==================== design 1
### src/rtl/sorter_pkg.sv
// Shared types and constants for the sorter frame sequencer and its watchdog.
// The sequencer is the only master of the Sorter user port, start and reset.
package sorter_pkg;

    localparam int unsigned SORT_WORDS = 8;
    localparam int unsigned SORT_AW    = 3;
    localparam int unsigned DATA_W     = 8;

    typedef enum logic [2:0] {
        LOAD,
        KICK,
        WAIT,
        DRAIN,
        FAULT
    } seq_state_t;

endpackage

### src/rtl/sort_watchdog.sv
// Saturating cycle counter with synchronous clear; flags expiry at LIMIT.
// Used to bound how long the sequencer waits for the Sorter to finish.
module sort_watchdog #(
    parameter int unsigned LIMIT = 255
) (
    input  logic clk,
    input  logic rst,
    input  logic load,
    input  logic count,
    output logic expired
);

    localparam int unsigned W = $clog2(LIMIT + 1);

    logic [W-1:0] value;

    always_ff @(posedge clk) begin
        if (rst) begin
            value <= '0;
        end else if (load) begin
            value <= '0;
        end else if (count && (value != W'(LIMIT))) begin
            value <= value + 1'b1;
        end
    end

    assign expired = (value == W'(LIMIT));

endmodule

### src/rtl/sort_frame_sequencer.sv
// Streams one 8-byte frame into the Sorter RAM, kicks a sort under a watchdog,
// then drains the sorted bytes in address order to a valid/ready consumer.
module sort_frame_sequencer
    import sorter_pkg::*;
#(
    parameter int unsigned N_WORDS  = SORT_WORDS,
    parameter int unsigned WATCHDOG = 255
) (
    input  logic              clk,
    input  logic              rst,
    input  logic [DATA_W-1:0] s_data,
    input  logic              s_valid,
    output logic              s_ready,
    output logic [DATA_W-1:0] m_data,
    output logic              m_valid,
    input  logic              m_ready,
    output logic              m_last,
    output logic              busy,
    output logic              err,
    output logic              sort_nrst,
    output logic              sort_start,
    output logic              sort_wr,
    output logic [SORT_AW-1:0] sort_addr,
    output logic [DATA_W-1:0] sort_datain,
    input  logic              sort_ready,
    input  logic [DATA_W-1:0] sort_dataout
);

    localparam logic [SORT_AW-1:0] LAST = SORT_AW'(N_WORDS - 1);

    seq_state_t         state;
    seq_state_t         state_next;
    logic [SORT_AW-1:0] cnt;
    logic [SORT_AW-1:0] cnt_next;
    logic               rd_ok;
    logic               rd_ok_next;
    logic               wd_load;
    logic               wd_count;
    logic               wd_expired;
    logic               in_hs;
    logic               out_hs;

    sort_watchdog #(
        .LIMIT(WATCHDOG)
    ) u_watchdog (
        .clk    (clk),
        .rst    (rst),
        .load   (wd_load),
        .count  (wd_count),
        .expired(wd_expired)
    );

    always_comb begin
        state_next  = state;
        cnt_next    = cnt;
        rd_ok_next  = rd_ok;
        s_ready     = 1'b0;
        sort_wr     = 1'b0;
        sort_addr   = '0;
        sort_datain = '0;
        sort_start  = 1'b0;
        m_valid     = 1'b0;
        m_data      = '0;
        m_last      = 1'b0;
        wd_load     = 1'b0;
        wd_count    = 1'b0;
        in_hs       = 1'b0;
        out_hs      = 1'b0;

        case (state)
            LOAD: begin
                s_ready     = sort_nrst & sort_ready;
                in_hs       = s_valid & sort_nrst & sort_ready;
                // rst in the same cycle must keep the byte out of the Sorter RAM
                sort_wr     = in_hs & ~rst;
                sort_addr   = cnt;
                sort_datain = s_data;
                if (in_hs) begin
                    cnt_next = cnt + 1'b1;
                    if (cnt == LAST) begin
                        cnt_next   = '0;
                        state_next = KICK;
                    end
                end
            end
            KICK: begin
                sort_start = 1'b1;
                wd_load    = 1'b1;
                state_next = WAIT;
            end
            WAIT: begin
                wd_count = 1'b1;
                if (sort_ready) begin
                    state_next = DRAIN;
                    cnt_next   = '0;
                    rd_ok_next = 1'b0;
                end else if (wd_expired) begin
                    state_next = FAULT;
                end
            end
            DRAIN: begin
                sort_addr = cnt;
                m_valid   = rd_ok;
                m_data    = sort_dataout;
                m_last    = rd_ok & (cnt == LAST);
                out_hs    = rd_ok & m_ready;
                // read data is valid once the address has been held for one edge
                if (out_hs) begin
                    rd_ok_next = 1'b0;
                    cnt_next   = cnt + 1'b1;
                    if (cnt == LAST) begin
                        cnt_next   = '0;
                        state_next = LOAD;
                    end
                end else begin
                    rd_ok_next = 1'b1;
                end
            end
            FAULT: begin
                cnt_next   = '0;
                state_next = LOAD;
            end
            default: begin
                cnt_next   = '0;
                state_next = LOAD;
            end
        endcase
    end

    assign busy = ~((state == LOAD) && (cnt == '0));

    always_ff @(posedge clk) begin
        if (rst) begin
            state     <= LOAD;
            cnt       <= '0;
            rd_ok     <= 1'b0;
            err       <= 1'b0;
            sort_nrst <= 1'b0;
        end else begin
            state     <= state_next;
            cnt       <= cnt_next;
            rd_ok     <= rd_ok_next;
            sort_nrst <= (state != FAULT);
            if (state == FAULT) begin
                err <= 1'b1;
            end
        end
    end

endmodule

### config.mk
export PLATFORM = sky130hd
export DESIGN_NAME = sort_frame_sequencer
export DESIGN_NICKNAME = d
export VERILOG_FILES = /design/src/rtl/sorter_pkg.sv /design/src/rtl/sort_watchdog.sv /design/src/rtl/sort_frame_sequencer.sv
export SDC_FILE = /design/constraint.sdc
export NUM_CORES = 1
export LEC_CHECK = 0
export ABC_AREA = 1
export CORE_ASPECT_RATIO = 2
export CORE_MARGIN = 2
export CORE_UTILIZATION = 30
export CTS_BUF_LIST = sky130_fd_sc_hd__clkbuf_2
export CTS_CLUSTER_DIAMETER = 40
export DETAILED_ROUTE_END_ITERATION = 10
export SLEW_MARGIN = 0
export SYNTH_ARGS = -nofsm -noshare
export SYNTH_HDL_FRONTEND = slang
export SYNTH_SLANG_ARGS = --single-unit
export TNS_END_PERCENT = 50
### constraint.sdc
create_clock -name clk -period 1.6 [get_ports clk]
set_input_delay 0.16 -clock clk [delete_from_list [all_inputs] [get_ports clk]]
set_output_delay 0.16 -clock clk [all_outputs]
set_load 0.02 [all_outputs]
**Design 1: M1 wires**

Cells faint in the background.
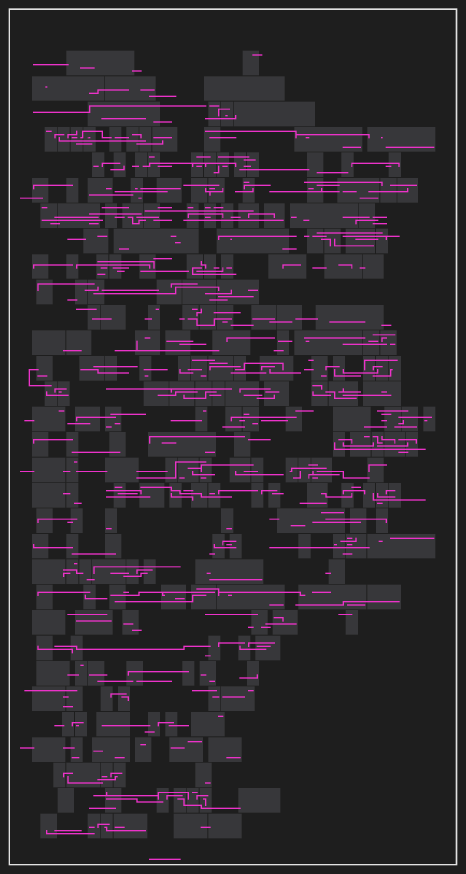
wire length on this layer = 1130 um
nets with wire on the layer = 249
share of all routed wire = 37%

==> out/results.tsv <==
metric	value	unit
status	complete, no violations	
IO buf count	47	
routed vias/inst	4.33	
vias after detailed routing	1320	
Die Size	4360	um^2
Max Used Layer	met4	
Yosys cell types	25	
IO Count	48	
arrival time at the worst endpoint	1360	ps
Skew-Pair Late Insertion Delay	300	ps
Comb power frac	53.7	%
Hold Vio Cnt, Final	0	
Synth top cells by count	nor2_1 (45), inv_1 (34), nand2_1 (27)	
Max power group	combinational logic	
area leader, netlist	dfxtp_1	
met2 usage	30.8	%
Final Instance Area	1780	um^2
PostCTS Resize Cnt	92	
CTS Buffer Depth	2	
first-pass GRT wire length	5.57	mm
post-route ant nets	0	
CP delay by family, top	flip-flops	
worst setup path category	reg -> out	
largest family of logic cells by area	simple AND/OR/NAND/NOR gates	
Sink Count	17	
die width	47.7	um
met1 Use GR	17.2	%
Floorplan Nets	212	
Worst setup EP type	output port	
layout cells sized above 1	29.7	%
mean area per synthesized cell	6.12	um^2
layout inverter count without the clock tree	38	
clk_buf instances	4	
Yosys top cell by instances	nor2_1	
slowest CP cell	dfxtp_2	
r2r endpoint	state[0]	
Residual DRC	0	
worst hold slack	494	ps
vias in the first global route	1359	
placed cell area	1820	um^2
Setup Viol. Count Final	0	
area delta synth->final	55.1	%
Signal buf overhead	28.9	%
setup tns final	0	ps
## state kept, by name, indices dropped and copies added (netlist names)
signal / count
rd_ok: 1
u_watchdog.value: 8
state: 3
sort_nrst: 1
cnt: 3
err: 1
## stage by stage
| step | total power (W) | setup WS, ps | util, % |
|---|---|---|---|
| floorplan | 0.000960 | 186 | - |
| global placement | 0.00140 | -128 | 49.9 |
| detailed placement | 0.00140 | -130 | 49.9 |
| CTS | 0.00154 | -44.4 | 49.3 |
| global route | 0.00165 | 0.196 | 48.7 |
| finish | 0.00152 | 84.8 | 48.7 |
## worst max path at each step
stage / start / endpoint / slack (ps) / cells after the start
after global routing: state[1] / sort_wr / 0.2 / 4
after CTS: state[1] / busy / -40 / 6
after detailed placement: sort_ready / sort_wr / -130 / 4
final: cnt[0] / m_last / 80 / 5
after global placement: s_valid / sort_wr / -130 / 4
after floorplan: state[1] / sort_wr / 190 / 4
## cell usage in the layout (no fill, tap or decap), drive strengths merged, types with 5 or more instances in the layout
cell           count
dfxtp             17
nand3             16
a21oi              9
inv               37
buf               41
nand2             32
nor3               5
nor2              51
clkbuf             6
clkdlybuf4s50     21

==================== design 2
**Design 2: M1 wires**

Cells faint in the background.
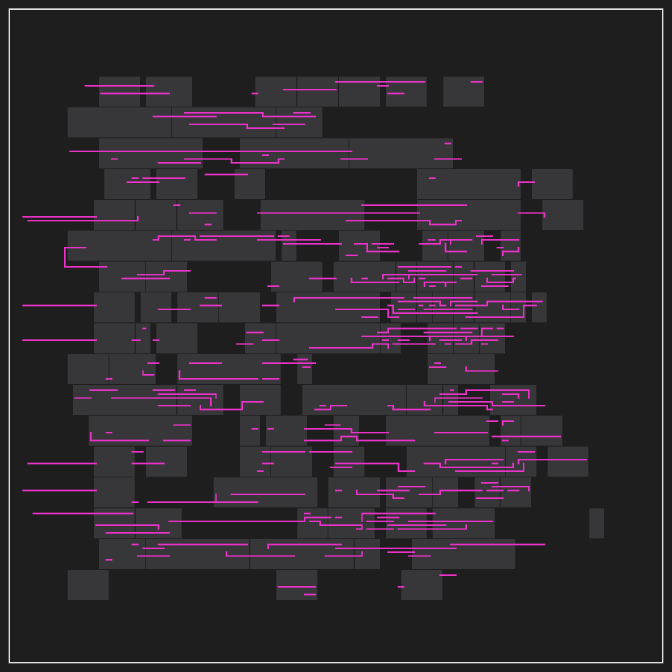
**Design 2: the metal 2 layer**

The bar under the picture is 20 um long.
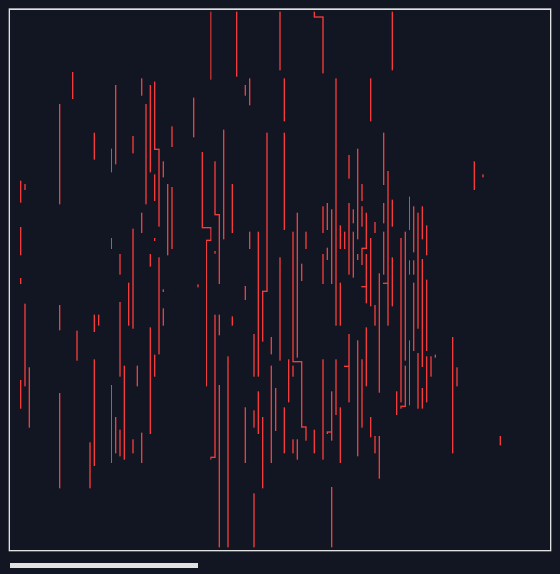
$ cat config.mk
export PLATFORM = sky130hd
export DESIGN_NAME = regfile_sequencer_flat
export DESIGN_NICKNAME = d
export VERILOG_FILES = /design/src/rtl/regfile_sequencer_pkg.sv /design/src/rtl/regfile_sequencer_if.sv /design/src/rtl/regfile_sequencer_watchdog.sv /design/src/rtl/regfile_sequencer.sv /design/src/flat_wrapper.sv
export SDC_FILE = /design/constraint.sdc
export NUM_CORES = 1
export LEC_CHECK = 0
export CAP_MARGIN = 10
export CORE_MARGIN = 5
export CORE_UTILIZATION = 44
export CTS_CLUSTER_SIZE = 25
export DETAILED_ROUTE_END_ITERATION = 10
export HOLD_SLACK_MARGIN = 0.02
export PLACE_DENSITY = 0.77
export SYNTH_ARGS = -nofsm -noshare
export SYNTH_HDL_FRONTEND = slang
export SYNTH_HIERARCHICAL = 1
export SYNTH_SLANG_ARGS = --single-unit
$ cat constraint.sdc
create_clock -name i_clk -period 2.3 [get_ports i_clk]
set_input_delay 0.46 -clock i_clk [delete_from_list [all_inputs] [get_ports i_clk]]
set_output_delay 0.46 -clock i_clk [all_outputs]
set_load 0.05 [all_outputs]
$ cat src/rtl/regfile_sequencer_pkg.sv
// Shared types and regfile command codes for the regfile command sequencer.
package regfile_sequencer_pkg;

    localparam int REGISTERS   = 8;
    localparam int INDEX_WIDTH = $clog2(REGISTERS);
    localparam int COM_WIDTH   = 4;
    localparam int SEL_WIDTH   = 3 * INDEX_WIDTH;

    typedef enum logic [1:0] {
        OP_ALU   = 2'd0,
        OP_MOV   = 2'd1,
        OP_SPINC = 2'd2,
        OP_SPDEC = 2'd3
    } op_kind_t;

    localparam logic [COM_WIDTH-1:0] COM_NOP      = 4'h0;
    localparam logic [COM_WIDTH-1:0] COM_READA    = 4'h1;
    localparam logic [COM_WIDTH-1:0] COM_READB    = 4'h2;
    localparam logic [COM_WIDTH-1:0] COM_LATCHC   = 4'h3;
    localparam logic [COM_WIDTH-1:0] COM_LATCHSEL = 4'h4;
    localparam logic [COM_WIDTH-1:0] COM_SP_INC   = 4'h7;
    localparam logic [COM_WIDTH-1:0] COM_SP_DEC   = 4'h8;
    localparam logic [COM_WIDTH-1:0] COM_LATCHF   = 4'hA;

    // Packed select layout consumed by the regfile: {sel_c, sel_b, sel_a}.
    function automatic logic [SEL_WIDTH-1:0] pack_sel(
        input logic [INDEX_WIDTH-1:0] sel_c,
        input logic [INDEX_WIDTH-1:0] sel_b,
        input logic [INDEX_WIDTH-1:0] sel_a
    );
        return {sel_c, sel_b, sel_a};
    endfunction

endpackage

$ cat src/rtl/regfile_sequencer_if.sv
// Op request / ALU handshake and regfile command bus of the sequencer.
interface regfile_sequencer_if;
    import regfile_sequencer_pkg::*;

    logic                   i_op_valid;
    logic                   o_op_ready;
    op_kind_t               i_op_kind;
    logic [INDEX_WIDTH-1:0] i_sel_a;
    logic [INDEX_WIDTH-1:0] i_sel_b;
    logic [INDEX_WIDTH-1:0] i_sel_c;
    logic                   i_write_f;
    logic                   i_alu_valid;
    logic [COM_WIDTH-1:0]   o_com;
    logic [SEL_WIDTH-1:0]   o_sel;
    logic                   o_done;
    logic                   o_error;

    modport master (
        output i_op_valid, i_op_kind, i_sel_a, i_sel_b, i_sel_c, i_write_f, i_alu_valid,
        input  o_op_ready, o_com, o_sel, o_done, o_error
    );

    modport slave (
        input  i_op_valid, i_op_kind, i_sel_a, i_sel_b, i_sel_c, i_write_f, i_alu_valid,
        output o_op_ready, o_com, o_sel, o_done, o_error
    );

endinterface

$ cat src/rtl/regfile_sequencer_watchdog.sv
// ALU-wait watchdog: counts wait cycles from start and flags the last permitted one.
module regseq_watchdog #(
    parameter int TIMEOUT_CYCLES = 16
) (
    input  logic clk,
    input  logic rst,
    input  logic start,
    input  logic tick,
    output logic expired
);

    localparam int CNT_W = $clog2(TIMEOUT_CYCLES + 1);
    localparam logic [CNT_W-1:0] LAST_COUNT = CNT_W'(TIMEOUT_CYCLES - 1);

    logic [CNT_W-1:0] count_r;

    // Wait-cycle counter, cleared on wait entry and saturating at the last cycle.
    always_ff @(posedge clk or posedge rst) begin
        if (rst) begin
            count_r <= '0;
        end else if (start) begin
            count_r <= '0;
        end else if (tick && (count_r != LAST_COUNT)) begin
            count_r <= count_r + CNT_W'(1);
        end
    end

    assign expired = (count_r == LAST_COUNT);

endmodule

$ cat src/rtl/regfile_sequencer.sv
// Regfile command sequencer: turns one accepted register-level op into a per-cycle COM_* stream.
// Build option REGSEQ_TIMEOUT_EN adds an ALU-wait timeout that aborts the op with an o_error pulse.
module regfile_sequencer
    import regfile_sequencer_pkg::*;
#(
    parameter int TIMEOUT_CYCLES = 16
) (
    input  logic                i_clk,
    input  logic                i_reset,
    regfile_sequencer_if.slave  bus
);

    typedef enum logic [2:0] {
        S_IDLE = 3'd0,
        S_SEL  = 3'd1,
        S_RDA  = 3'd2,
        S_RDB  = 3'd3,
        S_WAIT = 3'd4,
        S_WRC  = 3'd5,
        S_WRF  = 3'd6,
        S_SP   = 3'd7
    } state_t;

    state_t                 state_r, state_next_s;
    op_kind_t               kind_r, kind_next_s;
    logic                   write_f_r, write_f_next_s;
    logic [SEL_WIDTH-1:0]   sel_r, sel_next_s;
    logic [COM_WIDTH-1:0]   com_r, com_next_s;
    logic                   done_r, done_next_s;
    logic                   ready_r;
    logic                   timeout_s;

    if (TIMEOUT_CYCLES < 1) begin : g_timeout_range
        $error("TIMEOUT_CYCLES must be at least 1");
    end

`ifdef REGSEQ_TIMEOUT_EN
    logic wd_start_s;
    logic wd_tick_s;
    logic wd_expired_s;
    logic error_r;

    assign wd_start_s = (state_next_s == S_WAIT) && (state_r != S_WAIT);
    assign wd_tick_s  = (state_r == S_WAIT);
    // A result arriving on the expiry cycle still wins over the abort.
    assign timeout_s  = (state_r == S_WAIT) && wd_expired_s && !bus.i_alu_valid;

    regseq_watchdog #(
        .TIMEOUT_CYCLES(TIMEOUT_CYCLES)
    ) u_watchdog (
        .clk     (i_clk),
        .rst     (i_reset),
        .start   (wd_start_s),
        .tick    (wd_tick_s),
        .expired (wd_expired_s)
    );

    // Error pulse register, set for one cycle when the ALU wait is abandoned.
    always_ff @(posedge i_clk or posedge i_reset) begin
        if (i_reset) begin
            error_r <= 1'b0;
        end else begin
            error_r <= timeout_s;
        end
    end

    assign bus.o_error = error_r;
`else
    assign timeout_s   = 1'b0;
    assign bus.o_error = 1'b0;
`endif

    // Next-state logic; op fields are captured only on the accepting edge.
    always_comb begin
        state_next_s   = state_r;
        kind_next_s    = kind_r;
        write_f_next_s = write_f_r;
        sel_next_s     = sel_r;
        case (state_r)
            S_IDLE: begin
                if (bus.i_op_valid) begin
                    kind_next_s    = bus.i_op_kind;
                    write_f_next_s = bus.i_write_f;
                    sel_next_s     = pack_sel(bus.i_sel_c, bus.i_sel_b, bus.i_sel_a);
                    state_next_s   = ((bus.i_op_kind == OP_SPINC) || (bus.i_op_kind == OP_SPDEC))
                                     ? S_SP : S_SEL;
                end else begin
                    state_next_s = S_IDLE;
                end
            end
            S_SEL:  state_next_s = S_RDA;
            S_RDA:  state_next_s = (kind_r == OP_MOV) ? S_WRC : S_RDB;
            S_RDB:  state_next_s = S_WAIT;
            S_WAIT: begin
                if (bus.i_alu_valid) begin
                    state_next_s = S_WRC;
                end else if (timeout_s) begin
                    state_next_s = S_IDLE;
                end else begin
                    state_next_s = S_WAIT;
                end
            end
            S_WRC:  state_next_s = ((kind_r == OP_ALU) && write_f_r) ? S_WRF : S_IDLE;
            S_WRF:  state_next_s = S_IDLE;
            S_SP:   state_next_s = S_IDLE;
            default: state_next_s = S_IDLE;
        endcase
    end

    // Command decode of the upcoming state, so the outputs can be registered without extra latency.
    always_comb begin
        com_next_s  = COM_NOP;
        done_next_s = 1'b0;
        case (state_next_s)
            S_IDLE: com_next_s = COM_NOP;
            S_SEL:  com_next_s = COM_LATCHSEL;
            S_RDA:  com_next_s = COM_READA;
            S_RDB:  com_next_s = COM_READB;
            S_WAIT: com_next_s = COM_NOP;
            S_WRC: begin
                com_next_s  = COM_LATCHC;
                done_next_s = !((kind_next_s == OP_ALU) && write_f_next_s);
            end
            S_WRF: begin
                com_next_s  = COM_LATCHF;
                done_next_s = 1'b1;
            end
            S_SP: begin
                com_next_s  = (kind_next_s == OP_SPINC) ? COM_SP_INC : COM_SP_DEC;
                done_next_s = 1'b1;
            end
            default: com_next_s = COM_NOP;
        endcase
    end

    // FSM state and captured op fields.
    always_ff @(posedge i_clk or posedge i_reset) begin
        if (i_reset) begin
            state_r   <= S_IDLE;
            kind_r    <= OP_ALU;
            write_f_r <= 1'b0;
            sel_r     <= '0;
        end else begin
            state_r   <= state_next_s;
            kind_r    <= kind_next_s;
            write_f_r <= write_f_next_s;
            sel_r     <= sel_next_s;
        end
    end

    // Registered command outputs; reset drops any in-flight command at once.
    always_ff @(posedge i_clk or posedge i_reset) begin
        if (i_reset) begin
            com_r   <= COM_NOP;
            done_r  <= 1'b0;
            ready_r <= 1'b1;
        end else begin
            com_r   <= com_next_s;
            done_r  <= done_next_s;
            ready_r <= (state_next_s == S_IDLE);
        end
    end

    assign bus.o_com      = com_r;
    assign bus.o_sel      = sel_r;
    assign bus.o_done     = done_r;
    assign bus.o_op_ready = ready_r;

endmodule
$ cat src/flat_wrapper.sv
// flat-port wrapper written by rule: the top's interface ports become plain ports
module regfile_sequencer_flat import regfile_sequencer_pkg::*;
#(
    parameter int TIMEOUT_CYCLES = 16
)
  (i_clk, i_reset, bus_i_op_valid, bus_i_op_kind, bus_i_sel_a, bus_i_sel_b, bus_i_sel_c, bus_i_write_f, bus_i_alu_valid, bus_o_op_ready, bus_o_com, bus_o_sel, bus_o_done, bus_o_error);
  regfile_sequencer_if bus_i ();
  input  logic i_clk;
  input  logic i_reset;
  input wire logic [$bits(bus_i.i_op_valid)-1:0] bus_i_op_valid;
  input wire logic [$bits(bus_i.i_op_kind)-1:0] bus_i_op_kind;
  input wire logic [$bits(bus_i.i_sel_a)-1:0] bus_i_sel_a;
  input wire logic [$bits(bus_i.i_sel_b)-1:0] bus_i_sel_b;
  input wire logic [$bits(bus_i.i_sel_c)-1:0] bus_i_sel_c;
  input wire logic [$bits(bus_i.i_write_f)-1:0] bus_i_write_f;
  input wire logic [$bits(bus_i.i_alu_valid)-1:0] bus_i_alu_valid;
  output wire logic [$bits(bus_i.o_op_ready)-1:0] bus_o_op_ready;
  output wire logic [$bits(bus_i.o_com)-1:0] bus_o_com;
  output wire logic [$bits(bus_i.o_sel)-1:0] bus_o_sel;
  output wire logic [$bits(bus_i.o_done)-1:0] bus_o_done;
  output wire logic [$bits(bus_i.o_error)-1:0] bus_o_error;
  assign bus_i.i_op_valid = bus_i_op_valid;
  assign bus_i.i_op_kind = bus_i_op_kind;
  assign bus_i.i_sel_a = bus_i_sel_a;
  assign bus_i.i_sel_b = bus_i_sel_b;
  assign bus_i.i_sel_c = bus_i_sel_c;
  assign bus_i.i_write_f = bus_i_write_f;
  assign bus_i.i_alu_valid = bus_i_alu_valid;
  assign bus_o_op_ready = bus_i.o_op_ready;
  assign bus_o_com = bus_i.o_com;
  assign bus_o_sel = bus_i.o_sel;
  assign bus_o_done = bus_i.o_done;
  assign bus_o_error = bus_i.o_error;
  regfile_sequencer #(.TIMEOUT_CYCLES(TIMEOUT_CYCLES)) u_core (.i_clk(i_clk), .i_reset(i_reset), .bus(bus_i));
endmodule
==> out/results.tsv <==
metric	value	unit
status	complete, no violations	
# rows	17	
PostCTS Resize Cnt	0	
FP Util	45.3	%
GPL Wtd Cong	0.777	
Hold Vio Cnt, Final	0	
OpenROAD warning count	26	
gr usage total	13.0	%
Buf/Inv on CP	1	
Setup WS pre-CTS	152	ps
Reg clk slew, reported paths	110	ps
unrepaired setup endpoints after global routing	false	
critical path launch point type	flop	
hold buffer count at CTS	0	
Post-Layout Cell Count	138	
Setup Viol. Count Final	0	
CP delay by family, top	buffers and inverters	
Synth Area in Simple Gates	12.1	%
Cell Pwr Density	1630	nW/um^2
Post-synth EDFFs	0	
minimum clock period	2070	ps
most instantiated logic cell after routing	clkdlybuf4s50_1	
gr ovfl total	0	
chip area line of the yosys report	993	um^2
About 'M1 wires' of design 2:
longest straight run = 24.8 um
share of all routed wire = 41%

About 'the metal 2 layer' of design 2:
main direction = vertical
longest straight run = 26.2 um
wire length on this layer = 920 um
vias after detailed routing: 715
Routed WL: 1.94 mm
met2 usage: 19.8%

## worst min-delay path, cell delays in order
cell             delay [ps]
clkdlybuf4s50_1         390
inv_1                    50
buf_4                   260
## final timing paths
check	from	end	slack (ps)	cells after the start
min reg2reg	u_core/bus.o_sel[4]	u_core/bus.o_sel[4]	520	1
max in group asynchronous	i_reset	u_core/bus.o_op_ready	1550	3
max reg2reg	u_core/state_r[1]	u_core/bus.o_done	550	4
min in group i_clk	u_core/bus.o_sel[4]	u_core/bus.o_sel[4]	520	1
min	i_reset	u_core/bus.o_sel[5]	470	3
max	u_core/bus.o_op_ready	bus_o_op_ready	230	1
## final cells by class
type | instances | area [um^2]
clock buffer | 3 | 22.5
clock inverter | 1 | 5.00
timing repair buffer | 32 | 315
tap | 28 | 35.0
multi-input combinational | 46 | 414
fill | 183 | 846
inverter | 7 | 26.3
sequential | 21 | 527
## power breakdown
part	internal [W]	switching, W	leakage (nW)
sequential	0.000550	0.000150	0.255
clock	0.0000647	0.000105	0.0177
combinational	0.000549	0.000780	0.294
total	0.00116	0.00104	0.566

==================== design 3
**Design 3: M1 wires**

Cells faint in the background.
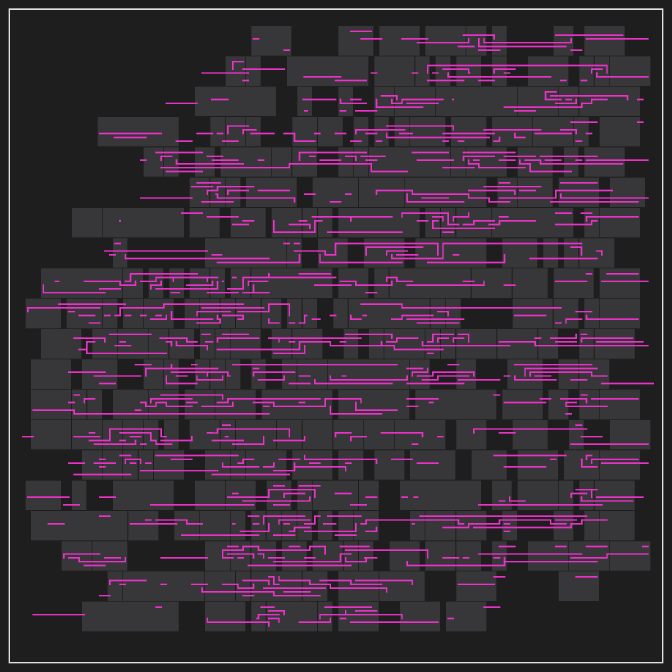
**Design 3: the metal 2 layer**

The bar under the picture is 20 um long.
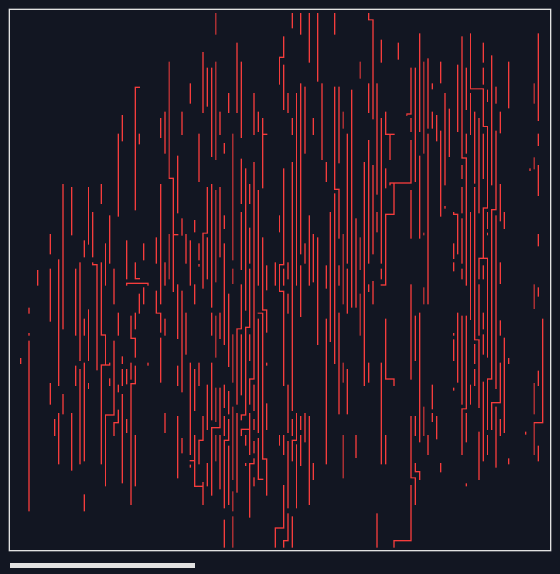
**Design 3: the metal 3 layer**

The bar under the picture is 20 um long.
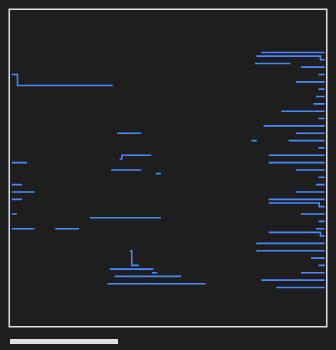
[config.mk]
export PLATFORM = sky130hd
export DESIGN_NAME = mux_nch_scan
export DESIGN_NICKNAME = d
export VERILOG_FILES = /design/src/rtl/mux_nch_scan.sv
export SDC_FILE = /design/constraint.sdc
export NUM_CORES = 1
export LEC_CHECK = 0
export ABC_AREA = 1
export CAP_MARGIN = 20
export CORE_MARGIN = 1
export CORE_UTILIZATION = 39
export CTS_BUF_LIST = sky130_fd_sc_hd__clkbuf_2
export DETAILED_ROUTE_END_ITERATION = 16
export PLACE_DENSITY = 0.78
export SLEW_MARGIN = 0
export SYNTH_ARGS = -nofsm -noshare
export SYNTH_HDL_FRONTEND = slang
export SYNTH_SLANG_ARGS = --single-unit
[constraint.sdc]
create_clock -name clk -period 1.55 [get_ports clk]
set_input_delay 0.31 -clock clk [delete_from_list [all_inputs] [get_ports clk]]
set_output_delay 0.31 -clock clk [all_outputs]
set_load 0.02 [all_outputs]
[src/rtl/mux_nch_scan.sv]
// Registered N-channel mux: manual strobe select or round-robin scan with dwell; one blank cycle per switch.
// Latency 1 cycle input-to-y; no backpressure, consumer qualifies y with y_valid.
module mux_nch_scan #(
    parameter int WIDTH    = 8,
    parameter int CHANNELS = 4,
    parameter int DWELL    = 8,
    localparam int SEL_W   = (CHANNELS > 2) ? $clog2(CHANNELS) : 1
) (
    input  logic                      clk,
    input  logic                      rst_n,
    input  logic [WIDTH*CHANNELS-1:0] i,
    input  logic [SEL_W-1:0]          s,
    input  logic                      load,
    input  logic                      mode,
    input  logic [CHANNELS-1:0]       en_mask,
    output logic [WIDTH-1:0]          y,
    output logic                      y_valid,
    output logic [SEL_W-1:0]          cur_sel,
    output logic                      wrap
);
    localparam int CNT_W = (DWELL > 2) ? $clog2(DWELL) : 1;

    typedef enum logic [1:0] {ST_MANUAL, ST_SCAN, ST_BLANK} state_t;

    state_t           state;
    logic [CNT_W-1:0] cnt;
    logic [WIDTH-1:0] sel_dat;
    logic [SEL_W-1:0] hi_sel;
    logic [SEL_W-1:0] lo_sel;
    logic [SEL_W-1:0] next_sel;
    logic             hi_found;
    logic             s_ok;
    logic             dwell_done;

    always_comb begin
        sel_dat = '0;
        for (int k = 0; k < CHANNELS; k++) begin
            if (cur_sel == SEL_W'(k)) sel_dat = i[k*WIDTH +: WIDTH];
        end
    end

    // Next enabled channel above cur_sel wins; otherwise wrap to the lowest enabled one.
    always_comb begin
        hi_sel   = cur_sel;
        lo_sel   = cur_sel;
        hi_found = 1'b0;
        for (int k = CHANNELS - 1; k >= 0; k--) begin
            if (en_mask[k]) begin
                if (SEL_W'(k) > cur_sel) begin
                    hi_sel   = SEL_W'(k);
                    hi_found = 1'b1;
                end else begin
                    lo_sel = SEL_W'(k);
                end
            end
        end
        next_sel = hi_found ? hi_sel : lo_sel;
    end

    assign s_ok       = (int'(s) < CHANNELS) && (s != cur_sel);
    assign dwell_done = (cnt == CNT_W'(DWELL - 1));

    always_ff @(posedge clk) begin
        if (!rst_n) begin
            state   <= ST_MANUAL;
            y       <= '0;
            y_valid <= 1'b0;
            cur_sel <= '0;
            wrap    <= 1'b0;
            cnt     <= '0;
        end else begin
            wrap <= 1'b0;
            unique case (state)
                ST_MANUAL: begin
                    cnt <= '0;
                    if (mode) begin
                        state   <= ST_SCAN;
                        y       <= sel_dat;
                        y_valid <= 1'b1;
                    end else if (load && s_ok) begin
                        cur_sel <= s;
                        state   <= ST_BLANK;
                        y_valid <= 1'b0;
                    end else begin
                        y       <= sel_dat;
                        y_valid <= 1'b1;
                    end
                end
                ST_SCAN: begin
                    if (!mode) begin
                        state   <= ST_MANUAL;
                        cnt     <= '0;
                        y       <= sel_dat;
                        y_valid <= 1'b1;
                    end else if (en_mask == '0) begin
                        cnt     <= '0;
                        y       <= sel_dat;
                        y_valid <= 1'b0;
                    end else if (dwell_done && (next_sel != cur_sel)) begin
                        cnt     <= '0;
                        cur_sel <= next_sel;
                        state   <= ST_BLANK;
                        y_valid <= 1'b0;
                        wrap    <= !hi_found;
                    end else begin
                        cnt     <= dwell_done ? '0 : cnt + 1'b1;
                        y       <= sel_dat;
                        y_valid <= 1'b1;
                    end
                end
                ST_BLANK: begin
                    // The blank cycle is the one just output; this edge loads the new channel.
                    state   <= mode ? ST_SCAN : ST_MANUAL;
                    y       <= sel_dat;
                    y_valid <= mode ? (en_mask != '0) : 1'b1;
                end
                default: begin
                    state   <= ST_MANUAL;
                    y_valid <= 1'b0;
                end
            endcase
        end
    end
endmodule

==> out/results.tsv <==
metric	value	unit
Buf/Inv on CP	3	
Slew Viols, Final	0	
total of max-cap violations	0	
final setup slack of the worst path	-201	ps
Flops after synth	17	
FP Util	40.8	%
ys async rst share	0	%
WL met3	309	um
Sink Count	17	
Floorplan Nets	240	
crit-path max cell delay	390	ps
Skew-Pair Late Insertion Delay	300	ps
first-pass GRT wire length	6.14	mm
Reg clk slew, reported paths	180	ps
TritonCTS clock tree	done	
Peak supply drop	0.000630	V
synth warn	0	
Setup Viol. Count Final	14	
failing checks	setup timing	
status	finished, violations left	
GPL Wtd Cong	0.883	
crit path to	y[5]	
hold depth	2	
slowest CP cell	dfxtp_4	
## Picture notes: 'M1 wires' of design 3
nets with wire on the layer = 287
wire length on this layer = 1700 um
longest straight run = 17.5 um
share of all routed wire = 41%
main direction = horizontal

## Picture notes: 'the metal 2 layer' of design 3
main direction = vertical
wire length on this layer = 2040 um
share of all routed wire = 50%
longest straight run = 26.9 um
nets with wire on the layer = 271

## Picture notes: 'the metal 3 layer' of design 3
longest straight run = 17.9 um
share of all routed wire = 7.6%
nets with wire on the layer = 50
wire length on this layer = 310 um
main direction = horizontal

## layer usage
metal | vias up | track usage (%)
met2 | 62 | 42.9
met4 | 0 | 7.14
met3 | 6 | 4.62
met1 | 722 | 26.5
met5 | - | 0
li1 | 810 | -
## metrics by stage
stage               std cells  instance area (um^2)  hold slack (ps)  power [W]  utilization (%)
floorplan                 196                  1250              440   0.000975                -
global placement          311                  1980              445    0.00132             64.9
detailed placement        311                  1980              452    0.00134             64.9
CTS                       322                  2140              475    0.00163             70.0
global route              324                  2220              507    0.00180             72.8
finish                    324                  2220              479    0.00170             72.8
## power by group
group / switching, W / total [W] / internal, W
Sequential: 0.0000428 / 0.000534 / 0.000492
Combinational: 0.000474 / 0.000954 / 0.000480
Clock: 0.000153 / 0.000212 / 0.0000585
Total: 0.000670 / 0.00170 / 0.00103
## sequential cells by signal (all words and copies together), names as in the netlist
| name | count |
|---|---|
| cnt | 3 |
| state | 2 |
| cur_sel | 2 |
| wrap | 1 |
| y_valid | 1 |
| y | 8 |
## area by class of cell
cell class              count  area (um^2)
well taps                  44         55.1
inverters                  20         77.6
multi-input cells         152          912
clock inverters             1         5.00
repair buffers             87          811
clock buffers               3         15.0
fillers                   247          830
flip-flops and latches     17          348

==================== design 4
**Design 4: M1 wires**

Cells faint in the background.
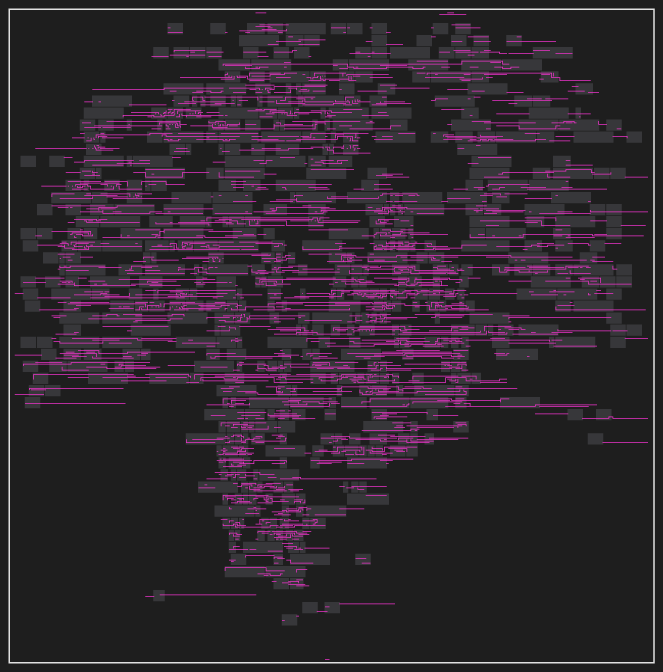
**Design 4: the metal 2 layer**

The bar under the picture is 50 um long.
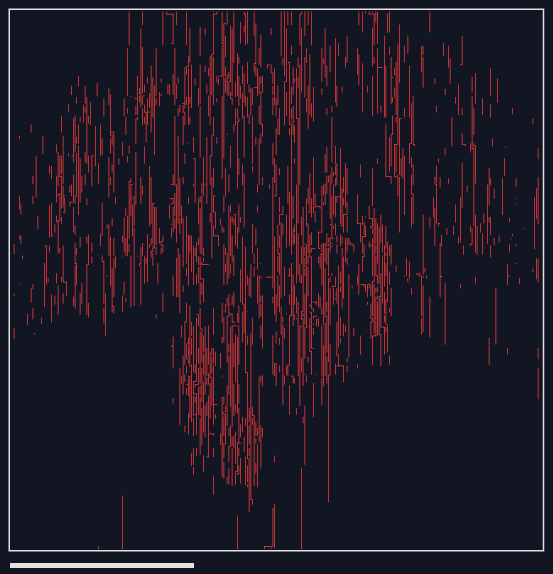
**Design 4: the metal 3 layer**

The bar under the picture is 50 um long.
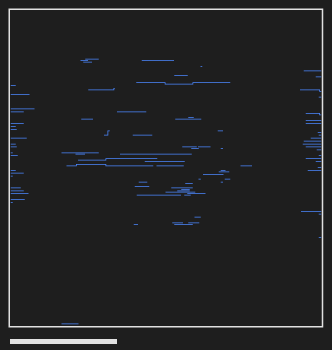
**config.mk**
```make
export PLATFORM = sky130hd
export DESIGN_NAME = psram_quad_ctrl
export DESIGN_NICKNAME = d
export VERILOG_FILES = /design/src/rtl/psram_quad_ctrl.sv
export SDC_FILE = /design/constraint.sdc
export NUM_CORES = 1
export LEC_CHECK = 0
export ABC_AREA = 0
export CAP_MARGIN = 20
export CORE_AREA = 2 2 143 145
export DETAILED_ROUTE_END_ITERATION = 10
export DIE_AREA = 0 0 145 147
export SLEW_MARGIN = 40
export SYNTH_ARGS = -nofsm -noshare
export SYNTH_HDL_FRONTEND = slang
export SYNTH_SLANG_ARGS = --single-unit
```
**constraint.sdc**
```tcl
create_clock -name sys_clk -period 3.2 [get_ports sys_clk]
set_input_delay 0.32 -clock sys_clk [delete_from_list [all_inputs] [get_ports sys_clk]]
set_output_delay 0.32 -clock sys_clk [all_outputs]
set_load 0.005 [all_outputs]
```
**src/rtl/psram_quad_ctrl.sv**
```systemverilog
// psram_quad_ctrl
//   QPI controller for an APS6404L-class 64 Mbit PSRAM. After reset it waits
//   INIT_CYCLES, then sends reset-enable (0x66), reset (0x99) and enter-QPI
//   (0x35) in SPI mode. After that it serves one 16-bit read or write per
//   quad_start pulse. Read data goes back through rd_data with a send_uart pulse.
//
// Ports
//   sys_clk, sys_rst_n   clock, async active-low reset
//   quad_start           one-cycle request; cmd_read/address/wr_data sampled with it
//   rd_data, send_uart   last read word, one-cycle pulse when it updates
//   wr_done              one-cycle pulse when a write completes
//   busy, init_done      controller busy / PSRAM in QPI mode
//   psram_ce_n/sclk      chip enable (active low) and SPI clock (sys_clk/2)
//   psram_sio_out/oe/in  quad data lines; the tristate buffers live above this block
//
// state       | meaning
// ------------+-------------------------------------------------
// INIT_WAIT   | power-up delay of INIT_CYCLES
// INIT_CMD    | shift one init opcode out on sio[0], SPI mode
// INIT_GAP    | ce_n high CE_HIGH_MIN cycles between init opcodes
// IDLE        | ready, waiting for quad_start
// CMD         | two opcode nibbles (0xEB read / 0x38 write)
// ADDR        | six address nibbles
// WAIT        | READ_WAIT_CLKS turnaround SCLKs, bus released
// WR_DATA     | four write-data nibbles
// RD_DATA     | four read-data nibbles captured
// DONE        | ce_n high recovery, then back to IDLE
module psram_quad_ctrl #(
   parameter int INIT_CYCLES    = 4050,
   parameter int READ_WAIT_CLKS = 6,
   parameter int CE_HIGH_MIN    = 2
) (
   input  logic        sys_clk,
   input  logic        sys_rst_n,
   input  logic        quad_start,
   input  logic        cmd_read,
   input  logic [22:0] address,
   input  logic [15:0] wr_data,
   output logic [15:0] rd_data,
   output logic        send_uart,
   output logic        wr_done,
   output logic        busy,
   output logic        init_done,
   output logic        psram_ce_n,
   output logic        psram_sclk,
   output logic [3:0]  psram_sio_out,
   output logic [3:0]  psram_sio_oe,
   input  logic [3:0]  psram_sio_in
);

   localparam logic [3:0] S_INIT_WAIT = 4'd0;
   localparam logic [3:0] S_INIT_CMD  = 4'd1;
   localparam logic [3:0] S_INIT_GAP  = 4'd2;
   localparam logic [3:0] S_IDLE      = 4'd3;
   localparam logic [3:0] S_CMD       = 4'd4;
   localparam logic [3:0] S_ADDR      = 4'd5;
   localparam logic [3:0] S_WAIT      = 4'd6;
   localparam logic [3:0] S_WR_DATA   = 4'd7;
   localparam logic [3:0] S_RD_DATA   = 4'd8;
   localparam logic [3:0] S_DONE      = 4'd9;

   localparam int                WAIT_W   = $clog2(INIT_CYCLES + CE_HIGH_MIN + 1);
   localparam logic [WAIT_W-1:0] INIT_TC  = WAIT_W'(INIT_CYCLES - 1);
   localparam logic [WAIT_W-1:0] GAP_TC   = WAIT_W'(CE_HIGH_MIN - 1);
   localparam logic [3:0]        RWAIT_TC = 4'(READ_WAIT_CLKS - 1);
   localparam logic [7:0]        OP_READ  = 8'hEB;
   localparam logic [7:0]        OP_WRITE = 8'h38;

   logic [3:0]        state;
   logic [WAIT_W-1:0] wait_cnt;
   logic [3:0]        sclk_cnt;
   logic [1:0]        init_idx;
   logic              sclk_q;
   logic              qpi_mode;
   logic              is_read;
   logic [31:0]       tx_sh;
   logic [15:0]       wdata_q;
   logic [11:0]       rx_sh;
   logic              step;

   function automatic logic [7:0] init_byte(input logic [1:0] idx);
      case (idx)
         2'd0:    return 8'h66;
         2'd1:    return 8'h99;
         default: return 8'h35;
      endcase
   endfunction

   // step marks the sys_clk edge that ends SCLK high: the point where
   // input data is captured and the next bit/nibble is presented.
   assign step          = ~psram_ce_n & sclk_q;
   assign psram_sclk    = sclk_q;
   // The outgoing bit/nibble always sits at the top of tx_sh.
   assign psram_sio_out = qpi_mode ? tx_sh[31:28] : {3'b000, tx_sh[31]};

   always_ff @(posedge sys_clk or negedge sys_rst_n) begin
      if (!sys_rst_n) begin
         state        <= S_INIT_WAIT;
         wait_cnt     <= '0;
         sclk_cnt     <= '0;
         init_idx     <= '0;
         sclk_q       <= 1'b0;
         qpi_mode     <= 1'b0;
         is_read      <= 1'b0;
         tx_sh        <= '0;
         wdata_q      <= '0;
         rx_sh        <= '0;
         psram_ce_n   <= 1'b1;
         psram_sio_oe <= 4'h0;
         rd_data      <= '0;
         send_uart    <= 1'b0;
         wr_done      <= 1'b0;
         busy         <= 1'b1;
         init_done    <= 1'b0;
      end else begin
         send_uart <= 1'b0;
         wr_done   <= 1'b0;
         // SCLK runs only while the chip is selected; it is low on the first
         // selected cycle and falls back to 0 when ce_n rises.
         sclk_q    <= psram_ce_n ? 1'b0 : ~sclk_q;

         case (state)
            S_INIT_WAIT: begin
               if (wait_cnt == INIT_TC) begin
                  wait_cnt     <= '0;
                  sclk_cnt     <= '0;
                  qpi_mode     <= 1'b0;
                  tx_sh        <= {init_byte(init_idx), 24'h0};
                  psram_ce_n   <= 1'b0;
                  psram_sio_oe <= 4'b0001;
                  state        <= S_INIT_CMD;
               end else begin
                  wait_cnt <= wait_cnt + 1'b1;
               end
            end

            S_INIT_CMD: begin
               if (step) begin
                  tx_sh    <= {tx_sh[30:0], 1'b0};
                  sclk_cnt <= sclk_cnt + 4'd1;
                  if (sclk_cnt == 4'd7) begin
                     psram_ce_n   <= 1'b1;
                     psram_sio_oe <= 4'h0;
                     wait_cnt     <= '0;
                     state        <= S_INIT_GAP;
                  end
               end
            end

            S_INIT_GAP: begin
               if (wait_cnt == GAP_TC) begin
                  wait_cnt <= '0;
                  if (init_idx == 2'd2) begin
                     init_done <= 1'b1;
                     busy      <= 1'b0;
                     state     <= S_IDLE;
                  end else begin
                     init_idx     <= init_idx + 2'd1;
                     sclk_cnt     <= '0;
                     tx_sh        <= {init_byte(init_idx + 2'd1), 24'h0};
                     psram_ce_n   <= 1'b0;
                     psram_sio_oe <= 4'b0001;
                     state        <= S_INIT_CMD;
                  end
               end else begin
                  wait_cnt <= wait_cnt + 1'b1;
               end
            end

            S_IDLE: begin
               if (quad_start) begin
                  is_read      <= cmd_read;
                  wdata_q      <= wr_data;
                  tx_sh        <= {(cmd_read ? OP_READ : OP_WRITE), 1'b0, address};
                  qpi_mode     <= 1'b1;
                  sclk_cnt     <= '0;
                  busy         <= 1'b1;
                  psram_ce_n   <= 1'b0;
                  psram_sio_oe <= 4'hF;
                  state        <= S_CMD;
               end
            end

            S_CMD: begin
               if (step) begin
                  tx_sh    <= {tx_sh[27:0], 4'h0};
                  sclk_cnt <= sclk_cnt + 4'd1;
                  if (sclk_cnt == 4'd1) begin
                     sclk_cnt <= '0;
                     state    <= S_ADDR;
                  end
               end
            end

            S_ADDR: begin
               if (step) begin
                  tx_sh    <= {tx_sh[27:0], 4'h0};
                  sclk_cnt <= sclk_cnt + 4'd1;
                  if (sclk_cnt == 4'd5) begin
                     sclk_cnt <= '0;
                     if (is_read) begin
                        psram_sio_oe <= 4'h0;
                        state        <= S_WAIT;
                     end else begin
                        tx_sh <= {wdata_q, 16'h0};
                        state <= S_WR_DATA;
                     end
                  end
               end
            end

            S_WAIT: begin
               if (step) begin
                  sclk_cnt <= sclk_cnt + 4'd1;
                  if (sclk_cnt == RWAIT_TC) begin
                     sclk_cnt <= '0;
                     state    <= S_RD_DATA;
                  end
               end
            end

            S_WR_DATA: begin
               if (step) begin
                  tx_sh    <= {tx_sh[27:0], 4'h0};
                  sclk_cnt <= sclk_cnt + 4'd1;
                  if (sclk_cnt == 4'd3) begin
                     psram_ce_n   <= 1'b1;
                     psram_sio_oe <= 4'h0;
                     wr_done      <= 1'b1;
                     wait_cnt     <= '0;
                     state        <= S_DONE;
                  end
               end
            end

            S_RD_DATA: begin
               if (step) begin
                  rx_sh    <= {rx_sh[7:0], psram_sio_in};
                  sclk_cnt <= sclk_cnt + 4'd1;
                  if (sclk_cnt == 4'd3) begin
                     psram_ce_n <= 1'b1;
                     rd_data    <= {rx_sh, psram_sio_in};
                     send_uart  <= 1'b1;
                     wait_cnt   <= '0;
                     state      <= S_DONE;
                  end
               end
            end

            S_DONE: begin
               if (wait_cnt == GAP_TC) begin
                  wait_cnt <= '0;
                  busy     <= 1'b0;
                  state    <= S_IDLE;
               end else begin
                  wait_cnt <= wait_cnt + 1'b1;
               end
            end

            default: begin
               psram_ce_n   <= 1'b1;
               psram_sio_oe <= 4'h0;
               busy         <= 1'b1;
               init_done    <= 1'b0;
               init_idx     <= '0;
               wait_cnt     <= '0;
               state        <= S_INIT_WAIT;
            end
         endcase
      end
   end

endmodule

```
==> out/results.tsv <==
metric	value	unit
sw power	0.00234	W
Slew Viols, Final	0	
GPL Wtd Cong	0.857	
met2 routed WL	6.78	mm
worst hold slack	0.0594	ps
Skew-Pair Late Insertion Delay	360	ps
Peak supply drop	0.000385	V
status	complete, no violations	
IO buf count	76	
Top cells by area	dfrtp_1 (46%), mux2_2 (9.9%), a222oi_1 (4.7%)	
Synth Area in Simple Gates	12.7	%
cycle use final	85.8	%
vias in the first global route	4531	
sequential share of cell area	37.4	%
core area	19800	um^2
logic share of the area	39.2	%
About 'M1 wires' of design 4:
share of all routed wire = 47%
wire length on this layer = 6890 um
longest straight run = 28.1 um
main direction = horizontal
nets with wire on the layer = 585

About 'the metal 2 layer' of design 4:
wire length on this layer = 6780 um
share of all routed wire = 47%
nets with wire on the layer = 566
met2 usage: 21.6%
Routed WL: 14.5 mm
vias after detailed routing: 4544

About 'the metal 3 layer' of design 4:
share of all routed wire = 4.4%
wire length on this layer = 637 um
main direction = horizontal
nets with wire on the layer = 77

sequential cells by signal (all words and copies together), names as in the netlist:
| name | cells |
|---|---|
| tx_sh | 32 |
| rd_data | 16 |
| wdata_q | 16 |
| rx_sh | 12 |
| wait_cnt | 12 |
| sclk_cnt | 4 |
| state | 4 |
| init_idx | 2 |
| psram_sio_oe | 2 |
| busy | 1 |
| init_done | 1 |
| is_read | 1 |
| psram_ce_n | 1 |
| psram_sclk | 1 |
| qpi_mode | 1 |
| send_uart | 1 |
| wr_done | 1 |
path summary, 6_finish.rpt:
| kind | startpoint | to | slack, ps | cells past startpoint |
|---|---|---|---|---|
| worst max-delay path | wait_cnt[1] | sclk_cnt[3] | 450 | 7 |
| worst min-delay path | sys_rst_n | wait_cnt[6] | 0.06 | 1 |
| worst max register to register | wait_cnt[1] | sclk_cnt[3] | 450 | 7 |
| worst min register to register | busy | busy | 500 | 2 |
| max in group asynchronous | sys_rst_n | init_idx[1] | 2400 | 2 |
| min in group sys_clk | busy | busy | 500 | 2 |
critical path, stage by stage, from the launching register on:
cell	delay, ps
dfrtp_1	420
inv_1	90
ha_1	150
nor4b_1	440
a41oi_1	380
nor3_1	580
nand2_1	200
o32ai_1	370

==================== design 5
--- config.mk ---
export PLATFORM = sky130hd
export DESIGN_NAME = ramio_unit
export DESIGN_NICKNAME = d
export VERILOG_FILES = /design/src/rtl/ramio_unit.sv
export SDC_FILE = /design/constraint.sdc
export NUM_CORES = 1
export LEC_CHECK = 0
export CAP_MARGIN = 20
export CORE_MARGIN = 3
export CORE_UTILIZATION = 45
export DETAILED_ROUTE_END_ITERATION = 16
export PLACE_DENSITY = 0.83
export SYNTH_ARGS = -nofsm -noshare
export SYNTH_HDL_FRONTEND = slang
export SYNTH_SLANG_ARGS = --single-unit
--- constraint.sdc ---
create_clock -name clk -period 2.53 [get_ports clk]
set_input_delay 0.6325 -clock clk [delete_from_list [all_inputs] [get_ports clk]]
set_output_delay 0.6325 -clock clk [all_outputs]
set_load 0.02 [all_outputs]
--- src/rtl/ramio_unit.sv ---
// ramio_unit: load/store aligner between the rv32i core and the memory port, with a small MMIO window (LEDs, UART TX).
// Build option RAMIO_CYCLE_COUNTER_EN exposes a free-running cycle counter at IoBase+8.
module ramio_unit #(
   parameter logic [31:0] IoBase   = 32'hFFFF_FFF0,
   parameter int          LedWidth = 6
) (
   input  logic                clk,
   input  logic                rst_n,
   input  logic                i_enable,
   input  logic [2:0]          i_read_type,
   input  logic [1:0]          i_write_type,
   input  logic [31:0]         i_address,
   input  logic [31:0]         i_data_in,
   output logic [31:0]         o_data_out,
   output logic                o_data_out_ready,
   output logic                o_busy,
   output logic                o_err,
   output logic                o_mem_req,
   output logic [29:0]         o_mem_addr,
   output logic [3:0]          o_mem_we,
   output logic [31:0]         o_mem_wdata,
   input  logic [31:0]         i_mem_rdata,
   input  logic                i_mem_ack,
   output logic [LedWidth-1:0] o_led,
   output logic [7:0]          o_uart_tx_data,
   output logic                o_uart_tx_go,
   input  logic                i_uart_tx_busy
);
   typedef enum logic [1:0] {IDLE, MEM_WAIT, UART_WAIT, COMPLETE} state_t;
   state_t r_state, w_next;
   logic [31:0] r_addr, r_wdata, r_data_out, w_io_rdata, w_shift, w_load, w_cnt;
   logic [1:0] r_size, w_size, w_io_sel;
   logic [3:0] w_be;
   logic [LedWidth-1:0] r_led;
   logic [7:0] r_tx_data;
   logic r_wr, r_sgn, r_err, r_tx_go, w_cap, w_wr, w_misal, w_io;
   assign w_cap = i_enable && (i_read_type != 3'd0 || i_write_type != 2'd0);
   assign w_wr = i_write_type != 2'd0;
   assign w_size = w_wr ? i_write_type : i_read_type[1:0];
   assign w_misal = (w_size == 2'b10 && i_address[1:0] == 2'd3) || (w_size == 2'b11 && i_address[1:0] != 2'd0);
   assign w_io = i_address >= IoBase;
   // IoBase is word aligned, so the register select needs only address bits [3:2]
   assign w_io_sel = i_address[3:2] - IoBase[3:2];
   assign w_io_rdata = (w_io_sel == 2'd0) ? 32'(r_led) :
                       (w_io_sel == 2'd1) ? {31'd0, i_uart_tx_busy} :
                       (w_io_sel == 2'd2) ? w_cnt : 32'd0;
`ifdef RAMIO_CYCLE_COUNTER_EN
   logic [31:0] r_cnt;
   always_ff @(posedge clk or negedge rst_n)
      if (!rst_n) r_cnt <= '0;
      else r_cnt <= r_cnt + 32'd1;
   assign w_cnt = r_cnt;
`else
   assign w_cnt = '0;
`endif
   assign w_shift = i_mem_rdata >> {r_addr[1:0], 3'b000};
   assign w_load = (r_size == 2'b01) ? {{24{r_sgn & w_shift[7]}}, w_shift[7:0]} :
                   (r_size == 2'b10) ? {{16{r_sgn & w_shift[15]}}, w_shift[15:0]} : w_shift;
   assign w_be = (r_size == 2'b01) ? (4'b0001 << r_addr[1:0]) :
                 (r_size == 2'b10) ? (4'b0011 << r_addr[1:0]) : 4'b1111;
   always_comb begin
      w_next = r_state;
      case (r_state)
         IDLE:      if (w_cap) w_next = w_misal ? COMPLETE : !w_io ? MEM_WAIT :
                                        (w_wr && w_io_sel == 2'd1) ? UART_WAIT : COMPLETE;
         MEM_WAIT:  if (i_mem_ack) w_next = COMPLETE;
         UART_WAIT: if (!i_uart_tx_busy) w_next = COMPLETE;
         default:   w_next = IDLE;
      endcase
   end
   always_ff @(posedge clk or negedge rst_n)
      if (!rst_n) begin
         r_state    <= IDLE;
         r_addr     <= '0;
         r_wdata    <= '0;
         r_size     <= '0;
         r_wr       <= 1'b0;
         r_sgn      <= 1'b0;
         r_err      <= 1'b0;
         r_data_out <= '0;
         r_led      <= '1;
         r_tx_data  <= '0;
         r_tx_go    <= 1'b0;
      end else begin
         r_state <= w_next;
         r_tx_go <= 1'b0;
         if (r_state == IDLE && w_cap) begin
            r_addr  <= i_address;
            r_wdata <= i_data_in;
            r_size  <= w_size;
            r_wr    <= w_wr;
            r_sgn   <= i_read_type[2];
            if (w_misal) begin
               r_err <= 1'b1;
               if (!w_wr) r_data_out <= '0;
            end else if (w_io) begin
               if (!w_wr) r_data_out <= w_io_rdata;
               else if (w_io_sel == 2'd0) r_led <= i_data_in[LedWidth-1:0];
            end
         end
         if (r_state == MEM_WAIT && i_mem_ack && !r_wr) r_data_out <= w_load;
         if (r_state == UART_WAIT && !i_uart_tx_busy) begin
            r_tx_go   <= 1'b1;
            r_tx_data <= r_wdata[7:0];
         end
      end
   assign o_mem_req = r_state == MEM_WAIT;
   assign o_mem_addr = o_mem_req ? r_addr[31:2] : '0;
   assign o_mem_we = (o_mem_req && r_wr) ? w_be : 4'b0000;
   assign o_mem_wdata = !(o_mem_req && r_wr) ? 32'd0 :
                        (r_size == 2'b01) ? {4{r_wdata[7:0]}} :
                        (r_size == 2'b10) ? {2{r_wdata[15:0]}} : r_wdata;
   // Complete never captures, so a core retargeting the bus on ready cannot re-trigger the old request
   assign o_busy = (r_state != COMPLETE) && (r_state != IDLE || (i_enable && i_write_type != 2'd0));
   assign o_data_out_ready = (r_state == COMPLETE) && !r_wr;
   assign o_data_out = r_data_out;
   assign o_err = r_err;
   assign o_led = r_led;
   assign o_uart_tx_data = r_tx_data;
   assign o_uart_tx_go = r_tx_go;
endmodule

**Design 5: M1 wires**

Cells faint in the background.
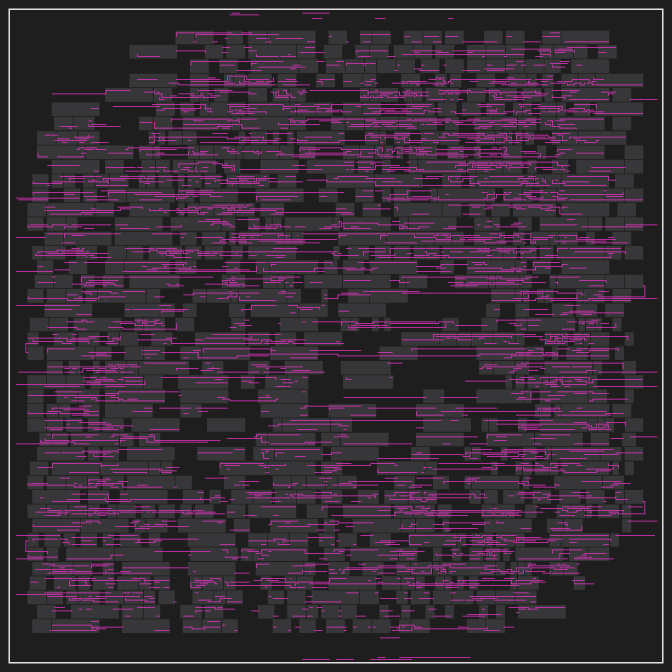
main direction = horizontal
share of all routed wire = 39%
longest straight run = 32.2 um

==> out/results.tsv <==
metric	value	unit
status	complete, no violations	
gr ovfl total	0	
TritonCTS clock tree	done	
final setup slack of the worst path	90.3	ps
Cell Pwr Density	1290	nW/um^2
Die Size	15300	um^2
Cell Count Post-Placement	972	
CTS Buffer Depth	2	
initial antenna violation count	0	
FA/HA/MAJ Cells, Area Fraction	1.81	%
mux share	19.9	%
unrepaired setup endpoints after global routing	false	
logic share of the area	32.4	%
post-DP HPWL	15.1	mm
largest family of logic cells by area	multiplexers	
Synth Area in Simple Gates	12.8	%
Peak supply drop	0.000689	V
Hold Vio Cnt, Final	0	
Slew headroom	65.6	%
# rows	42	
IO buf count	222	
Iter 0 DRT Violations	435	
FF-to-FF path depth	6	
Non-Clock Buffer Count	274	
Setup WS pre-CTS	-222	ps
Slew @ Worst Pin	512	ps
**Design 5: the metal 2 layer**

The bar under the picture is 20 um long.
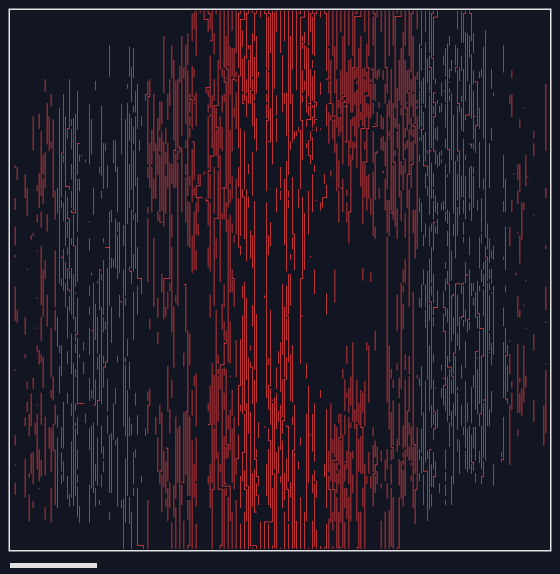
longest straight run = 47.3 um
share of all routed wire = 51%
nets with wire on the layer = 833
wire length on this layer = 10100 um
main direction = vertical
met2 usage: 44.3%
Routed WL: 19.9 mm
vias after detailed routing: 5543

==> how the worst min path moves through the flow <==
| stage | startpoint | end | slack (ps) |
|---|---|---|---|
| global placement | r_addr[20] | r_addr[20] | 470 |
| CTS | rst_n | o_data_out[13] | 180 |
| floorplan | rst_n | o_data_out[0] | 340 |
| finish | rst_n | o_data_out[13] | 180 |
| global route | rst_n | o_data_out[13] | 200 |
| detailed placement | o_err | o_err | 480 |
==> logic make-up (layout without fill, tap and decap cells) <==
kind of cell,after synthesis,in the layout
buffers and inverters,52,316
AOI/OAI and AO/OA,129,129
muxes,112,112
and+or+nand+nor,144,144
adders and majority gates,9,9
DFF,118,118
==> sequential cells by signal, summed over array words and instances (netlist names), 2 cells and up <==
signal          cells
r_size              2
o_uart_tx_data      8
r_wdata            32
o_data_out         32
r_state             2
r_addr             32
o_led               6
==> worst reg2reg max path: stages, from the launching register on <==
cell,delay [ps]
dfrtp_1,430
buf_4,390
mux4_2,610
a21oi_1,220
nor2_2,110
and2_1,290
a22o_1,230
==> per-layer routing <==
layer / GRT usage, % / vias to the layer above
li1: - / 2545
met1: 32.7 / 2734
met2: 44.3 / 233
met3: 8.55 / 31
met4: 7.34 / 0
met5: 0 / -

==================== design 6
**Design 6: the metal 3 layer**

The bar under the picture is 100 um long.
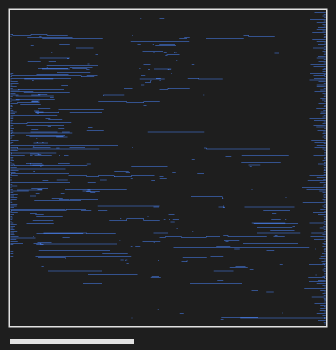
**Design 6: the metal 2 layer**

The bar under the picture is 100 um long.
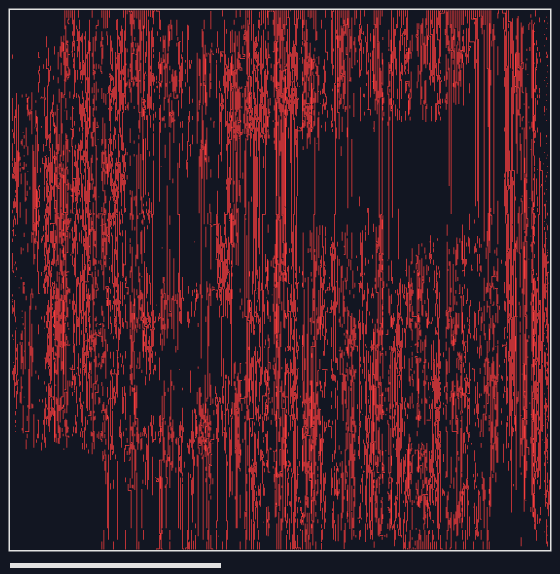
**config.mk**
```make
export PLATFORM = sky130hd
export DESIGN_NAME = input_stream_sequencer
export DESIGN_NICKNAME = d
export VERILOG_FILES = /design/src/rtl/input_stream_sequencer.sv
export SDC_FILE = /design/constraint.sdc
export NUM_CORES = 1
export LEC_CHECK = 0
export ABC_CLOCK_PERIOD_IN_PS = 4250
export CORE_UTILIZATION = 36
export DETAILED_ROUTE_END_ITERATION = 8
export PLACE_DENSITY_LB_ADDON = 0.3
export SLEW_MARGIN = 10
export SYNTH_ARGS = -nofsm -noshare
export SYNTH_HDL_FRONTEND = slang
export SYNTH_SLANG_ARGS = --single-unit
```
**constraint.sdc**
```tcl
create_clock -name clk_i -period 4.25 [get_ports clk_i]
set_input_delay 0.6375 -clock clk_i [delete_from_list [all_inputs] [get_ports clk_i]]
set_output_delay 0.6375 -clock clk_i [all_outputs]
set_load 0.02 [all_outputs]
```
**src/rtl/input_stream_sequencer.sv**
```systemverilog
// Input-side execution sequencer for the CGRA.
// Latches per-stream read configuration on execute, issues word reads for all
// streams over one shared memory port with round-robin arbitration, and routes
// the in-order responses back to the requesting node.
// Ports:
//   clk_i, rst_ni                 clock, async active-low reset
//   execute_i, abort_i            start / abort pulses
//   cfg_addr_i/size_i/stride_i    per-stream base address, word count, byte stride
//   node_ready_i                  per-node "can take one more word"
//   mem_req_o/addr_o/gnt_i        read request channel
//   mem_rvalid_i/rdata_i          in-order read responses
//   node_valid_o/data_o           per-node data strobe and payload
//   busy_o, done_o, cycle_count_o status
module input_stream_sequencer #(
    parameter int unsigned INPUT_NODES_NUM = 4,
    parameter int unsigned MAX_OUTSTANDING = 4
) (
    input  logic                              clk_i,
    input  logic                              rst_ni,
    input  logic                              execute_i,
    input  logic                              abort_i,
    input  logic [INPUT_NODES_NUM-1:0][31:0]  cfg_addr_i,
    input  logic [INPUT_NODES_NUM-1:0][15:0]  cfg_size_i,
    input  logic [INPUT_NODES_NUM-1:0][15:0]  cfg_stride_i,
    input  logic [INPUT_NODES_NUM-1:0]        node_ready_i,
    output logic                              mem_req_o,
    output logic [31:0]                       mem_addr_o,
    input  logic                              mem_gnt_i,
    input  logic                              mem_rvalid_i,
    input  logic [31:0]                       mem_rdata_i,
    output logic [INPUT_NODES_NUM-1:0]        node_valid_o,
    output logic [INPUT_NODES_NUM-1:0][31:0]  node_data_o,
    output logic                              busy_o,
    output logic                              done_o,
    output logic [31:0]                       cycle_count_o
);

    localparam int unsigned IDX_W = (INPUT_NODES_NUM > 1) ? $clog2(INPUT_NODES_NUM) : 1;
    localparam int unsigned PTR_W = $clog2(MAX_OUTSTANDING);
    localparam int unsigned CNT_W = PTR_W + 1;

    typedef enum logic [1:0] {
        S_IDLE  = 2'd0,
        S_RUN   = 2'd1,
        S_DRAIN = 2'd2
    } state_e;

    state_e state_q, state_d;
    logic   done_d;
    logic   start_run;

    logic [INPUT_NODES_NUM-1:0][31:0] cur_addr_q;
    logic [INPUT_NODES_NUM-1:0][15:0] size_q;
    logic [INPUT_NODES_NUM-1:0][15:0] stride_q;
    logic [INPUT_NODES_NUM-1:0][15:0] issued_q;

    logic [IDX_W-1:0] ptr_q;
    logic             pend_q;
    logic [IDX_W-1:0] pend_idx_q;

    logic [MAX_OUTSTANDING-1:0][IDX_W-1:0] fifo_q;
    logic [PTR_W-1:0]                      wr_ptr_q, rd_ptr_q;
    logic [CNT_W-1:0]                      out_cnt_q;

    logic        busy_q, done_q;
    logic [31:0] cycle_cnt_q;

    logic [INPUT_NODES_NUM-1:0] elig;
    logic                       fifo_full;
    logic                       all_issued;
    logic                       arb_found;
    logic [IDX_W-1:0]           arb_idx;
    logic [IDX_W-1:0]           sel_idx;
    logic                       hs;
    logic                       pop;
    logic [IDX_W-1:0]           pop_idx;

    assign fifo_full = (out_cnt_q == CNT_W'(MAX_OUTSTANDING));

    // Per-stream eligibility and completion
    always_comb begin
        elig       = '0;
        all_issued = 1'b1;
        for (int unsigned n = 0; n < INPUT_NODES_NUM; n++) begin
            elig[n] = (issued_q[n] < size_q[n]) && node_ready_i[n] && !fifo_full;
            if (issued_q[n] != size_q[n]) begin
                all_issued = 1'b0;
            end
        end
    end

    // Round-robin search starting at the priority pointer
    always_comb begin
        arb_found = 1'b0;
        arb_idx   = '0;
        for (int unsigned i = 0; i < INPUT_NODES_NUM; i++) begin
            if (!arb_found && elig[IDX_W'((32'(ptr_q) + i) % INPUT_NODES_NUM)]) begin
                arb_found = 1'b1;
                arb_idx   = IDX_W'((32'(ptr_q) + i) % INPUT_NODES_NUM);
            end
        end
    end

    // A pending ungranted request freezes selection until it is accepted
    assign sel_idx    = pend_q ? pend_idx_q : arb_idx;
    assign mem_req_o  = (state_q == S_RUN) && (pend_q || arb_found);
    assign mem_addr_o = mem_req_o ? cur_addr_q[sel_idx] : 32'd0;
    assign hs         = mem_req_o && mem_gnt_i;

    // Responses with an empty ID FIFO are dropped
    assign pop     = mem_rvalid_i && (out_cnt_q != '0);
    assign pop_idx = fifo_q[rd_ptr_q];

    // Response routing; suppressed while draining after an abort
    always_comb begin
        node_valid_o = '0;
        node_data_o  = '0;
        if (pop && (state_q == S_RUN)) begin
            node_valid_o[pop_idx] = 1'b1;
            node_data_o[pop_idx]  = mem_rdata_i;
        end
    end

    // Next-state logic
    always_comb begin
        state_d   = state_q;
        done_d    = 1'b0;
        start_run = 1'b0;
        unique case (state_q)
            S_IDLE: begin
                if (execute_i) begin
                    state_d   = S_RUN;
                    start_run = 1'b1;
                end
            end
            S_RUN: begin
                if (abort_i) begin
                    state_d = S_DRAIN;
                end else if (all_issued && (out_cnt_q == '0)) begin
                    state_d = S_IDLE;
                    done_d  = 1'b1;
                end
            end
            S_DRAIN: begin
                if (out_cnt_q == '0) begin
                    state_d = S_IDLE;
                end
            end
            default: state_d = S_IDLE;
        endcase
    end

    // State and status registers
    always_ff @(posedge clk_i or negedge rst_ni) begin
        if (!rst_ni) begin
            state_q     <= S_IDLE;
            busy_q      <= 1'b0;
            done_q      <= 1'b0;
            cycle_cnt_q <= '0;
        end else begin
            state_q <= state_d;
            busy_q  <= (state_d != S_IDLE);
            done_q  <= done_d;
            if (start_run) begin
                cycle_cnt_q <= '0;
            end else if ((state_q == S_RUN) && (cycle_cnt_q != '1)) begin
                cycle_cnt_q <= cycle_cnt_q + 32'd1;
            end
        end
    end

    // Stream configuration and issue tracking; running address avoids a multiplier
    always_ff @(posedge clk_i or negedge rst_ni) begin
        if (!rst_ni) begin
            cur_addr_q <= '0;
            size_q     <= '0;
            stride_q   <= '0;
            issued_q   <= '0;
        end else begin
            for (int unsigned n = 0; n < INPUT_NODES_NUM; n++) begin
                if (start_run) begin
                    cur_addr_q[n] <= cfg_addr_i[n];
                    size_q[n]     <= cfg_size_i[n];
                    stride_q[n]   <= cfg_stride_i[n];
                    issued_q[n]   <= '0;
                end else if (hs && (sel_idx == IDX_W'(n))) begin
                    cur_addr_q[n] <= cur_addr_q[n] + 32'(stride_q[n]);
                    issued_q[n]   <= issued_q[n] + 16'd1;
                end
            end
        end
    end

    // Arbitration pointer and pending-request hold
    always_ff @(posedge clk_i or negedge rst_ni) begin
        if (!rst_ni) begin
            ptr_q      <= '0;
            pend_q     <= 1'b0;
            pend_idx_q <= '0;
        end else begin
            if (hs) begin
                ptr_q <= (sel_idx == IDX_W'(INPUT_NODES_NUM - 1)) ? '0 : sel_idx + IDX_W'(1);
            end
            pend_q <= mem_req_o && !mem_gnt_i && (state_d == S_RUN);
            if (mem_req_o && !mem_gnt_i) begin
                pend_idx_q <= sel_idx;
            end
        end
    end

    // Response-ID FIFO
    always_ff @(posedge clk_i or negedge rst_ni) begin
        if (!rst_ni) begin
            fifo_q    <= '0;
            wr_ptr_q  <= '0;
            rd_ptr_q  <= '0;
            out_cnt_q <= '0;
        end else begin
            if (hs) begin
                fifo_q[wr_ptr_q] <= sel_idx;
                wr_ptr_q         <= wr_ptr_q + PTR_W'(1);
            end
            if (pop) begin
                rd_ptr_q <= rd_ptr_q + PTR_W'(1);
            end
            out_cnt_q <= out_cnt_q + CNT_W'(hs) - CNT_W'(pop);
        end
    end

    assign busy_o        = busy_q;
    assign done_o        = done_q;
    assign cycle_count_o = cycle_cnt_q;

endmodule

```
==> out/results.tsv <==
metric	value	unit
Final Power	0.0223	W
PostCTS Resize Cnt	167	
Buf/Inv on CP	4	
failing checks	setup timing	
die width	255	um
Setup Viol. Count Final	31	
Synth Cell Area	23100	um^2
area delta synth->final	38.4	%
Slew headroom	46.9	%
status	finished, violations left	
CTS Buffer Depth	3	
final setup slack of the worst path	-120	ps
clk_buf instances	65	
Cell Count Post-Placement	3986	
part of the Yosys area used for sequential elements	40.7	%
unrepaired setup endpoints after global routing	true	
OpenROAD warning count	34	
Die Size	65200	um^2
Worst setup EP type	output port	
met2 usage	42.1	%
Top cells by area	dfrtp_1 (41%), ha_1 (7.7%), nand2_1 (7.0%)	
## Picture notes: 'the metal 3 layer' of design 6
nets with wire on the layer = 442
share of all routed wire = 6.3%
main direction = horizontal
wire length on this layer = 5260 um
longest straight run = 110 um

## Picture notes: 'the metal 2 layer' of design 6
wire length on this layer = 40.1 mm
share of all routed wire = 48%
main direction = vertical

## registers in the layout (all words and copies together), names as in the netlist, 2 cells and up
name,flops
issued_q,64
size_q,64
pend_idx_q,2
state_q,2
cycle_count_o,32
fifo_q,8
cur_addr_q,128
out_cnt_q,3
ptr_q,2
rd_ptr_q,2
stride_q,64
wr_ptr_q,2
## cells in the mapped netlist (all sizes together), types with 8 or more instances
master,count
or3,26
dfrtp,376
o21ai,174
clkbuf,79
o21a,21
ha,143
buf,38
nor2b,8
mux2i,68
inv,121
nand2b,12
nand3,64
a31oi,25
o22ai,81
nand4,42
and2,142
and3,48
nor4b,9
and4,10
xnor2,114
nor4,22
nor2,229
a21oi,120
xor2,49
nor3,49
a211oi,12
nand2,431
a21o,21
## power breakdown
group / switching, W / internal (W)
combinational: 0.00657 / 0.00534
clock: 0.00166 / 0.00234
sequential: 0.00150 / 0.00490
total: 0.00974 / 0.0126
## logic make-up after synthesis
logic type,count (synthesis),share of synthesized area (%)
AND-OR/OR-AND,526,14.1
XOR/XNOR,163,6.18
adder cells (fa/ha/maj),148,8.17
buffers and inverters,238,4.28
flip-flops,376,40.7
multiplexers,71,3.19
AND/OR/NAND/NOR,1114,23.3

==================== design 7
**Design 7: M1 wires**

Cells faint in the background.
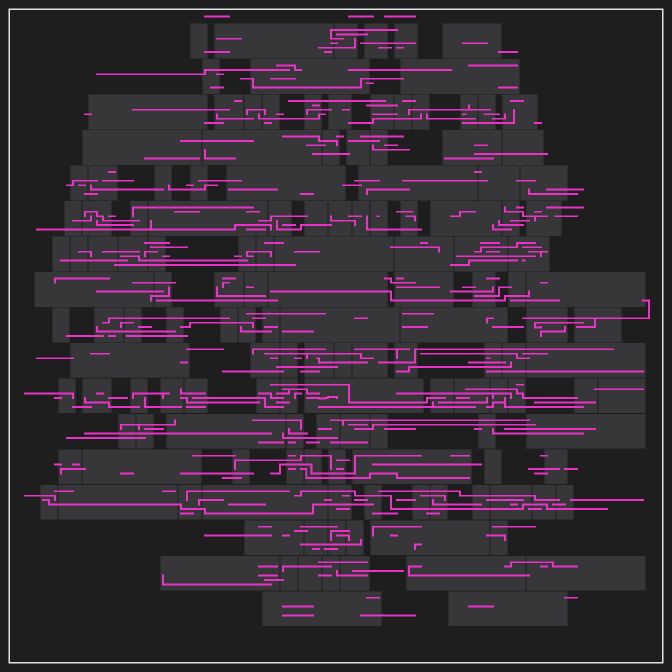
**Design 7: the metal 2 layer**

The bar under the picture is 10 um long.
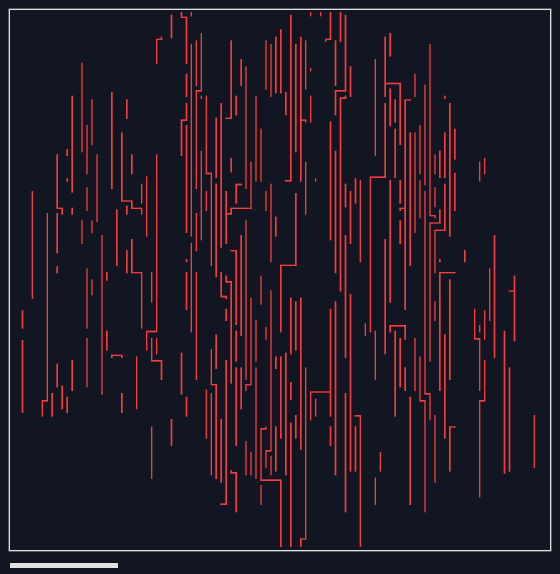
## src/rtl/seq_param_reduce.sv

```systemverilog
// Multi-cycle AND/OR/XOR reduction of an nbits operand, folding chunk bits per cycle.
// Valid/ready request in, valid/ready single-bit result out; mode[2] inverts the result.
module seq_param_reduce #(
    parameter int unsigned nbits = 13,
    parameter int unsigned chunk = 4
) (
    input  logic             clk,
    input  logic             reset,
    input  logic [nbits-1:0] in_,
    input  logic [2:0]       mode,
    input  logic             in_val,
    output logic             in_rdy,
    output logic             out,
    output logic             out_val,
    input  logic             out_rdy
);

    localparam int unsigned nchunks = (nbits + chunk - 1) / chunk;
    localparam int unsigned PadW    = nchunks * chunk;
    localparam int unsigned IdxW    = (nchunks > 1) ? $clog2(nchunks) : 1;

    localparam logic [IdxW-1:0] LastIdx = IdxW'(nchunks - 1);
    // Ones in the positions beyond nbits that only exist to fill the last chunk
    localparam logic [PadW-1:0] PadMask = ~({PadW{1'b1}} >> (PadW - nbits));

    typedef enum logic [1:0] {StIdle, StBusy, StDone} state_t;

    state_t          r_state;
    logic [PadW-1:0] r_opnd;
    logic [1:0]      r_op;
    logic            r_inv;
    logic [IdxW-1:0] r_idx;
    logic            r_acc;
    logic            r_out;
    logic            r_out_val;
    logic            r_in_rdy;

    logic [chunk-1:0] w_bits;
    logic             w_acc_nxt;
    logic             w_in_is_and;

    assign w_in_is_and = (mode[1:0] == 2'b00);
    assign w_bits      = r_opnd[chunk-1:0];

    always_comb begin
        w_acc_nxt = r_acc;
        case (r_op)
            2'b00:   w_acc_nxt = r_acc & (&w_bits);
            2'b10:   w_acc_nxt = r_acc ^ (^w_bits);
            default: w_acc_nxt = r_acc | (|w_bits);
        endcase
    end

    always_ff @(posedge clk or negedge reset) begin
        if (!reset) begin
            r_state   <= StIdle;
            r_opnd    <= '0;
            r_op      <= 2'b00;
            r_inv     <= 1'b0;
            r_idx     <= '0;
            r_acc     <= 1'b0;
            r_out     <= 1'b0;
            r_out_val <= 1'b0;
            r_in_rdy  <= 1'b1;
        end else begin
            case (r_state)
                StIdle: begin
                    if (in_val) begin
                        // Pad with the op identity so the filler bits never change the result
                        r_opnd   <= PadW'(in_) | (w_in_is_and ? PadMask : '0);
                        r_op     <= mode[1:0];
                        r_inv    <= mode[2];
                        r_idx    <= '0;
                        r_acc    <= w_in_is_and;
                        r_in_rdy <= 1'b0;
                        r_state  <= StBusy;
                    end
                end
                StBusy: begin
                    r_acc  <= w_acc_nxt;
                    r_opnd <= r_opnd >> chunk;
                    r_idx  <= r_idx + 1'b1;
                    if (r_idx == LastIdx) begin
                        r_out     <= w_acc_nxt ^ r_inv;
                        r_out_val <= 1'b1;
                        r_state   <= StDone;
                    end
                end
                StDone: begin
                    if (out_rdy) begin
                        r_out_val <= 1'b0;
                        r_in_rdy  <= 1'b1;
                        r_state   <= StIdle;
                    end
                end
                default: begin
                    r_out_val <= 1'b0;
                    r_in_rdy  <= 1'b1;
                    r_state   <= StIdle;
                end
            endcase
        end
    end

    assign in_rdy  = r_in_rdy;
    assign out     = r_out;
    assign out_val = r_out_val;

endmodule

```

## config.mk

```make
export PLATFORM = sky130hd
export DESIGN_NAME = seq_param_reduce
export DESIGN_NICKNAME = d
export VERILOG_FILES = /design/src/rtl/seq_param_reduce.sv
export SDC_FILE = /design/constraint.sdc
export NUM_CORES = 1
export LEC_CHECK = 0
export CAP_MARGIN = 20
export CORE_UTILIZATION = 55
export CTS_BUF_LIST = sky130_fd_sc_hd__clkbuf_16
export CTS_CLUSTER_SIZE = 12
export DETAILED_ROUTE_END_ITERATION = 8
export DONT_BUFFER_PORTS = 1
export GPL_TIMING_DRIVEN = 0
export PLACE_DENSITY = 0.81
export SYNTH_ARGS = -nofsm -noshare
export SYNTH_HDL_FRONTEND = slang
export SYNTH_SLANG_ARGS = --single-unit
```

## constraint.sdc

```tcl
create_clock -name clk -period 3.5 [get_ports clk]
set_input_delay 0.525 -clock clk [delete_from_list [all_inputs] [get_ports clk]]
set_output_delay 0.525 -clock clk [all_outputs]
set_load 0.05 [all_outputs]
```

==> out/results.tsv <==
metric	value	unit
Max Used Layer	met4	
Top cells by area	dfrtp_1 (47%), nand2_1 (11%), ha_1 (4.9%)	
Non-Clock Buffer Count	11	
Power Clock	0.000248	W
met2 usage	37.1	%
total of max-cap violations	0	
FP Util	57.8	%
Peak supply drop	0.000542	V
layout cells sized above 1	8.05	%
routed vias/inst	5.70	
fmax	560	MHz
setup tns final	0	ps
Reg area	627	um^2
post-DP HPWL	1.83	mm
gr ovfl total	0	
ys async rst share	100	%
Most Crowded Layer GR	met2	
Hold Vio Cnt, Final	0	
Post-Layout Cell Count	177	
Slew Viols, Final	0	
flop count	25	
sequential share of cell area	44.3	%
aoi share	15.8	%
part of the Yosys area used for sequential elements	49.5	%
logic share of the area	41.2	%
worst setup path category	reg -> reg	
area leader, netlist	dfrtp_1	
Reg clk slew, reported paths	60	ps
Switching Fraction	41.6	%
clk_skew	1.49	ps
Residual DRC	0	
OpenROAD warning count	28	
Leading cell kind	flip-flops and latches	
Int Pwr	0.000879	W
Fillers	180	
die width	50.0	um
vias in the first global route	1018	
Final clock-cell share	5.57	%
post-route ant nets	0	
CTS Buffer Depth	2	
xor/xnor share of the synthesized area	3.16	%
Skew-Pair Late Insertion Delay	250	ps
status	complete, no violations	
Signal buf overhead	5.13	%
mux share	1.58	%
About 'M1 wires' of design 7:
main direction = horizontal
share of all routed wire = 43%

About 'the metal 2 layer' of design 7:
nets with wire on the layer = 143
longest straight run = 19.4 um
share of all routed wire = 52%
wire length on this layer = 1340 um
main direction = vertical

## registers in the layout, indices dropped and copies added, names as in the netlist
name     count
r_state      2
r_op         2
r_acc        1
r_inv        1
out          1
out_val      1
in_rdy       1
r_opnd      14
r_idx        2
## placed cells by master (no fill, tap or decap)
master         synthesis  layout
a21oi_1                8       8
a22oi_1                1       1
a311oi_1               1       1
a311oi_2               1       1
a31oi_1                8       8
and2b_2                1       1
and4b_2                1       1
buf_2                  3       3
clkbuf_1               6       6
clkbuf_16              0       4
dfrtp_1               24      24
dfstp_2                1       1
dlygate4sd3_1          0       1
ha_1                   5       5
inv_1                  5       6
mux2i_1                2       2
nand2_1               37      37
nand2b_1               2       2
nand3_1                2       2
nor2_1                13      13
nor2b_1                1       1
nor3_1                 2       2
nor3b_1                1       1
o21ai_0               10      10
o21ai_1                1       1
o22a_1                 1       1
o31ai_1                2       2
or2_2                  1       1
xnor2_1                1       1
xnor3_1                1       1
xor2_1                 1       1
## critical path: stages, from the launching register on
cell      delay (ps)
dfrtp_1          350
clkbuf_1         210
nor3b_1          520
buf_2            310
nor2_1            60
a21oi_1          110
o21ai_0           90

==================== design 8
**Design 8: M1 wires**

Cells faint in the background.
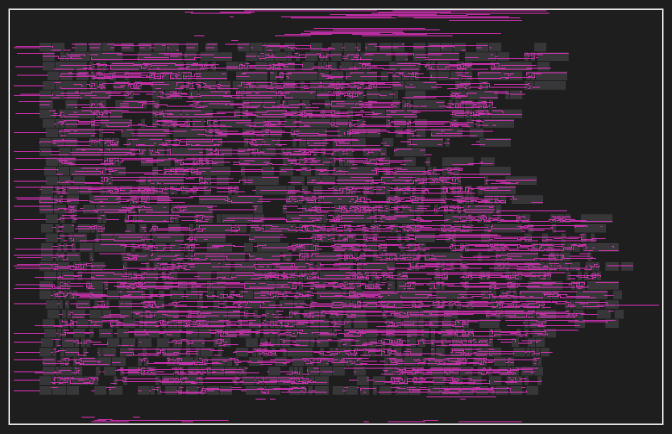
### config.mk
export PLATFORM = sky130hd
export DESIGN_NAME = data_mem_arbiter_flat
export DESIGN_NICKNAME = d
export VERILOG_FILES = /design/src/rtl/data_mem_arbiter_pkg.sv /design/src/rtl/data_mem_arbiter_if.sv /design/src/rtl/data_mem_arbiter_rr_arb2.sv /design/src/rtl/data_mem_arbiter.sv /design/src/flat_wrapper.sv
export SDC_FILE = /design/constraint.sdc
export NUM_CORES = 1
export LEC_CHECK = 0
export ABC_AREA = 1
export CAP_MARGIN = 20
export CORE_ASPECT_RATIO = 0.6
export CORE_MARGIN = 8
export CORE_UTILIZATION = 40
export CTS_BUF_LIST = sky130_fd_sc_hd__clkbuf_4
export CTS_CLUSTER_SIZE = 8
export DETAILED_ROUTE_END_ITERATION = 8
export GPL_TIMING_DRIVEN = 0
export PLACE_DENSITY = 0.8
export SLEW_MARGIN = 20
export SYNTH_ARGS = -nofsm -noshare
export SYNTH_HDL_FRONTEND = slang
export SYNTH_SLANG_ARGS = --single-unit
export TNS_END_PERCENT = 10
### constraint.sdc
create_clock -name clk -period 2.3 [get_ports clk]
set_clock_uncertainty 0.15 [all_clocks]
set_input_delay 0.23 -clock clk [delete_from_list [all_inputs] [get_ports clk]]
set_output_delay 0.23 -clock clk [all_outputs]
set_load 0.03 [all_outputs]
### src/rtl/data_mem_arbiter_pkg.sv
// Shared types for the data memory arbiter: FSM states, port index and
// the zero address constant.
package data_mem_arb_pkg;

    typedef enum logic [1:0] {
        ST_BOOT  = 2'd0,
        ST_SCRUB = 2'd1,
        ST_SERVE = 2'd2
    } state_e;

    typedef logic port_idx_t;

    localparam logic [31:0] ADDR_ZERO = 32'd0;

endpackage

### src/rtl/data_mem_arbiter_if.sv
// Requester and memory-pin bundle of the data memory arbiter. The master side
// is the environment (requesters plus memory); the slave side is the arbiter.
interface data_mem_arbiter_if;

    logic [1:0]  req_valid;
    logic [1:0]  req_we;
    logic [1:0]  req_lock;
    logic [31:0] req_addr0;
    logic [31:0] req_addr1;
    logic [31:0] req_wdata0;
    logic [31:0] req_wdata1;
    logic [1:0]  req_ready;
    logic [1:0]  rsp_valid;
    logic [31:0] rsp_rdata0;
    logic [31:0] rsp_rdata1;
    logic        scrub_start;
    logic        scrub_busy;
    logic        mem_we;
    logic [31:0] mem_a;
    logic [31:0] mem_wd;
    logic [31:0] mem_rd;

    modport master (
        output req_valid, req_we, req_lock, req_addr0, req_addr1,
               req_wdata0, req_wdata1, scrub_start, mem_rd,
        input  req_ready, rsp_valid, rsp_rdata0, rsp_rdata1, scrub_busy,
               mem_we, mem_a, mem_wd
    );

    modport slave (
        input  req_valid, req_we, req_lock, req_addr0, req_addr1,
               req_wdata0, req_wdata1, scrub_start, mem_rd,
        output req_ready, rsp_valid, rsp_rdata0, rsp_rdata1, scrub_busy,
               mem_we, mem_a, mem_wd
    );

endinterface

### src/rtl/data_mem_arbiter_rr_arb2.sv
// Stateless 2-way round-robin grant with lock override; the caller owns the
// round-robin pointer and the lock state.
module rr_arb2
    import data_mem_arb_pkg::*;
(
    input  logic [1:0] valid_i,
    input  port_idx_t  rr_i,
    input  logic       lock_active_i,
    input  port_idx_t  lock_owner_i,
    output logic [1:0] gnt_o
);

    always_comb begin
        // NOTE: every output gets a default before any branch, so no path leaves it unassigned (no latch).
        gnt_o = 2'b00;
        if (lock_active_i) begin
            // The owner keeps the grant even while it has nothing to send.
            gnt_o[lock_owner_i] = 1'b1;
        end else if (valid_i == 2'b11) begin
            gnt_o[rr_i] = 1'b1;
        end else begin
            gnt_o = valid_i;
        end
    end

endmodule

### src/rtl/data_mem_arbiter.sv
// Round-robin arbiter with locked sequences and a zero-fill scrubber in front
// of a single-port, combinational-read data memory.
module data_mem_arbiter
    import data_mem_arb_pkg::*;
#(
    parameter int unsigned DEPTH    = 256,
    parameter int unsigned LOCK_MAX = 16
) (
    input  logic              clk,
    input  logic              rst,
    data_mem_arbiter_if.slave bus
);

    localparam int unsigned   CW         = $clog2(LOCK_MAX + 1);
    localparam logic [31:0]   LAST_ADDR  = 32'(DEPTH - 1);
    localparam logic [31:0]   DEPTH_W    = 32'(DEPTH);
    localparam logic [CW-1:0] LOCK_LIMIT = CW'(LOCK_MAX);

    state_e        state_q, state_d;
    logic [31:0]   scrub_addr_q, scrub_addr_d;
    port_idx_t     rr_q, rr_d;
    logic          lock_active_q, lock_active_d;
    port_idx_t     lock_owner_q, lock_owner_d;
    logic [CW-1:0] lock_cnt_q, lock_cnt_d;
    logic [1:0]    rsp_valid_q, rsp_valid_d;
    logic [31:0]   rsp_rdata0_q, rsp_rdata0_d;
    logic [31:0]   rsp_rdata1_q, rsp_rdata1_d;

    logic [1:0]    gnt, ready, accept;
    logic          serve_en, any_acc, acc_we, acc_lock, acc_in_range;
    port_idx_t     acc_port;
    logic [31:0]   acc_addr, acc_wdata, acc_rdata;
    logic [CW-1:0] lock_cnt_inc;
    logic          mem_we;
    logic [31:0]   mem_a, mem_wd;

    rr_arb2 u_arb (
        .valid_i       (bus.req_valid),
        .rr_i          (rr_q),
        .lock_active_i (lock_active_q),
        .lock_owner_i  (lock_owner_q),
        .gnt_o         (gnt)
    );

    // A scrub request in SERVE pre-empts any grant in the same cycle.
    assign serve_en     = (state_q == ST_SERVE) && !bus.scrub_start;
    assign ready        = serve_en ? gnt : 2'b00;
    assign accept       = ready & bus.req_valid;
    assign any_acc      = |accept;
    assign acc_port     = accept[1];
    assign acc_addr     = acc_port ? bus.req_addr1  : bus.req_addr0;
    assign acc_wdata    = acc_port ? bus.req_wdata1 : bus.req_wdata0;
    assign acc_we       = bus.req_we[acc_port];
    assign acc_lock     = bus.req_lock[acc_port];
    assign acc_in_range = acc_addr < DEPTH_W;
    assign acc_rdata    = (acc_we || !acc_in_range) ? 32'd0 : bus.mem_rd;
    assign lock_cnt_inc = (lock_active_q ? lock_cnt_q : '0) + CW'(1);

    always_comb begin
        state_d       = state_q;
        scrub_addr_d  = scrub_addr_q;
        rr_d          = rr_q;
        lock_active_d = lock_active_q;
        lock_owner_d  = lock_owner_q;
        lock_cnt_d    = lock_cnt_q;
        mem_we        = 1'b0;
        mem_a         = ADDR_ZERO;
        mem_wd        = 32'd0;
        case (state_q)
            ST_BOOT: begin
                state_d      = ST_SCRUB;
                scrub_addr_d = ADDR_ZERO;
            end
            ST_SCRUB: begin
                mem_we       = 1'b1;
                mem_a        = scrub_addr_q;
                scrub_addr_d = scrub_addr_q + 32'd1;
                if (scrub_addr_q == LAST_ADDR) state_d = ST_SERVE;
            end
            ST_SERVE: begin
                if (bus.scrub_start) begin
                    state_d       = ST_SCRUB;
                    scrub_addr_d  = ADDR_ZERO;
                    lock_active_d = 1'b0;
                    lock_cnt_d    = '0;
                end else if (any_acc) begin
                    mem_we = acc_we && acc_in_range;
                    mem_a  = acc_addr;
                    mem_wd = acc_wdata;
                    rr_d   = ~acc_port;
                    // The beat that hits LOCK_MAX still completes, then the lock drops.
                    if (acc_lock && (lock_cnt_inc < LOCK_LIMIT)) begin
                        lock_active_d = 1'b1;
                        lock_owner_d  = acc_port;
                        lock_cnt_d    = lock_cnt_inc;
                    end else begin
                        lock_active_d = 1'b0;
                        lock_cnt_d    = '0;
                    end
                end
            end
            default: state_d = ST_BOOT;
        endcase
    end

    always_comb begin
        rsp_valid_d  = accept;
        rsp_rdata0_d = accept[0] ? acc_rdata : rsp_rdata0_q;
        rsp_rdata1_d = accept[1] ? acc_rdata : rsp_rdata1_q;
    end

    always_ff @(posedge clk or negedge rst) begin
        if (!rst) begin
            state_q       <= ST_BOOT;
            scrub_addr_q  <= ADDR_ZERO;
            rr_q          <= 1'b0;
            lock_active_q <= 1'b0;
            lock_owner_q  <= 1'b0;
            lock_cnt_q    <= '0;
            rsp_valid_q   <= 2'b00;
            rsp_rdata0_q  <= 32'd0;
            rsp_rdata1_q  <= 32'd0;
        end else begin
            // NOTE: non-blocking updates so every register samples pre-edge values.
            state_q       <= state_d;
            scrub_addr_q  <= scrub_addr_d;
            rr_q          <= rr_d;
            lock_active_q <= lock_active_d;
            lock_owner_q  <= lock_owner_d;
            lock_cnt_q    <= lock_cnt_d;
            rsp_valid_q   <= rsp_valid_d;
            rsp_rdata0_q  <= rsp_rdata0_d;
            rsp_rdata1_q  <= rsp_rdata1_d;
        end
    end

    assign bus.req_ready  = ready;
    assign bus.rsp_valid  = rsp_valid_q;
    assign bus.rsp_rdata0 = rsp_rdata0_q;
    assign bus.rsp_rdata1 = rsp_rdata1_q;
    assign bus.scrub_busy = (state_q != ST_SERVE);
    assign bus.mem_we     = mem_we;
    assign bus.mem_a      = mem_a;
    assign bus.mem_wd     = mem_wd;

endmodule

### src/flat_wrapper.sv
// flat-port wrapper written by rule: the top's interface ports become plain ports
module data_mem_arbiter_flat import data_mem_arb_pkg::*;
#(
    parameter int unsigned DEPTH    = 256,
    parameter int unsigned LOCK_MAX = 16
)
  (clk, rst, bus_req_valid, bus_req_we, bus_req_lock, bus_req_addr0, bus_req_addr1, bus_req_wdata0, bus_req_wdata1, bus_scrub_start, bus_mem_rd, bus_req_ready, bus_rsp_valid, bus_rsp_rdata0, bus_rsp_rdata1, bus_scrub_busy, bus_mem_we, bus_mem_a, bus_mem_wd);
  data_mem_arbiter_if bus_i ();
  input  logic clk;
  input  logic rst;
  input wire logic [$bits(bus_i.req_valid)-1:0] bus_req_valid;
  input wire logic [$bits(bus_i.req_we)-1:0] bus_req_we;
  input wire logic [$bits(bus_i.req_lock)-1:0] bus_req_lock;
  input wire logic [$bits(bus_i.req_addr0)-1:0] bus_req_addr0;
  input wire logic [$bits(bus_i.req_addr1)-1:0] bus_req_addr1;
  input wire logic [$bits(bus_i.req_wdata0)-1:0] bus_req_wdata0;
  input wire logic [$bits(bus_i.req_wdata1)-1:0] bus_req_wdata1;
  input wire logic [$bits(bus_i.scrub_start)-1:0] bus_scrub_start;
  input wire logic [$bits(bus_i.mem_rd)-1:0] bus_mem_rd;
  output wire logic [$bits(bus_i.req_ready)-1:0] bus_req_ready;
  output wire logic [$bits(bus_i.rsp_valid)-1:0] bus_rsp_valid;
  output wire logic [$bits(bus_i.rsp_rdata0)-1:0] bus_rsp_rdata0;
  output wire logic [$bits(bus_i.rsp_rdata1)-1:0] bus_rsp_rdata1;
  output wire logic [$bits(bus_i.scrub_busy)-1:0] bus_scrub_busy;
  output wire logic [$bits(bus_i.mem_we)-1:0] bus_mem_we;
  output wire logic [$bits(bus_i.mem_a)-1:0] bus_mem_a;
  output wire logic [$bits(bus_i.mem_wd)-1:0] bus_mem_wd;
  assign bus_i.req_valid = bus_req_valid;
  assign bus_i.req_we = bus_req_we;
  assign bus_i.req_lock = bus_req_lock;
  assign bus_i.req_addr0 = bus_req_addr0;
  assign bus_i.req_addr1 = bus_req_addr1;
  assign bus_i.req_wdata0 = bus_req_wdata0;
  assign bus_i.req_wdata1 = bus_req_wdata1;
  assign bus_i.scrub_start = bus_scrub_start;
  assign bus_i.mem_rd = bus_mem_rd;
  assign bus_req_ready = bus_i.req_ready;
  assign bus_rsp_valid = bus_i.rsp_valid;
  assign bus_rsp_rdata0 = bus_i.rsp_rdata0;
  assign bus_rsp_rdata1 = bus_i.rsp_rdata1;
  assign bus_scrub_busy = bus_i.scrub_busy;
  assign bus_mem_we = bus_i.mem_we;
  assign bus_mem_a = bus_i.mem_a;
  assign bus_mem_wd = bus_i.mem_wd;
  data_mem_arbiter #(.DEPTH(DEPTH), .LOCK_MAX(LOCK_MAX)) u_core (.clk(clk), .rst(rst), .bus(bus_i));
endmodule
==> out/results.tsv <==
metric	value	unit
Setup Viol. Count Final	144	
IO buf count	301	
Worst setup EP type	output port	
crit-path max cell delay	440	ps
arrival time at the worst endpoint	2920	ps
Floorplan Nets	1219	
crit path max fanout	7	
Iter 0 DRT Violations	1033	
OpenROAD warning count	32	
Reg area	2700	um^2
drt pass-1 iters	5	
initial antenna violation count	2	
MI comb area	3950	um^2
chip area line of the yosys report	6940	um^2
placed cell area	10500	um^2
hold buffer count at CTS	1	
Synth Area in Simple Gates	41.8	%
gr ovfl total	0	
Final Power	0.00342	W
dominant synthesized flop cell	dfrtp_1	
slowest CP cell	dfrtp_1	
xor/xnor share of the synthesized area	1.01	%
sw power	0.000943	W
final setup slack of the worst path	-999	ps
part of the Yosys area used for sequential elements	38.9	%
first-pass GRT wire length	46.9	mm
Top cells by area	dfrtp_1 (39%), nand2_1 (25%), nand4_1 (8.6%)	
Sink Count	108	
status	finished, violations left	
failing checks	setup timing	
fmax	303	MHz
FA/HA/MAJ Cells, Area Fraction	1.08	%
About 'M1 wires' of design 8:
share of all routed wire = 44%
main direction = horizontal
wire length on this layer = 13400 um
Routed WL: 30.7 mm
met1 Use GR: 38.6%
vias after detailed routing: 8549

==> synth_stat cells (9+ instances only) <==
| library cell | count |
|---|---|
| nor3_1 | 25 |
| clkbuf_1 | 24 |
| inv_1 | 93 |
| buf_2 | 16 |
| o21ai_1 | 9 |
| nand3_1 | 16 |
| nor2_1 | 53 |
| dfrtp_1 | 108 |
| nand4_1 | 95 |
| nand2_1 | 460 |
| nor4_1 | 12 |
| o21ai_0 | 20 |
| a21oi_1 | 43 |
| buf_1 | 12 |
==> layout make-up <==
class / count / share of cell area [%]
repair buffers: 324 / 29.1
well taps: 234 / 2.62
diodes: 1 / 0.0224
clock inverters: 7 / 0.773
clock buffers: 9 / 0.605
multi-input cells: 777 / 35.4
flip-flops and latches: 108 / 24.2
inverters: 98 / 3.38
plain buffers: 61 / 3.93
==> layer usage <==
metal	vias to the layer above	share of wire [%]	track usage [%]
li1	4063	-	-
met1	3995	44	38.6
met2	429	44	40.0
met3	60	9.4	7.24
met4	2	2.7	7.07
met5	-	0.042	0
==> logic make-up after synthesis <==
family / Yosys count
mux: 1
buf+inv: 159
xor+xnor: 8
simple gates: 671
fa+ha+maj: 6
flops: 108
compound gates: 91

==================== design 9
--- config.mk ---
export PLATFORM = sky130hd
export DESIGN_NAME = seat_alloc_ctrl_flat
export DESIGN_NICKNAME = d
export VERILOG_FILES = /design/src/rtl/seat_alloc_ctrl_pkg.sv /design/src/rtl/seat_alloc_ctrl_if.sv /design/src/rtl/seat_alloc_ctrl_find_free.sv /design/src/rtl/seat_alloc_ctrl.sv /design/src/flat_wrapper.sv
export SDC_FILE = /design/constraint.sdc
export NUM_CORES = 1
export LEC_CHECK = 0
export CAP_MARGIN = 5
export CORE_MARGIN = 3
export CORE_UTILIZATION = 45
export DETAILED_ROUTE_END_ITERATION = 12
export PLACE_DENSITY_LB_ADDON = 0.2
export SYNTH_ARGS = -nofsm -noshare
export SYNTH_HDL_FRONTEND = slang
export SYNTH_HIERARCHICAL = 1
export SYNTH_SLANG_ARGS = --single-unit
export TNS_END_PERCENT = 20
--- constraint.sdc ---
create_clock -name i_clk -period 6 [get_ports i_clk]
set_clock_uncertainty 0.15 [all_clocks]
set_input_delay 1.2 -clock i_clk [delete_from_list [all_inputs] [get_ports i_clk]]
set_output_delay 1.2 -clock i_clk [all_outputs]
set_load 0.02 [all_outputs]
--- src/rtl/seat_alloc_ctrl_pkg.sv ---
// Shared types and sizing for the seat booking controller and its helpers.
package seat_pkg;

  localparam int N_SEATS = 5;
  localparam int IDX_W   = 3;

  typedef enum logic [1:0] {
    IDLE,
    ALLOC,
    ACK
  } state_t;

  typedef enum logic {
    GATE0 = 1'b0,
    GATE1 = 1'b1
  } gate_t;

  function automatic logic [IDX_W-1:0] popcount(input logic [N_SEATS-1:0] v);
    logic [IDX_W-1:0] c;
    c = '0;
    for (int i = 0; i < N_SEATS; i++) begin
      c = c + IDX_W'(v[i]);
    end
    return c;
  endfunction

endpackage

--- src/rtl/seat_alloc_ctrl_if.sv ---
// Booking handshake between the two entry gates and the seat controller.
interface seat_alloc_ctrl_if;
  import seat_pkg::*;

  logic [1:0]       i_req;
  logic [1:0]       o_ack;
  logic             o_ok;
  logic [IDX_W-1:0] o_seat_idx;

  modport master (output i_req, input o_ack, input o_ok, input o_seat_idx);
  modport slave  (input i_req, output o_ack, output o_ok, output o_seat_idx);

endinterface

--- src/rtl/seat_alloc_ctrl_find_free.sv ---
// Lowest-zero priority encoder over the occupancy vector.
module seat_find_free
  import seat_pkg::*;
(
  input  logic [N_SEATS-1:0] occ_i,
  output logic [IDX_W-1:0]   idx_o,
  output logic               none_free_o
);

  // Scan from the top down so the lowest free seat is the last one written.
  always_comb begin
    idx_o       = '0;
    none_free_o = 1'b1;
    for (int i = N_SEATS - 1; i >= 0; i--) begin
      if (!occ_i[i]) begin
        idx_o       = IDX_W'(i);
        none_free_o = 1'b0;
      end
    end
  end

endmodule

--- src/rtl/seat_alloc_ctrl.sv ---
// Seat booking controller: two-gate round-robin allocation, release checking,
// and registered occupancy/count/full/empty status.
module seat_alloc_ctrl
  import seat_pkg::*;
(
  input  logic                i_clk,
  input  logic                i_rst_n,
  seat_alloc_ctrl_if.slave    bk,
  input  logic                i_rel_vld,
  input  logic [IDX_W-1:0]    i_rel_idx,
  output logic                o_rel_err,
  output logic [N_SEATS-1:0]  o_seat,
  output logic [IDX_W-1:0]    o_count,
  output logic                o_full,
  output logic                o_empty
);

  state_t              state_q, state_d;
  gate_t               rr_q, rr_d;
  gate_t               win_q, win_d;
  logic                ok_q, ok_d;
  logic [IDX_W-1:0]    idx_q, idx_d;
  logic [N_SEATS-1:0]  occ_q, occ_d;
  logic [IDX_W-1:0]    count_q, count_d;
  logic                full_q, full_d;
  logic                empty_q, empty_d;
  logic                relErr_q, relErr_d;

  logic [IDX_W-1:0]    freeIdx;
  logic                noneFree;
  logic [N_SEATS-1:0]  relMask;
  logic [N_SEATS-1:0]  relApplied;
  logic [N_SEATS-1:0]  allocMask;
  logic                relHit;

  seat_find_free u_find_free (
    .occ_i       (occ_q),
    .idx_o       (freeIdx),
    .none_free_o (noneFree)
  );

  // Out-of-range indices give an empty mask, so they can never hit a taken seat.
  assign relMask    = (i_rel_idx < IDX_W'(N_SEATS)) ? (N_SEATS'(1) << i_rel_idx) : '0;
  assign relHit     = |(occ_q & relMask);
  assign relApplied = (i_rel_vld && relHit) ? relMask : '0;

  always_comb begin
    state_d   = state_q;
    rr_d      = rr_q;
    win_d     = win_q;
    ok_d      = ok_q;
    idx_d     = idx_q;
    allocMask = '0;
    relErr_d  = i_rel_vld && !relHit;

    case (state_q)
      IDLE: begin
        if (|bk.i_req) begin
          state_d = ALLOC;
          if (bk.i_req == 2'b11) begin
            win_d = rr_q;
          end else begin
            win_d = bk.i_req[1] ? GATE1 : GATE0;
          end
        end
      end
      ALLOC: begin
        state_d = ACK;
        rr_d    = (win_q == GATE0) ? GATE1 : GATE0;
        ok_d    = !noneFree;
        idx_d   = noneFree ? '0 : freeIdx;
        if (!noneFree) begin
          allocMask = N_SEATS'(1) << freeIdx;
        end
      end
      ACK: begin
        state_d = IDLE;
      end
      default: begin
        state_d = IDLE;
      end
    endcase

    // Release and allocation never touch the same bit: one is taken, one free.
    occ_d   = (occ_q & ~relApplied) | allocMask;
    count_d = popcount(occ_d);
    full_d  = (count_d == IDX_W'(N_SEATS));
    empty_d = (count_d == '0);
  end

  always_ff @(posedge i_clk) begin
    if (!i_rst_n) begin
      state_q  <= IDLE;
      rr_q     <= GATE0;
      win_q    <= GATE0;
      ok_q     <= 1'b0;
      idx_q    <= '0;
      occ_q    <= '0;
      count_q  <= '0;
      full_q   <= 1'b0;
      empty_q  <= 1'b1;
      relErr_q <= 1'b0;
    end else begin
      state_q  <= state_d;
      rr_q     <= rr_d;
      win_q    <= win_d;
      ok_q     <= ok_d;
      idx_q    <= idx_d;
      occ_q    <= occ_d;
      count_q  <= count_d;
      full_q   <= full_d;
      empty_q  <= empty_d;
      relErr_q <= relErr_d;
    end
  end

  assign bk.o_ack      = (state_q == ACK) ? (2'b01 << win_q) : 2'b00;
  assign bk.o_ok       = (state_q == ACK) && ok_q;
  assign bk.o_seat_idx = ((state_q == ACK) && ok_q) ? idx_q : '0;
  assign o_rel_err     = relErr_q;
  assign o_seat        = occ_q;
  assign o_count       = count_q;
  assign o_full        = full_q;
  assign o_empty       = empty_q;

endmodule

--- src/flat_wrapper.sv ---
// flat-port wrapper written by rule: the top's interface ports become plain ports
module seat_alloc_ctrl_flat import seat_pkg::*;
  (i_clk, i_rst_n, i_rel_vld, i_rel_idx, o_rel_err, o_seat, o_count, o_full, o_empty, bk_i_req, bk_o_ack, bk_o_ok, bk_o_seat_idx);
  seat_alloc_ctrl_if bk_i ();
  input  logic i_clk;
  input  logic i_rst_n;
  input  logic i_rel_vld;
  input  logic [IDX_W-1:0] i_rel_idx;
  output logic o_rel_err;
  output logic [N_SEATS-1:0] o_seat;
  output logic [IDX_W-1:0] o_count;
  output logic o_full;
  output logic o_empty;
  input wire logic [$bits(bk_i.i_req)-1:0] bk_i_req;
  output wire logic [$bits(bk_i.o_ack)-1:0] bk_o_ack;
  output wire logic [$bits(bk_i.o_ok)-1:0] bk_o_ok;
  output wire logic [$bits(bk_i.o_seat_idx)-1:0] bk_o_seat_idx;
  assign bk_i.i_req = bk_i_req;
  assign bk_o_ack = bk_i.o_ack;
  assign bk_o_ok = bk_i.o_ok;
  assign bk_o_seat_idx = bk_i.o_seat_idx;
  seat_alloc_ctrl u_core (.i_clk(i_clk), .i_rst_n(i_rst_n), .bk(bk_i), .i_rel_vld(i_rel_vld), .i_rel_idx(i_rel_idx), .o_rel_err(o_rel_err), .o_seat(o_seat), .o_count(o_count), .o_full(o_full), .o_empty(o_empty));
endmodule
**Design 9: M1 wires**

Cells faint in the background.
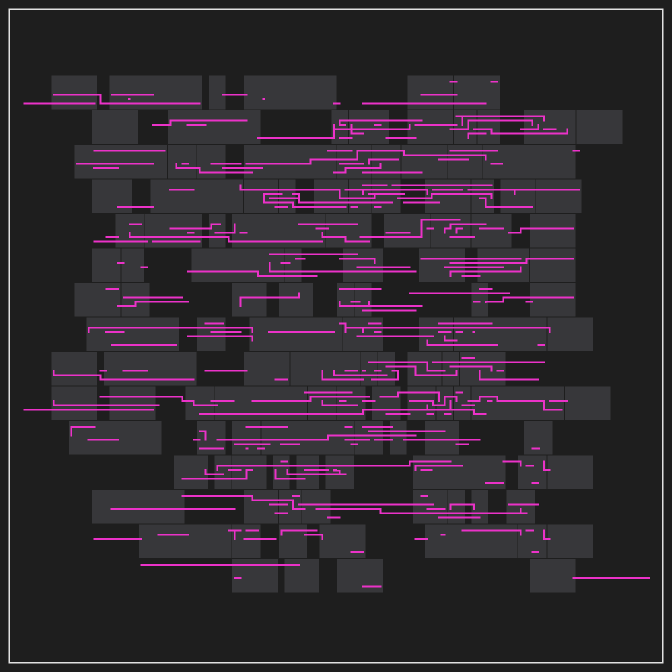
nets with wire on the layer = 118
wire length on this layer = 884 um
share of all routed wire = 47%
main direction = horizontal
longest straight run = 16.1 um

==> out/results.tsv <==
metric	value	unit
status	complete, no violations	
setup bufs post-CTS	0	
flop count	19	
crit path max fanout	8	
logic share of the area	42.7	%
Cell Pwr Density	203	nW/um^2
top area contributor share	41.0	%
critical path launch point type	primary input	
Skew-Pair Late Insertion Delay	290	ps
Tapcells	25	
ys async rst share	0	%
# diodes	0	
Routed WL	1.89	mm
slowest CP cell	or4b_1	
H-tree Lvls	1	
hold buffer count at CTS	0	
Slew Viols, Final	0	
vias after detailed routing	772	
r2r endpoint	u_core/o_empty	
Num CTS Buffers	3	
IO buf count	24	
Reg area	380	um^2
Seq group	0.000137	W
initial antenna violation count	0	
hold depth	2	
sw power	0.0000654	W
mean area per synthesized cell	9.46	um^2
first-pass GRT wire length	3.22	mm
unrepaired setup endpoints after global routing	false	
P_comb	0.0000442	W
Fillers	177	
nets@finish	136	
Iter 0 DRT Violations	12	
synth warn	6	
Synth Instances	98	
area delta synth->final	30.5	%
sequential share of power	55.9	%
Power Clock	0.0000642	W
Int Pwr	0.000180	W
Reg clk slew, reported paths	110	ps
Critical Path RT	6070	ps
drt pass-1 iters	4	
cells in the final DEF (no fill, tap or decap), types with 3 or more instances in the layout:
master and count:
inv_1 4, nand3b_1 3, nand2b_1 4, and3_1 4, clkbuf_4 3, nand2_1 9, and2_1 7, a21boi_0 5
nor3_1 4, nor2b_1 7, nor2_1 4, dfxtp_1 19, clkdlybuf4s50_1 24
metal layers:
layer  track usage [%]  vias up  routed length, um
met4              6.55        0                 33
met3              4.66        4                115
met5                 0        -                  0
met2              25.4       21                858
li1                  -      404                  -
met1              21.4      343                883
stage by stage:
stage / total power, W / setup WS, ps / cells / cell area [um^2]
after global placement: 0.000183 / 1770 / 145 / 1180
after global routing: 0.000261 / 1860 / 149 / 1210
after detailed placement: 0.000184 / 1680 / 145 / 1180
after CTS: 0.000249 / 1990 / 149 / 1210
after floorplan: 0.000165 / 2310 / 98 / 927
final: 0.000246 / 1980 / 149 / 1210
kinds of logic (layout without fill, tap and decap cells):
group	Yosys count	count (layout)	share of synthesized area, %
flops	19	19	41.0
compound gates	17	17	14.0
simple gates	51	51	33.9
mux	2	2	2.16
fa+ha+maj	3	3	5.67
buf+inv	6	32	3.24

==================== design 10
<file path="src/rtl/johnson_phase_ctrl.sv">
// johnson_phase_ctrl: run controller for an 8-phase Johnson-ring timing generator.
// Optional single-step pacing (step_mode/step ports) when JOHNSON_PHASE_CTRL_STEP_EN is defined.
module johnson_phase_ctrl #(
  parameter int CW = 8
) (
  input  logic          clock,
  input  logic          resetn,
`ifdef JOHNSON_PHASE_CTRL_STEP_EN
  input  logic          step_mode,
  input  logic          step,
`endif
  input  logic          start,
  input  logic [CW-1:0] len,
  input  logic          hold,
  input  logic          abort,
  output logic [0:7]    T,
  output logic [2:0]    phase_idx,
  output logic [CW-1:0] rot_cnt,
  output logic          busy,
  output logic          done,
  output logic          err
);
  typedef enum logic [1:0] {IDLE, RUN, DONE} state_t;
  state_t state, state_nx;
  logic [0:3] ring, ring_nx;
  logic [CW-1:0] len_q, len_nx, cnt_nx;
  logic [2:0] idx;
  logic legal, adv;
`ifdef JOHNSON_PHASE_CTRL_STEP_EN
  assign adv = ~hold & (~step_mode | step);
`else
  assign adv = ~hold;
`endif
  always_comb begin
    legal = 1'b1;
    idx = 3'd0;
    case (ring)
      4'b1000: idx = 3'd0;
      4'b1100: idx = 3'd1;
      4'b1110: idx = 3'd2;
      4'b1111: idx = 3'd3;
      4'b0111: idx = 3'd4;
      4'b0011: idx = 3'd5;
      4'b0001: idx = 3'd6;
      4'b0000: idx = 3'd7;
      default: legal = 1'b0;
    endcase
  end
  always_comb begin
    state_nx = state;
    ring_nx = ring;
    len_nx = len_q;
    cnt_nx = rot_cnt;
    case (state)
      IDLE: if (start && len != '0) begin
        state_nx = RUN;
        ring_nx = 4'b1000;
        len_nx = len;
        cnt_nx = '0;
      end
      RUN: if (abort) begin
        state_nx = IDLE;
        ring_nx = 4'b0000;
      end else if (!legal) begin
        ring_nx = 4'b1000;
      end else if (adv) begin
        ring_nx = {~ring[3], ring[0:2]};
        if (ring == 4'b0000) begin
          cnt_nx = rot_cnt + 1'b1;
          // completion parks the ring at 0000 instead of wrapping into a new rotation
          if (cnt_nx == len_q) begin
            state_nx = DONE;
            ring_nx = 4'b0000;
          end
        end
      end
      default: begin
        state_nx = IDLE;
        ring_nx = 4'b0000;
      end
    endcase
  end
  always_ff @(posedge clock or negedge resetn) begin
    if (!resetn) begin
      state <= IDLE;
      ring <= 4'b0000;
      len_q <= '0;
      rot_cnt <= '0;
    end else begin
      state <= state_nx;
      ring <= ring_nx;
      len_q <= len_nx;
      rot_cnt <= cnt_nx;
    end
  end
  assign busy = state == RUN;
  assign done = state == DONE;
  assign err = busy & ~legal;
  assign phase_idx = (busy && legal) ? idx : 3'd0;
  assign T = (busy && legal) ? (8'h80 >> idx) : 8'h00;
endmodule

</file>
<file path="config.mk">
export PLATFORM = sky130hd
export DESIGN_NAME = johnson_phase_ctrl
export DESIGN_NICKNAME = d
export VERILOG_FILES = /design/src/rtl/johnson_phase_ctrl.sv
export SDC_FILE = /design/constraint.sdc
export NUM_CORES = 1
export LEC_CHECK = 0
export ABC_AREA = 1
export CORE_MARGIN = 10
export CORE_UTILIZATION = 45
export DETAILED_ROUTE_END_ITERATION = 12
export PLACE_DENSITY = 0.83
export SLEW_MARGIN = 0
export SYNTH_ARGS = -nofsm -noshare
export SYNTH_HDL_FRONTEND = slang
export SYNTH_SLANG_ARGS = --single-unit
</file>
<file path="constraint.sdc">
create_clock -name clock -period 1.9 [get_ports clock]
set_input_delay 0.19 -clock clock [delete_from_list [all_inputs] [get_ports clock]]
set_output_delay 0.19 -clock clock [all_outputs]
set_load 0.03 [all_outputs]
</file>
**Design 10: M1 wires**

Cells faint in the background.
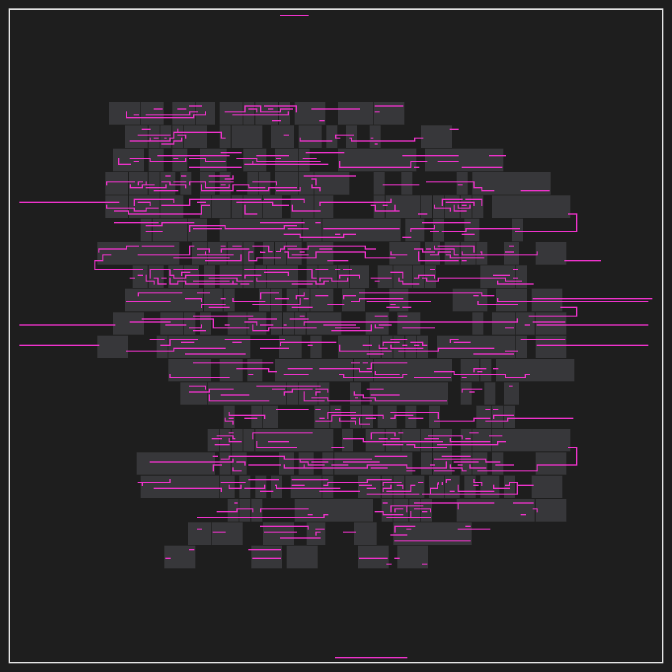
nets with wire on the layer = 239
longest straight run = 24.8 um
share of all routed wire = 43%
main direction = horizontal

**Design 10: wiring heat map**

The bar under the picture is 20 um long. The die is cut into 15 by 15 equal tiles; dark purple is low, yellow is high, scaled to the fullest tile. Values are wire area over tile area, all layers added.
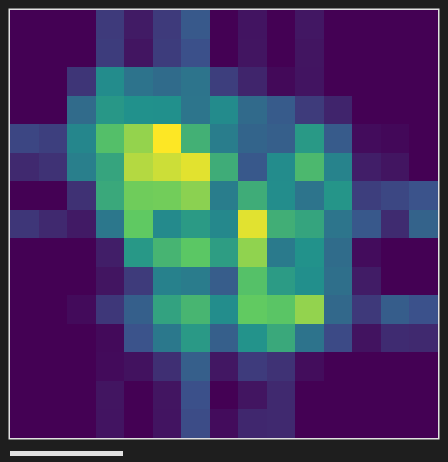
tiles over half the peak = 18%
emptiest ninth of the die = south-west
fullest tile = 0.45
densest ninth of the die = centre
mean over tiles = 0.11

**Design 10: clock nets**

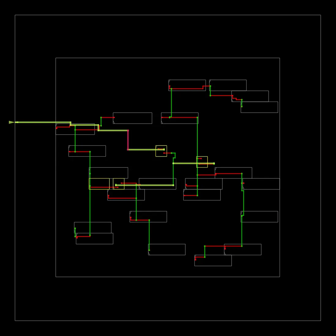
flop count: 22
Num CTS Buffers: 3
clk_skew: 6.33 ps
clk_buf instances: 4
Skew-Pair Late Insertion Delay: 310 ps

==> out/results.tsv <==
metric	value	unit
Floorplan Nets	218	
arrival time at the worst endpoint	1750	ps
most instantiated logic cell after routing	nand2_1	
total of max-cap violations	0	
post-route ant nets	0	
gr usage total	12.2	%
die height	76.0	um
Reg area	554	um^2
minimum clock period	1940	ps
largest registers	len_q: 8 flops, rot_cnt: 8 flops, ring: 4 flops	
FA/HA/MAJ Cells, Area Fraction	0.888	%
cycle use final	102	%
failing checks	setup timing	
fmax	514	MHz
OpenROAD warning count	28	
sequential share of cell area	28.2	%
hold buffer count at CTS	0	
Tapcells	44	
chip area line of the yosys report	1410	um^2
core area	3030	um^2
wire per inst	13.0	um
critical path launch point type	flop	
Lkg Pwr	0.923	nW
Top cells by area	dfrtp_1 (39%), nand2_1 (15%), nand3_1 (6.4%)	
synth warn	0	
unrepaired setup endpoints after global routing	true	
post-DP HPWL	2.81	mm
Slew headroom	76.2	%
Synth Instances	204	
final setup slack of the worst path	-44.5	ps
initial antenna violation count	0	
Int Pwr	0.00113	W
# diodes	0	
status	finished, violations left	
ys async rst share	100	%
FP Util	46.5	%
Switching Fraction	44.8	%
Sink Count	22	
xor/xnor share of the synthesized area	0	%
Setup Viol. Count Final	11	
path summary, 6_finish.rpt:
check	startpoint	to	slack [ps]	cells after the start
worst min-delay path	resetn	len_q[4]	210	2
min in group clock	len[7]	len_q[7]	470	3
worst max register to register	ring[3]	ring[0]	110	15
worst min register to register	len_q[1]	len_q[1]	540	2
worst max-delay path	ring[0]	phase_idx[2]	-40	8
max in group asynchronous	resetn	ring[3]	1450	2
what timing repair did:
item	CTS	global route
pin swaps	1	3
buffers inserted	3	2
resized	9	18
setup endpoints to repair	11	13
worst max-delay path, stage by stage, from the launching register on:
cell and delay, ps:
dfrtp_2 470, nand2_2 150, o21ai_2 90, a21oi_2 150, nand3_2 110, nand2_2 70, buf_4 180, a21oi_1 60
buf_4 170
power by group through the flow:
stage	Clock [W]	Sequential, W	Combinational (W)
CTS	0.000271	0.000682	0.00104
detailed placement	0	0.000685	0.00100
finish	0.000265	0.000693	0.00110
global placement	0	0.000678	0.000985
floorplan	0	0.000697	0.000660
global route	0.000289	0.000711	0.00121
routing by layer:
metal	GRT usage, %	wire [um]	vias up
met3	3.66	156	8
met5	0	0	-
met1	13.5	1650	663
met2	22.3	1960	36
met4	2.65	74	0
li1	-	-	749


==> layout pictures side by side <==
Wiring heat map.
(a)
The bar under the picture is 20 um long. The die is cut into 12 by 12 equal tiles; dark purple is low, yellow is high, scaled to the fullest tile. Values are wire area over tile area, all layers added.
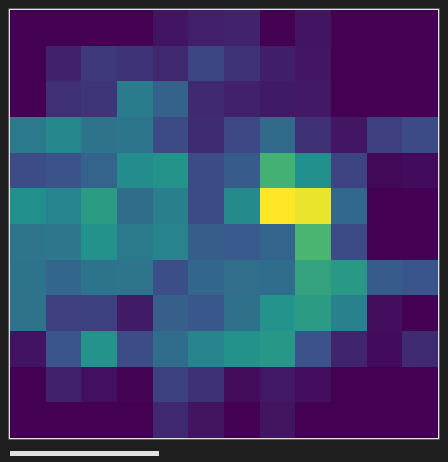
(b)
The bar under the picture is 10 um long. The die is cut into 10 by 18 equal tiles; dark purple is low, yellow is high, scaled to the fullest tile. Values are wire area over tile area, all layers added.
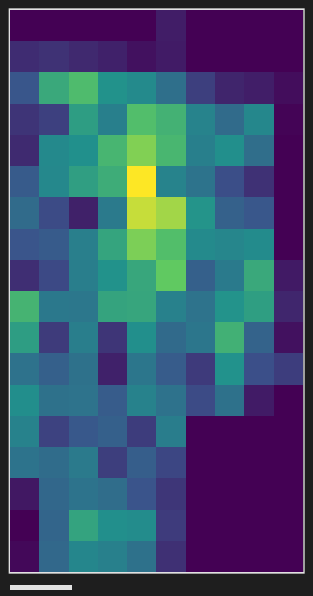
(c)
The bar under the picture is 20 um long. The die is cut into 12 by 12 equal tiles; dark purple is low, yellow is high, scaled to the fullest tile. Values are wire area over tile area, all layers added.
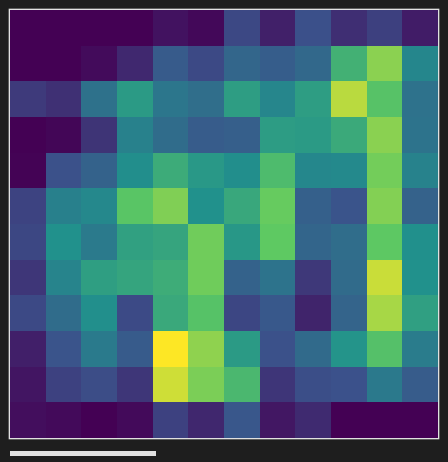
(d)
The bar under the picture is 20 um long. The die is cut into 10 by 10 equal tiles; dark purple is low, yellow is high, scaled to the fullest tile. Values are wire area over tile area, all layers added.
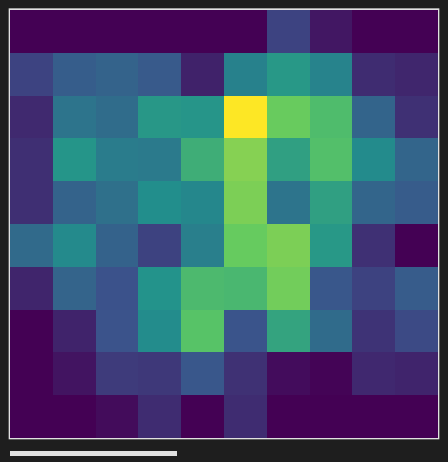
(e)
The bar under the picture is 10 um long. The die is cut into 10 by 10 equal tiles; dark purple is low, yellow is high, scaled to the fullest tile. Values are wire area over tile area, all layers added.
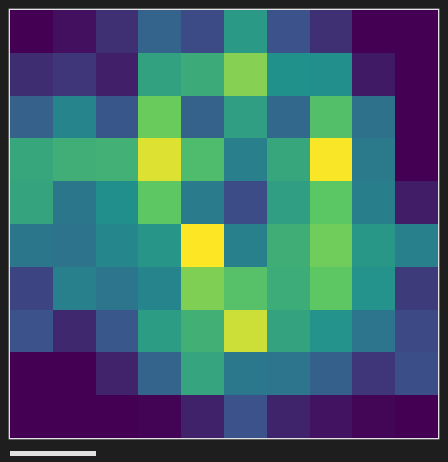
- design 2 = (a)
- design 9 = (d)
- design 1 = (b)
- design 3 = (c)
- design 7 = (e)
The one with the largest die is (b).


==> screenshots <==
Met4 routing.
picture 1
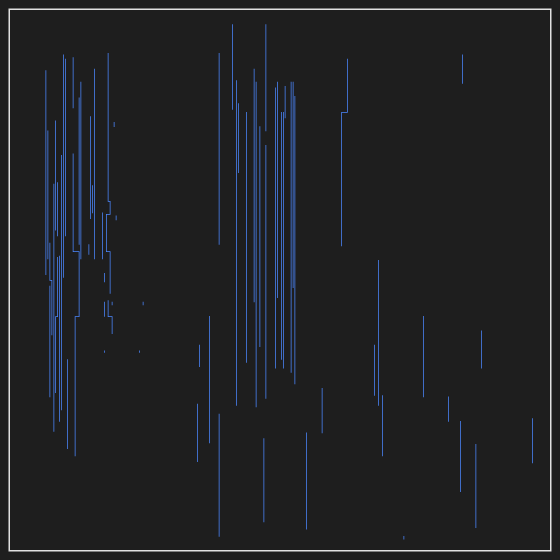
picture 2
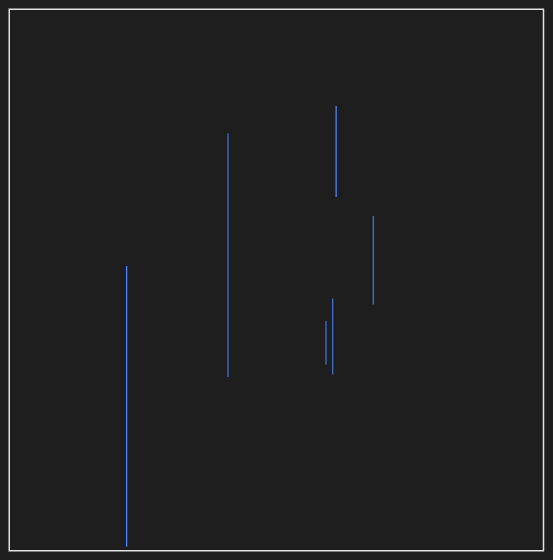
picture 3
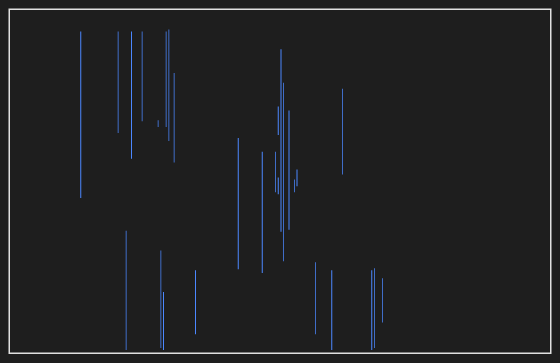
For design 8, see picture 3.
For design 4, see picture 2.
For design 6, see picture 1.

Key to picture 1:
nets with wire on the layer = 53
main direction = vertical

Power and IR drop assume default switching activity.
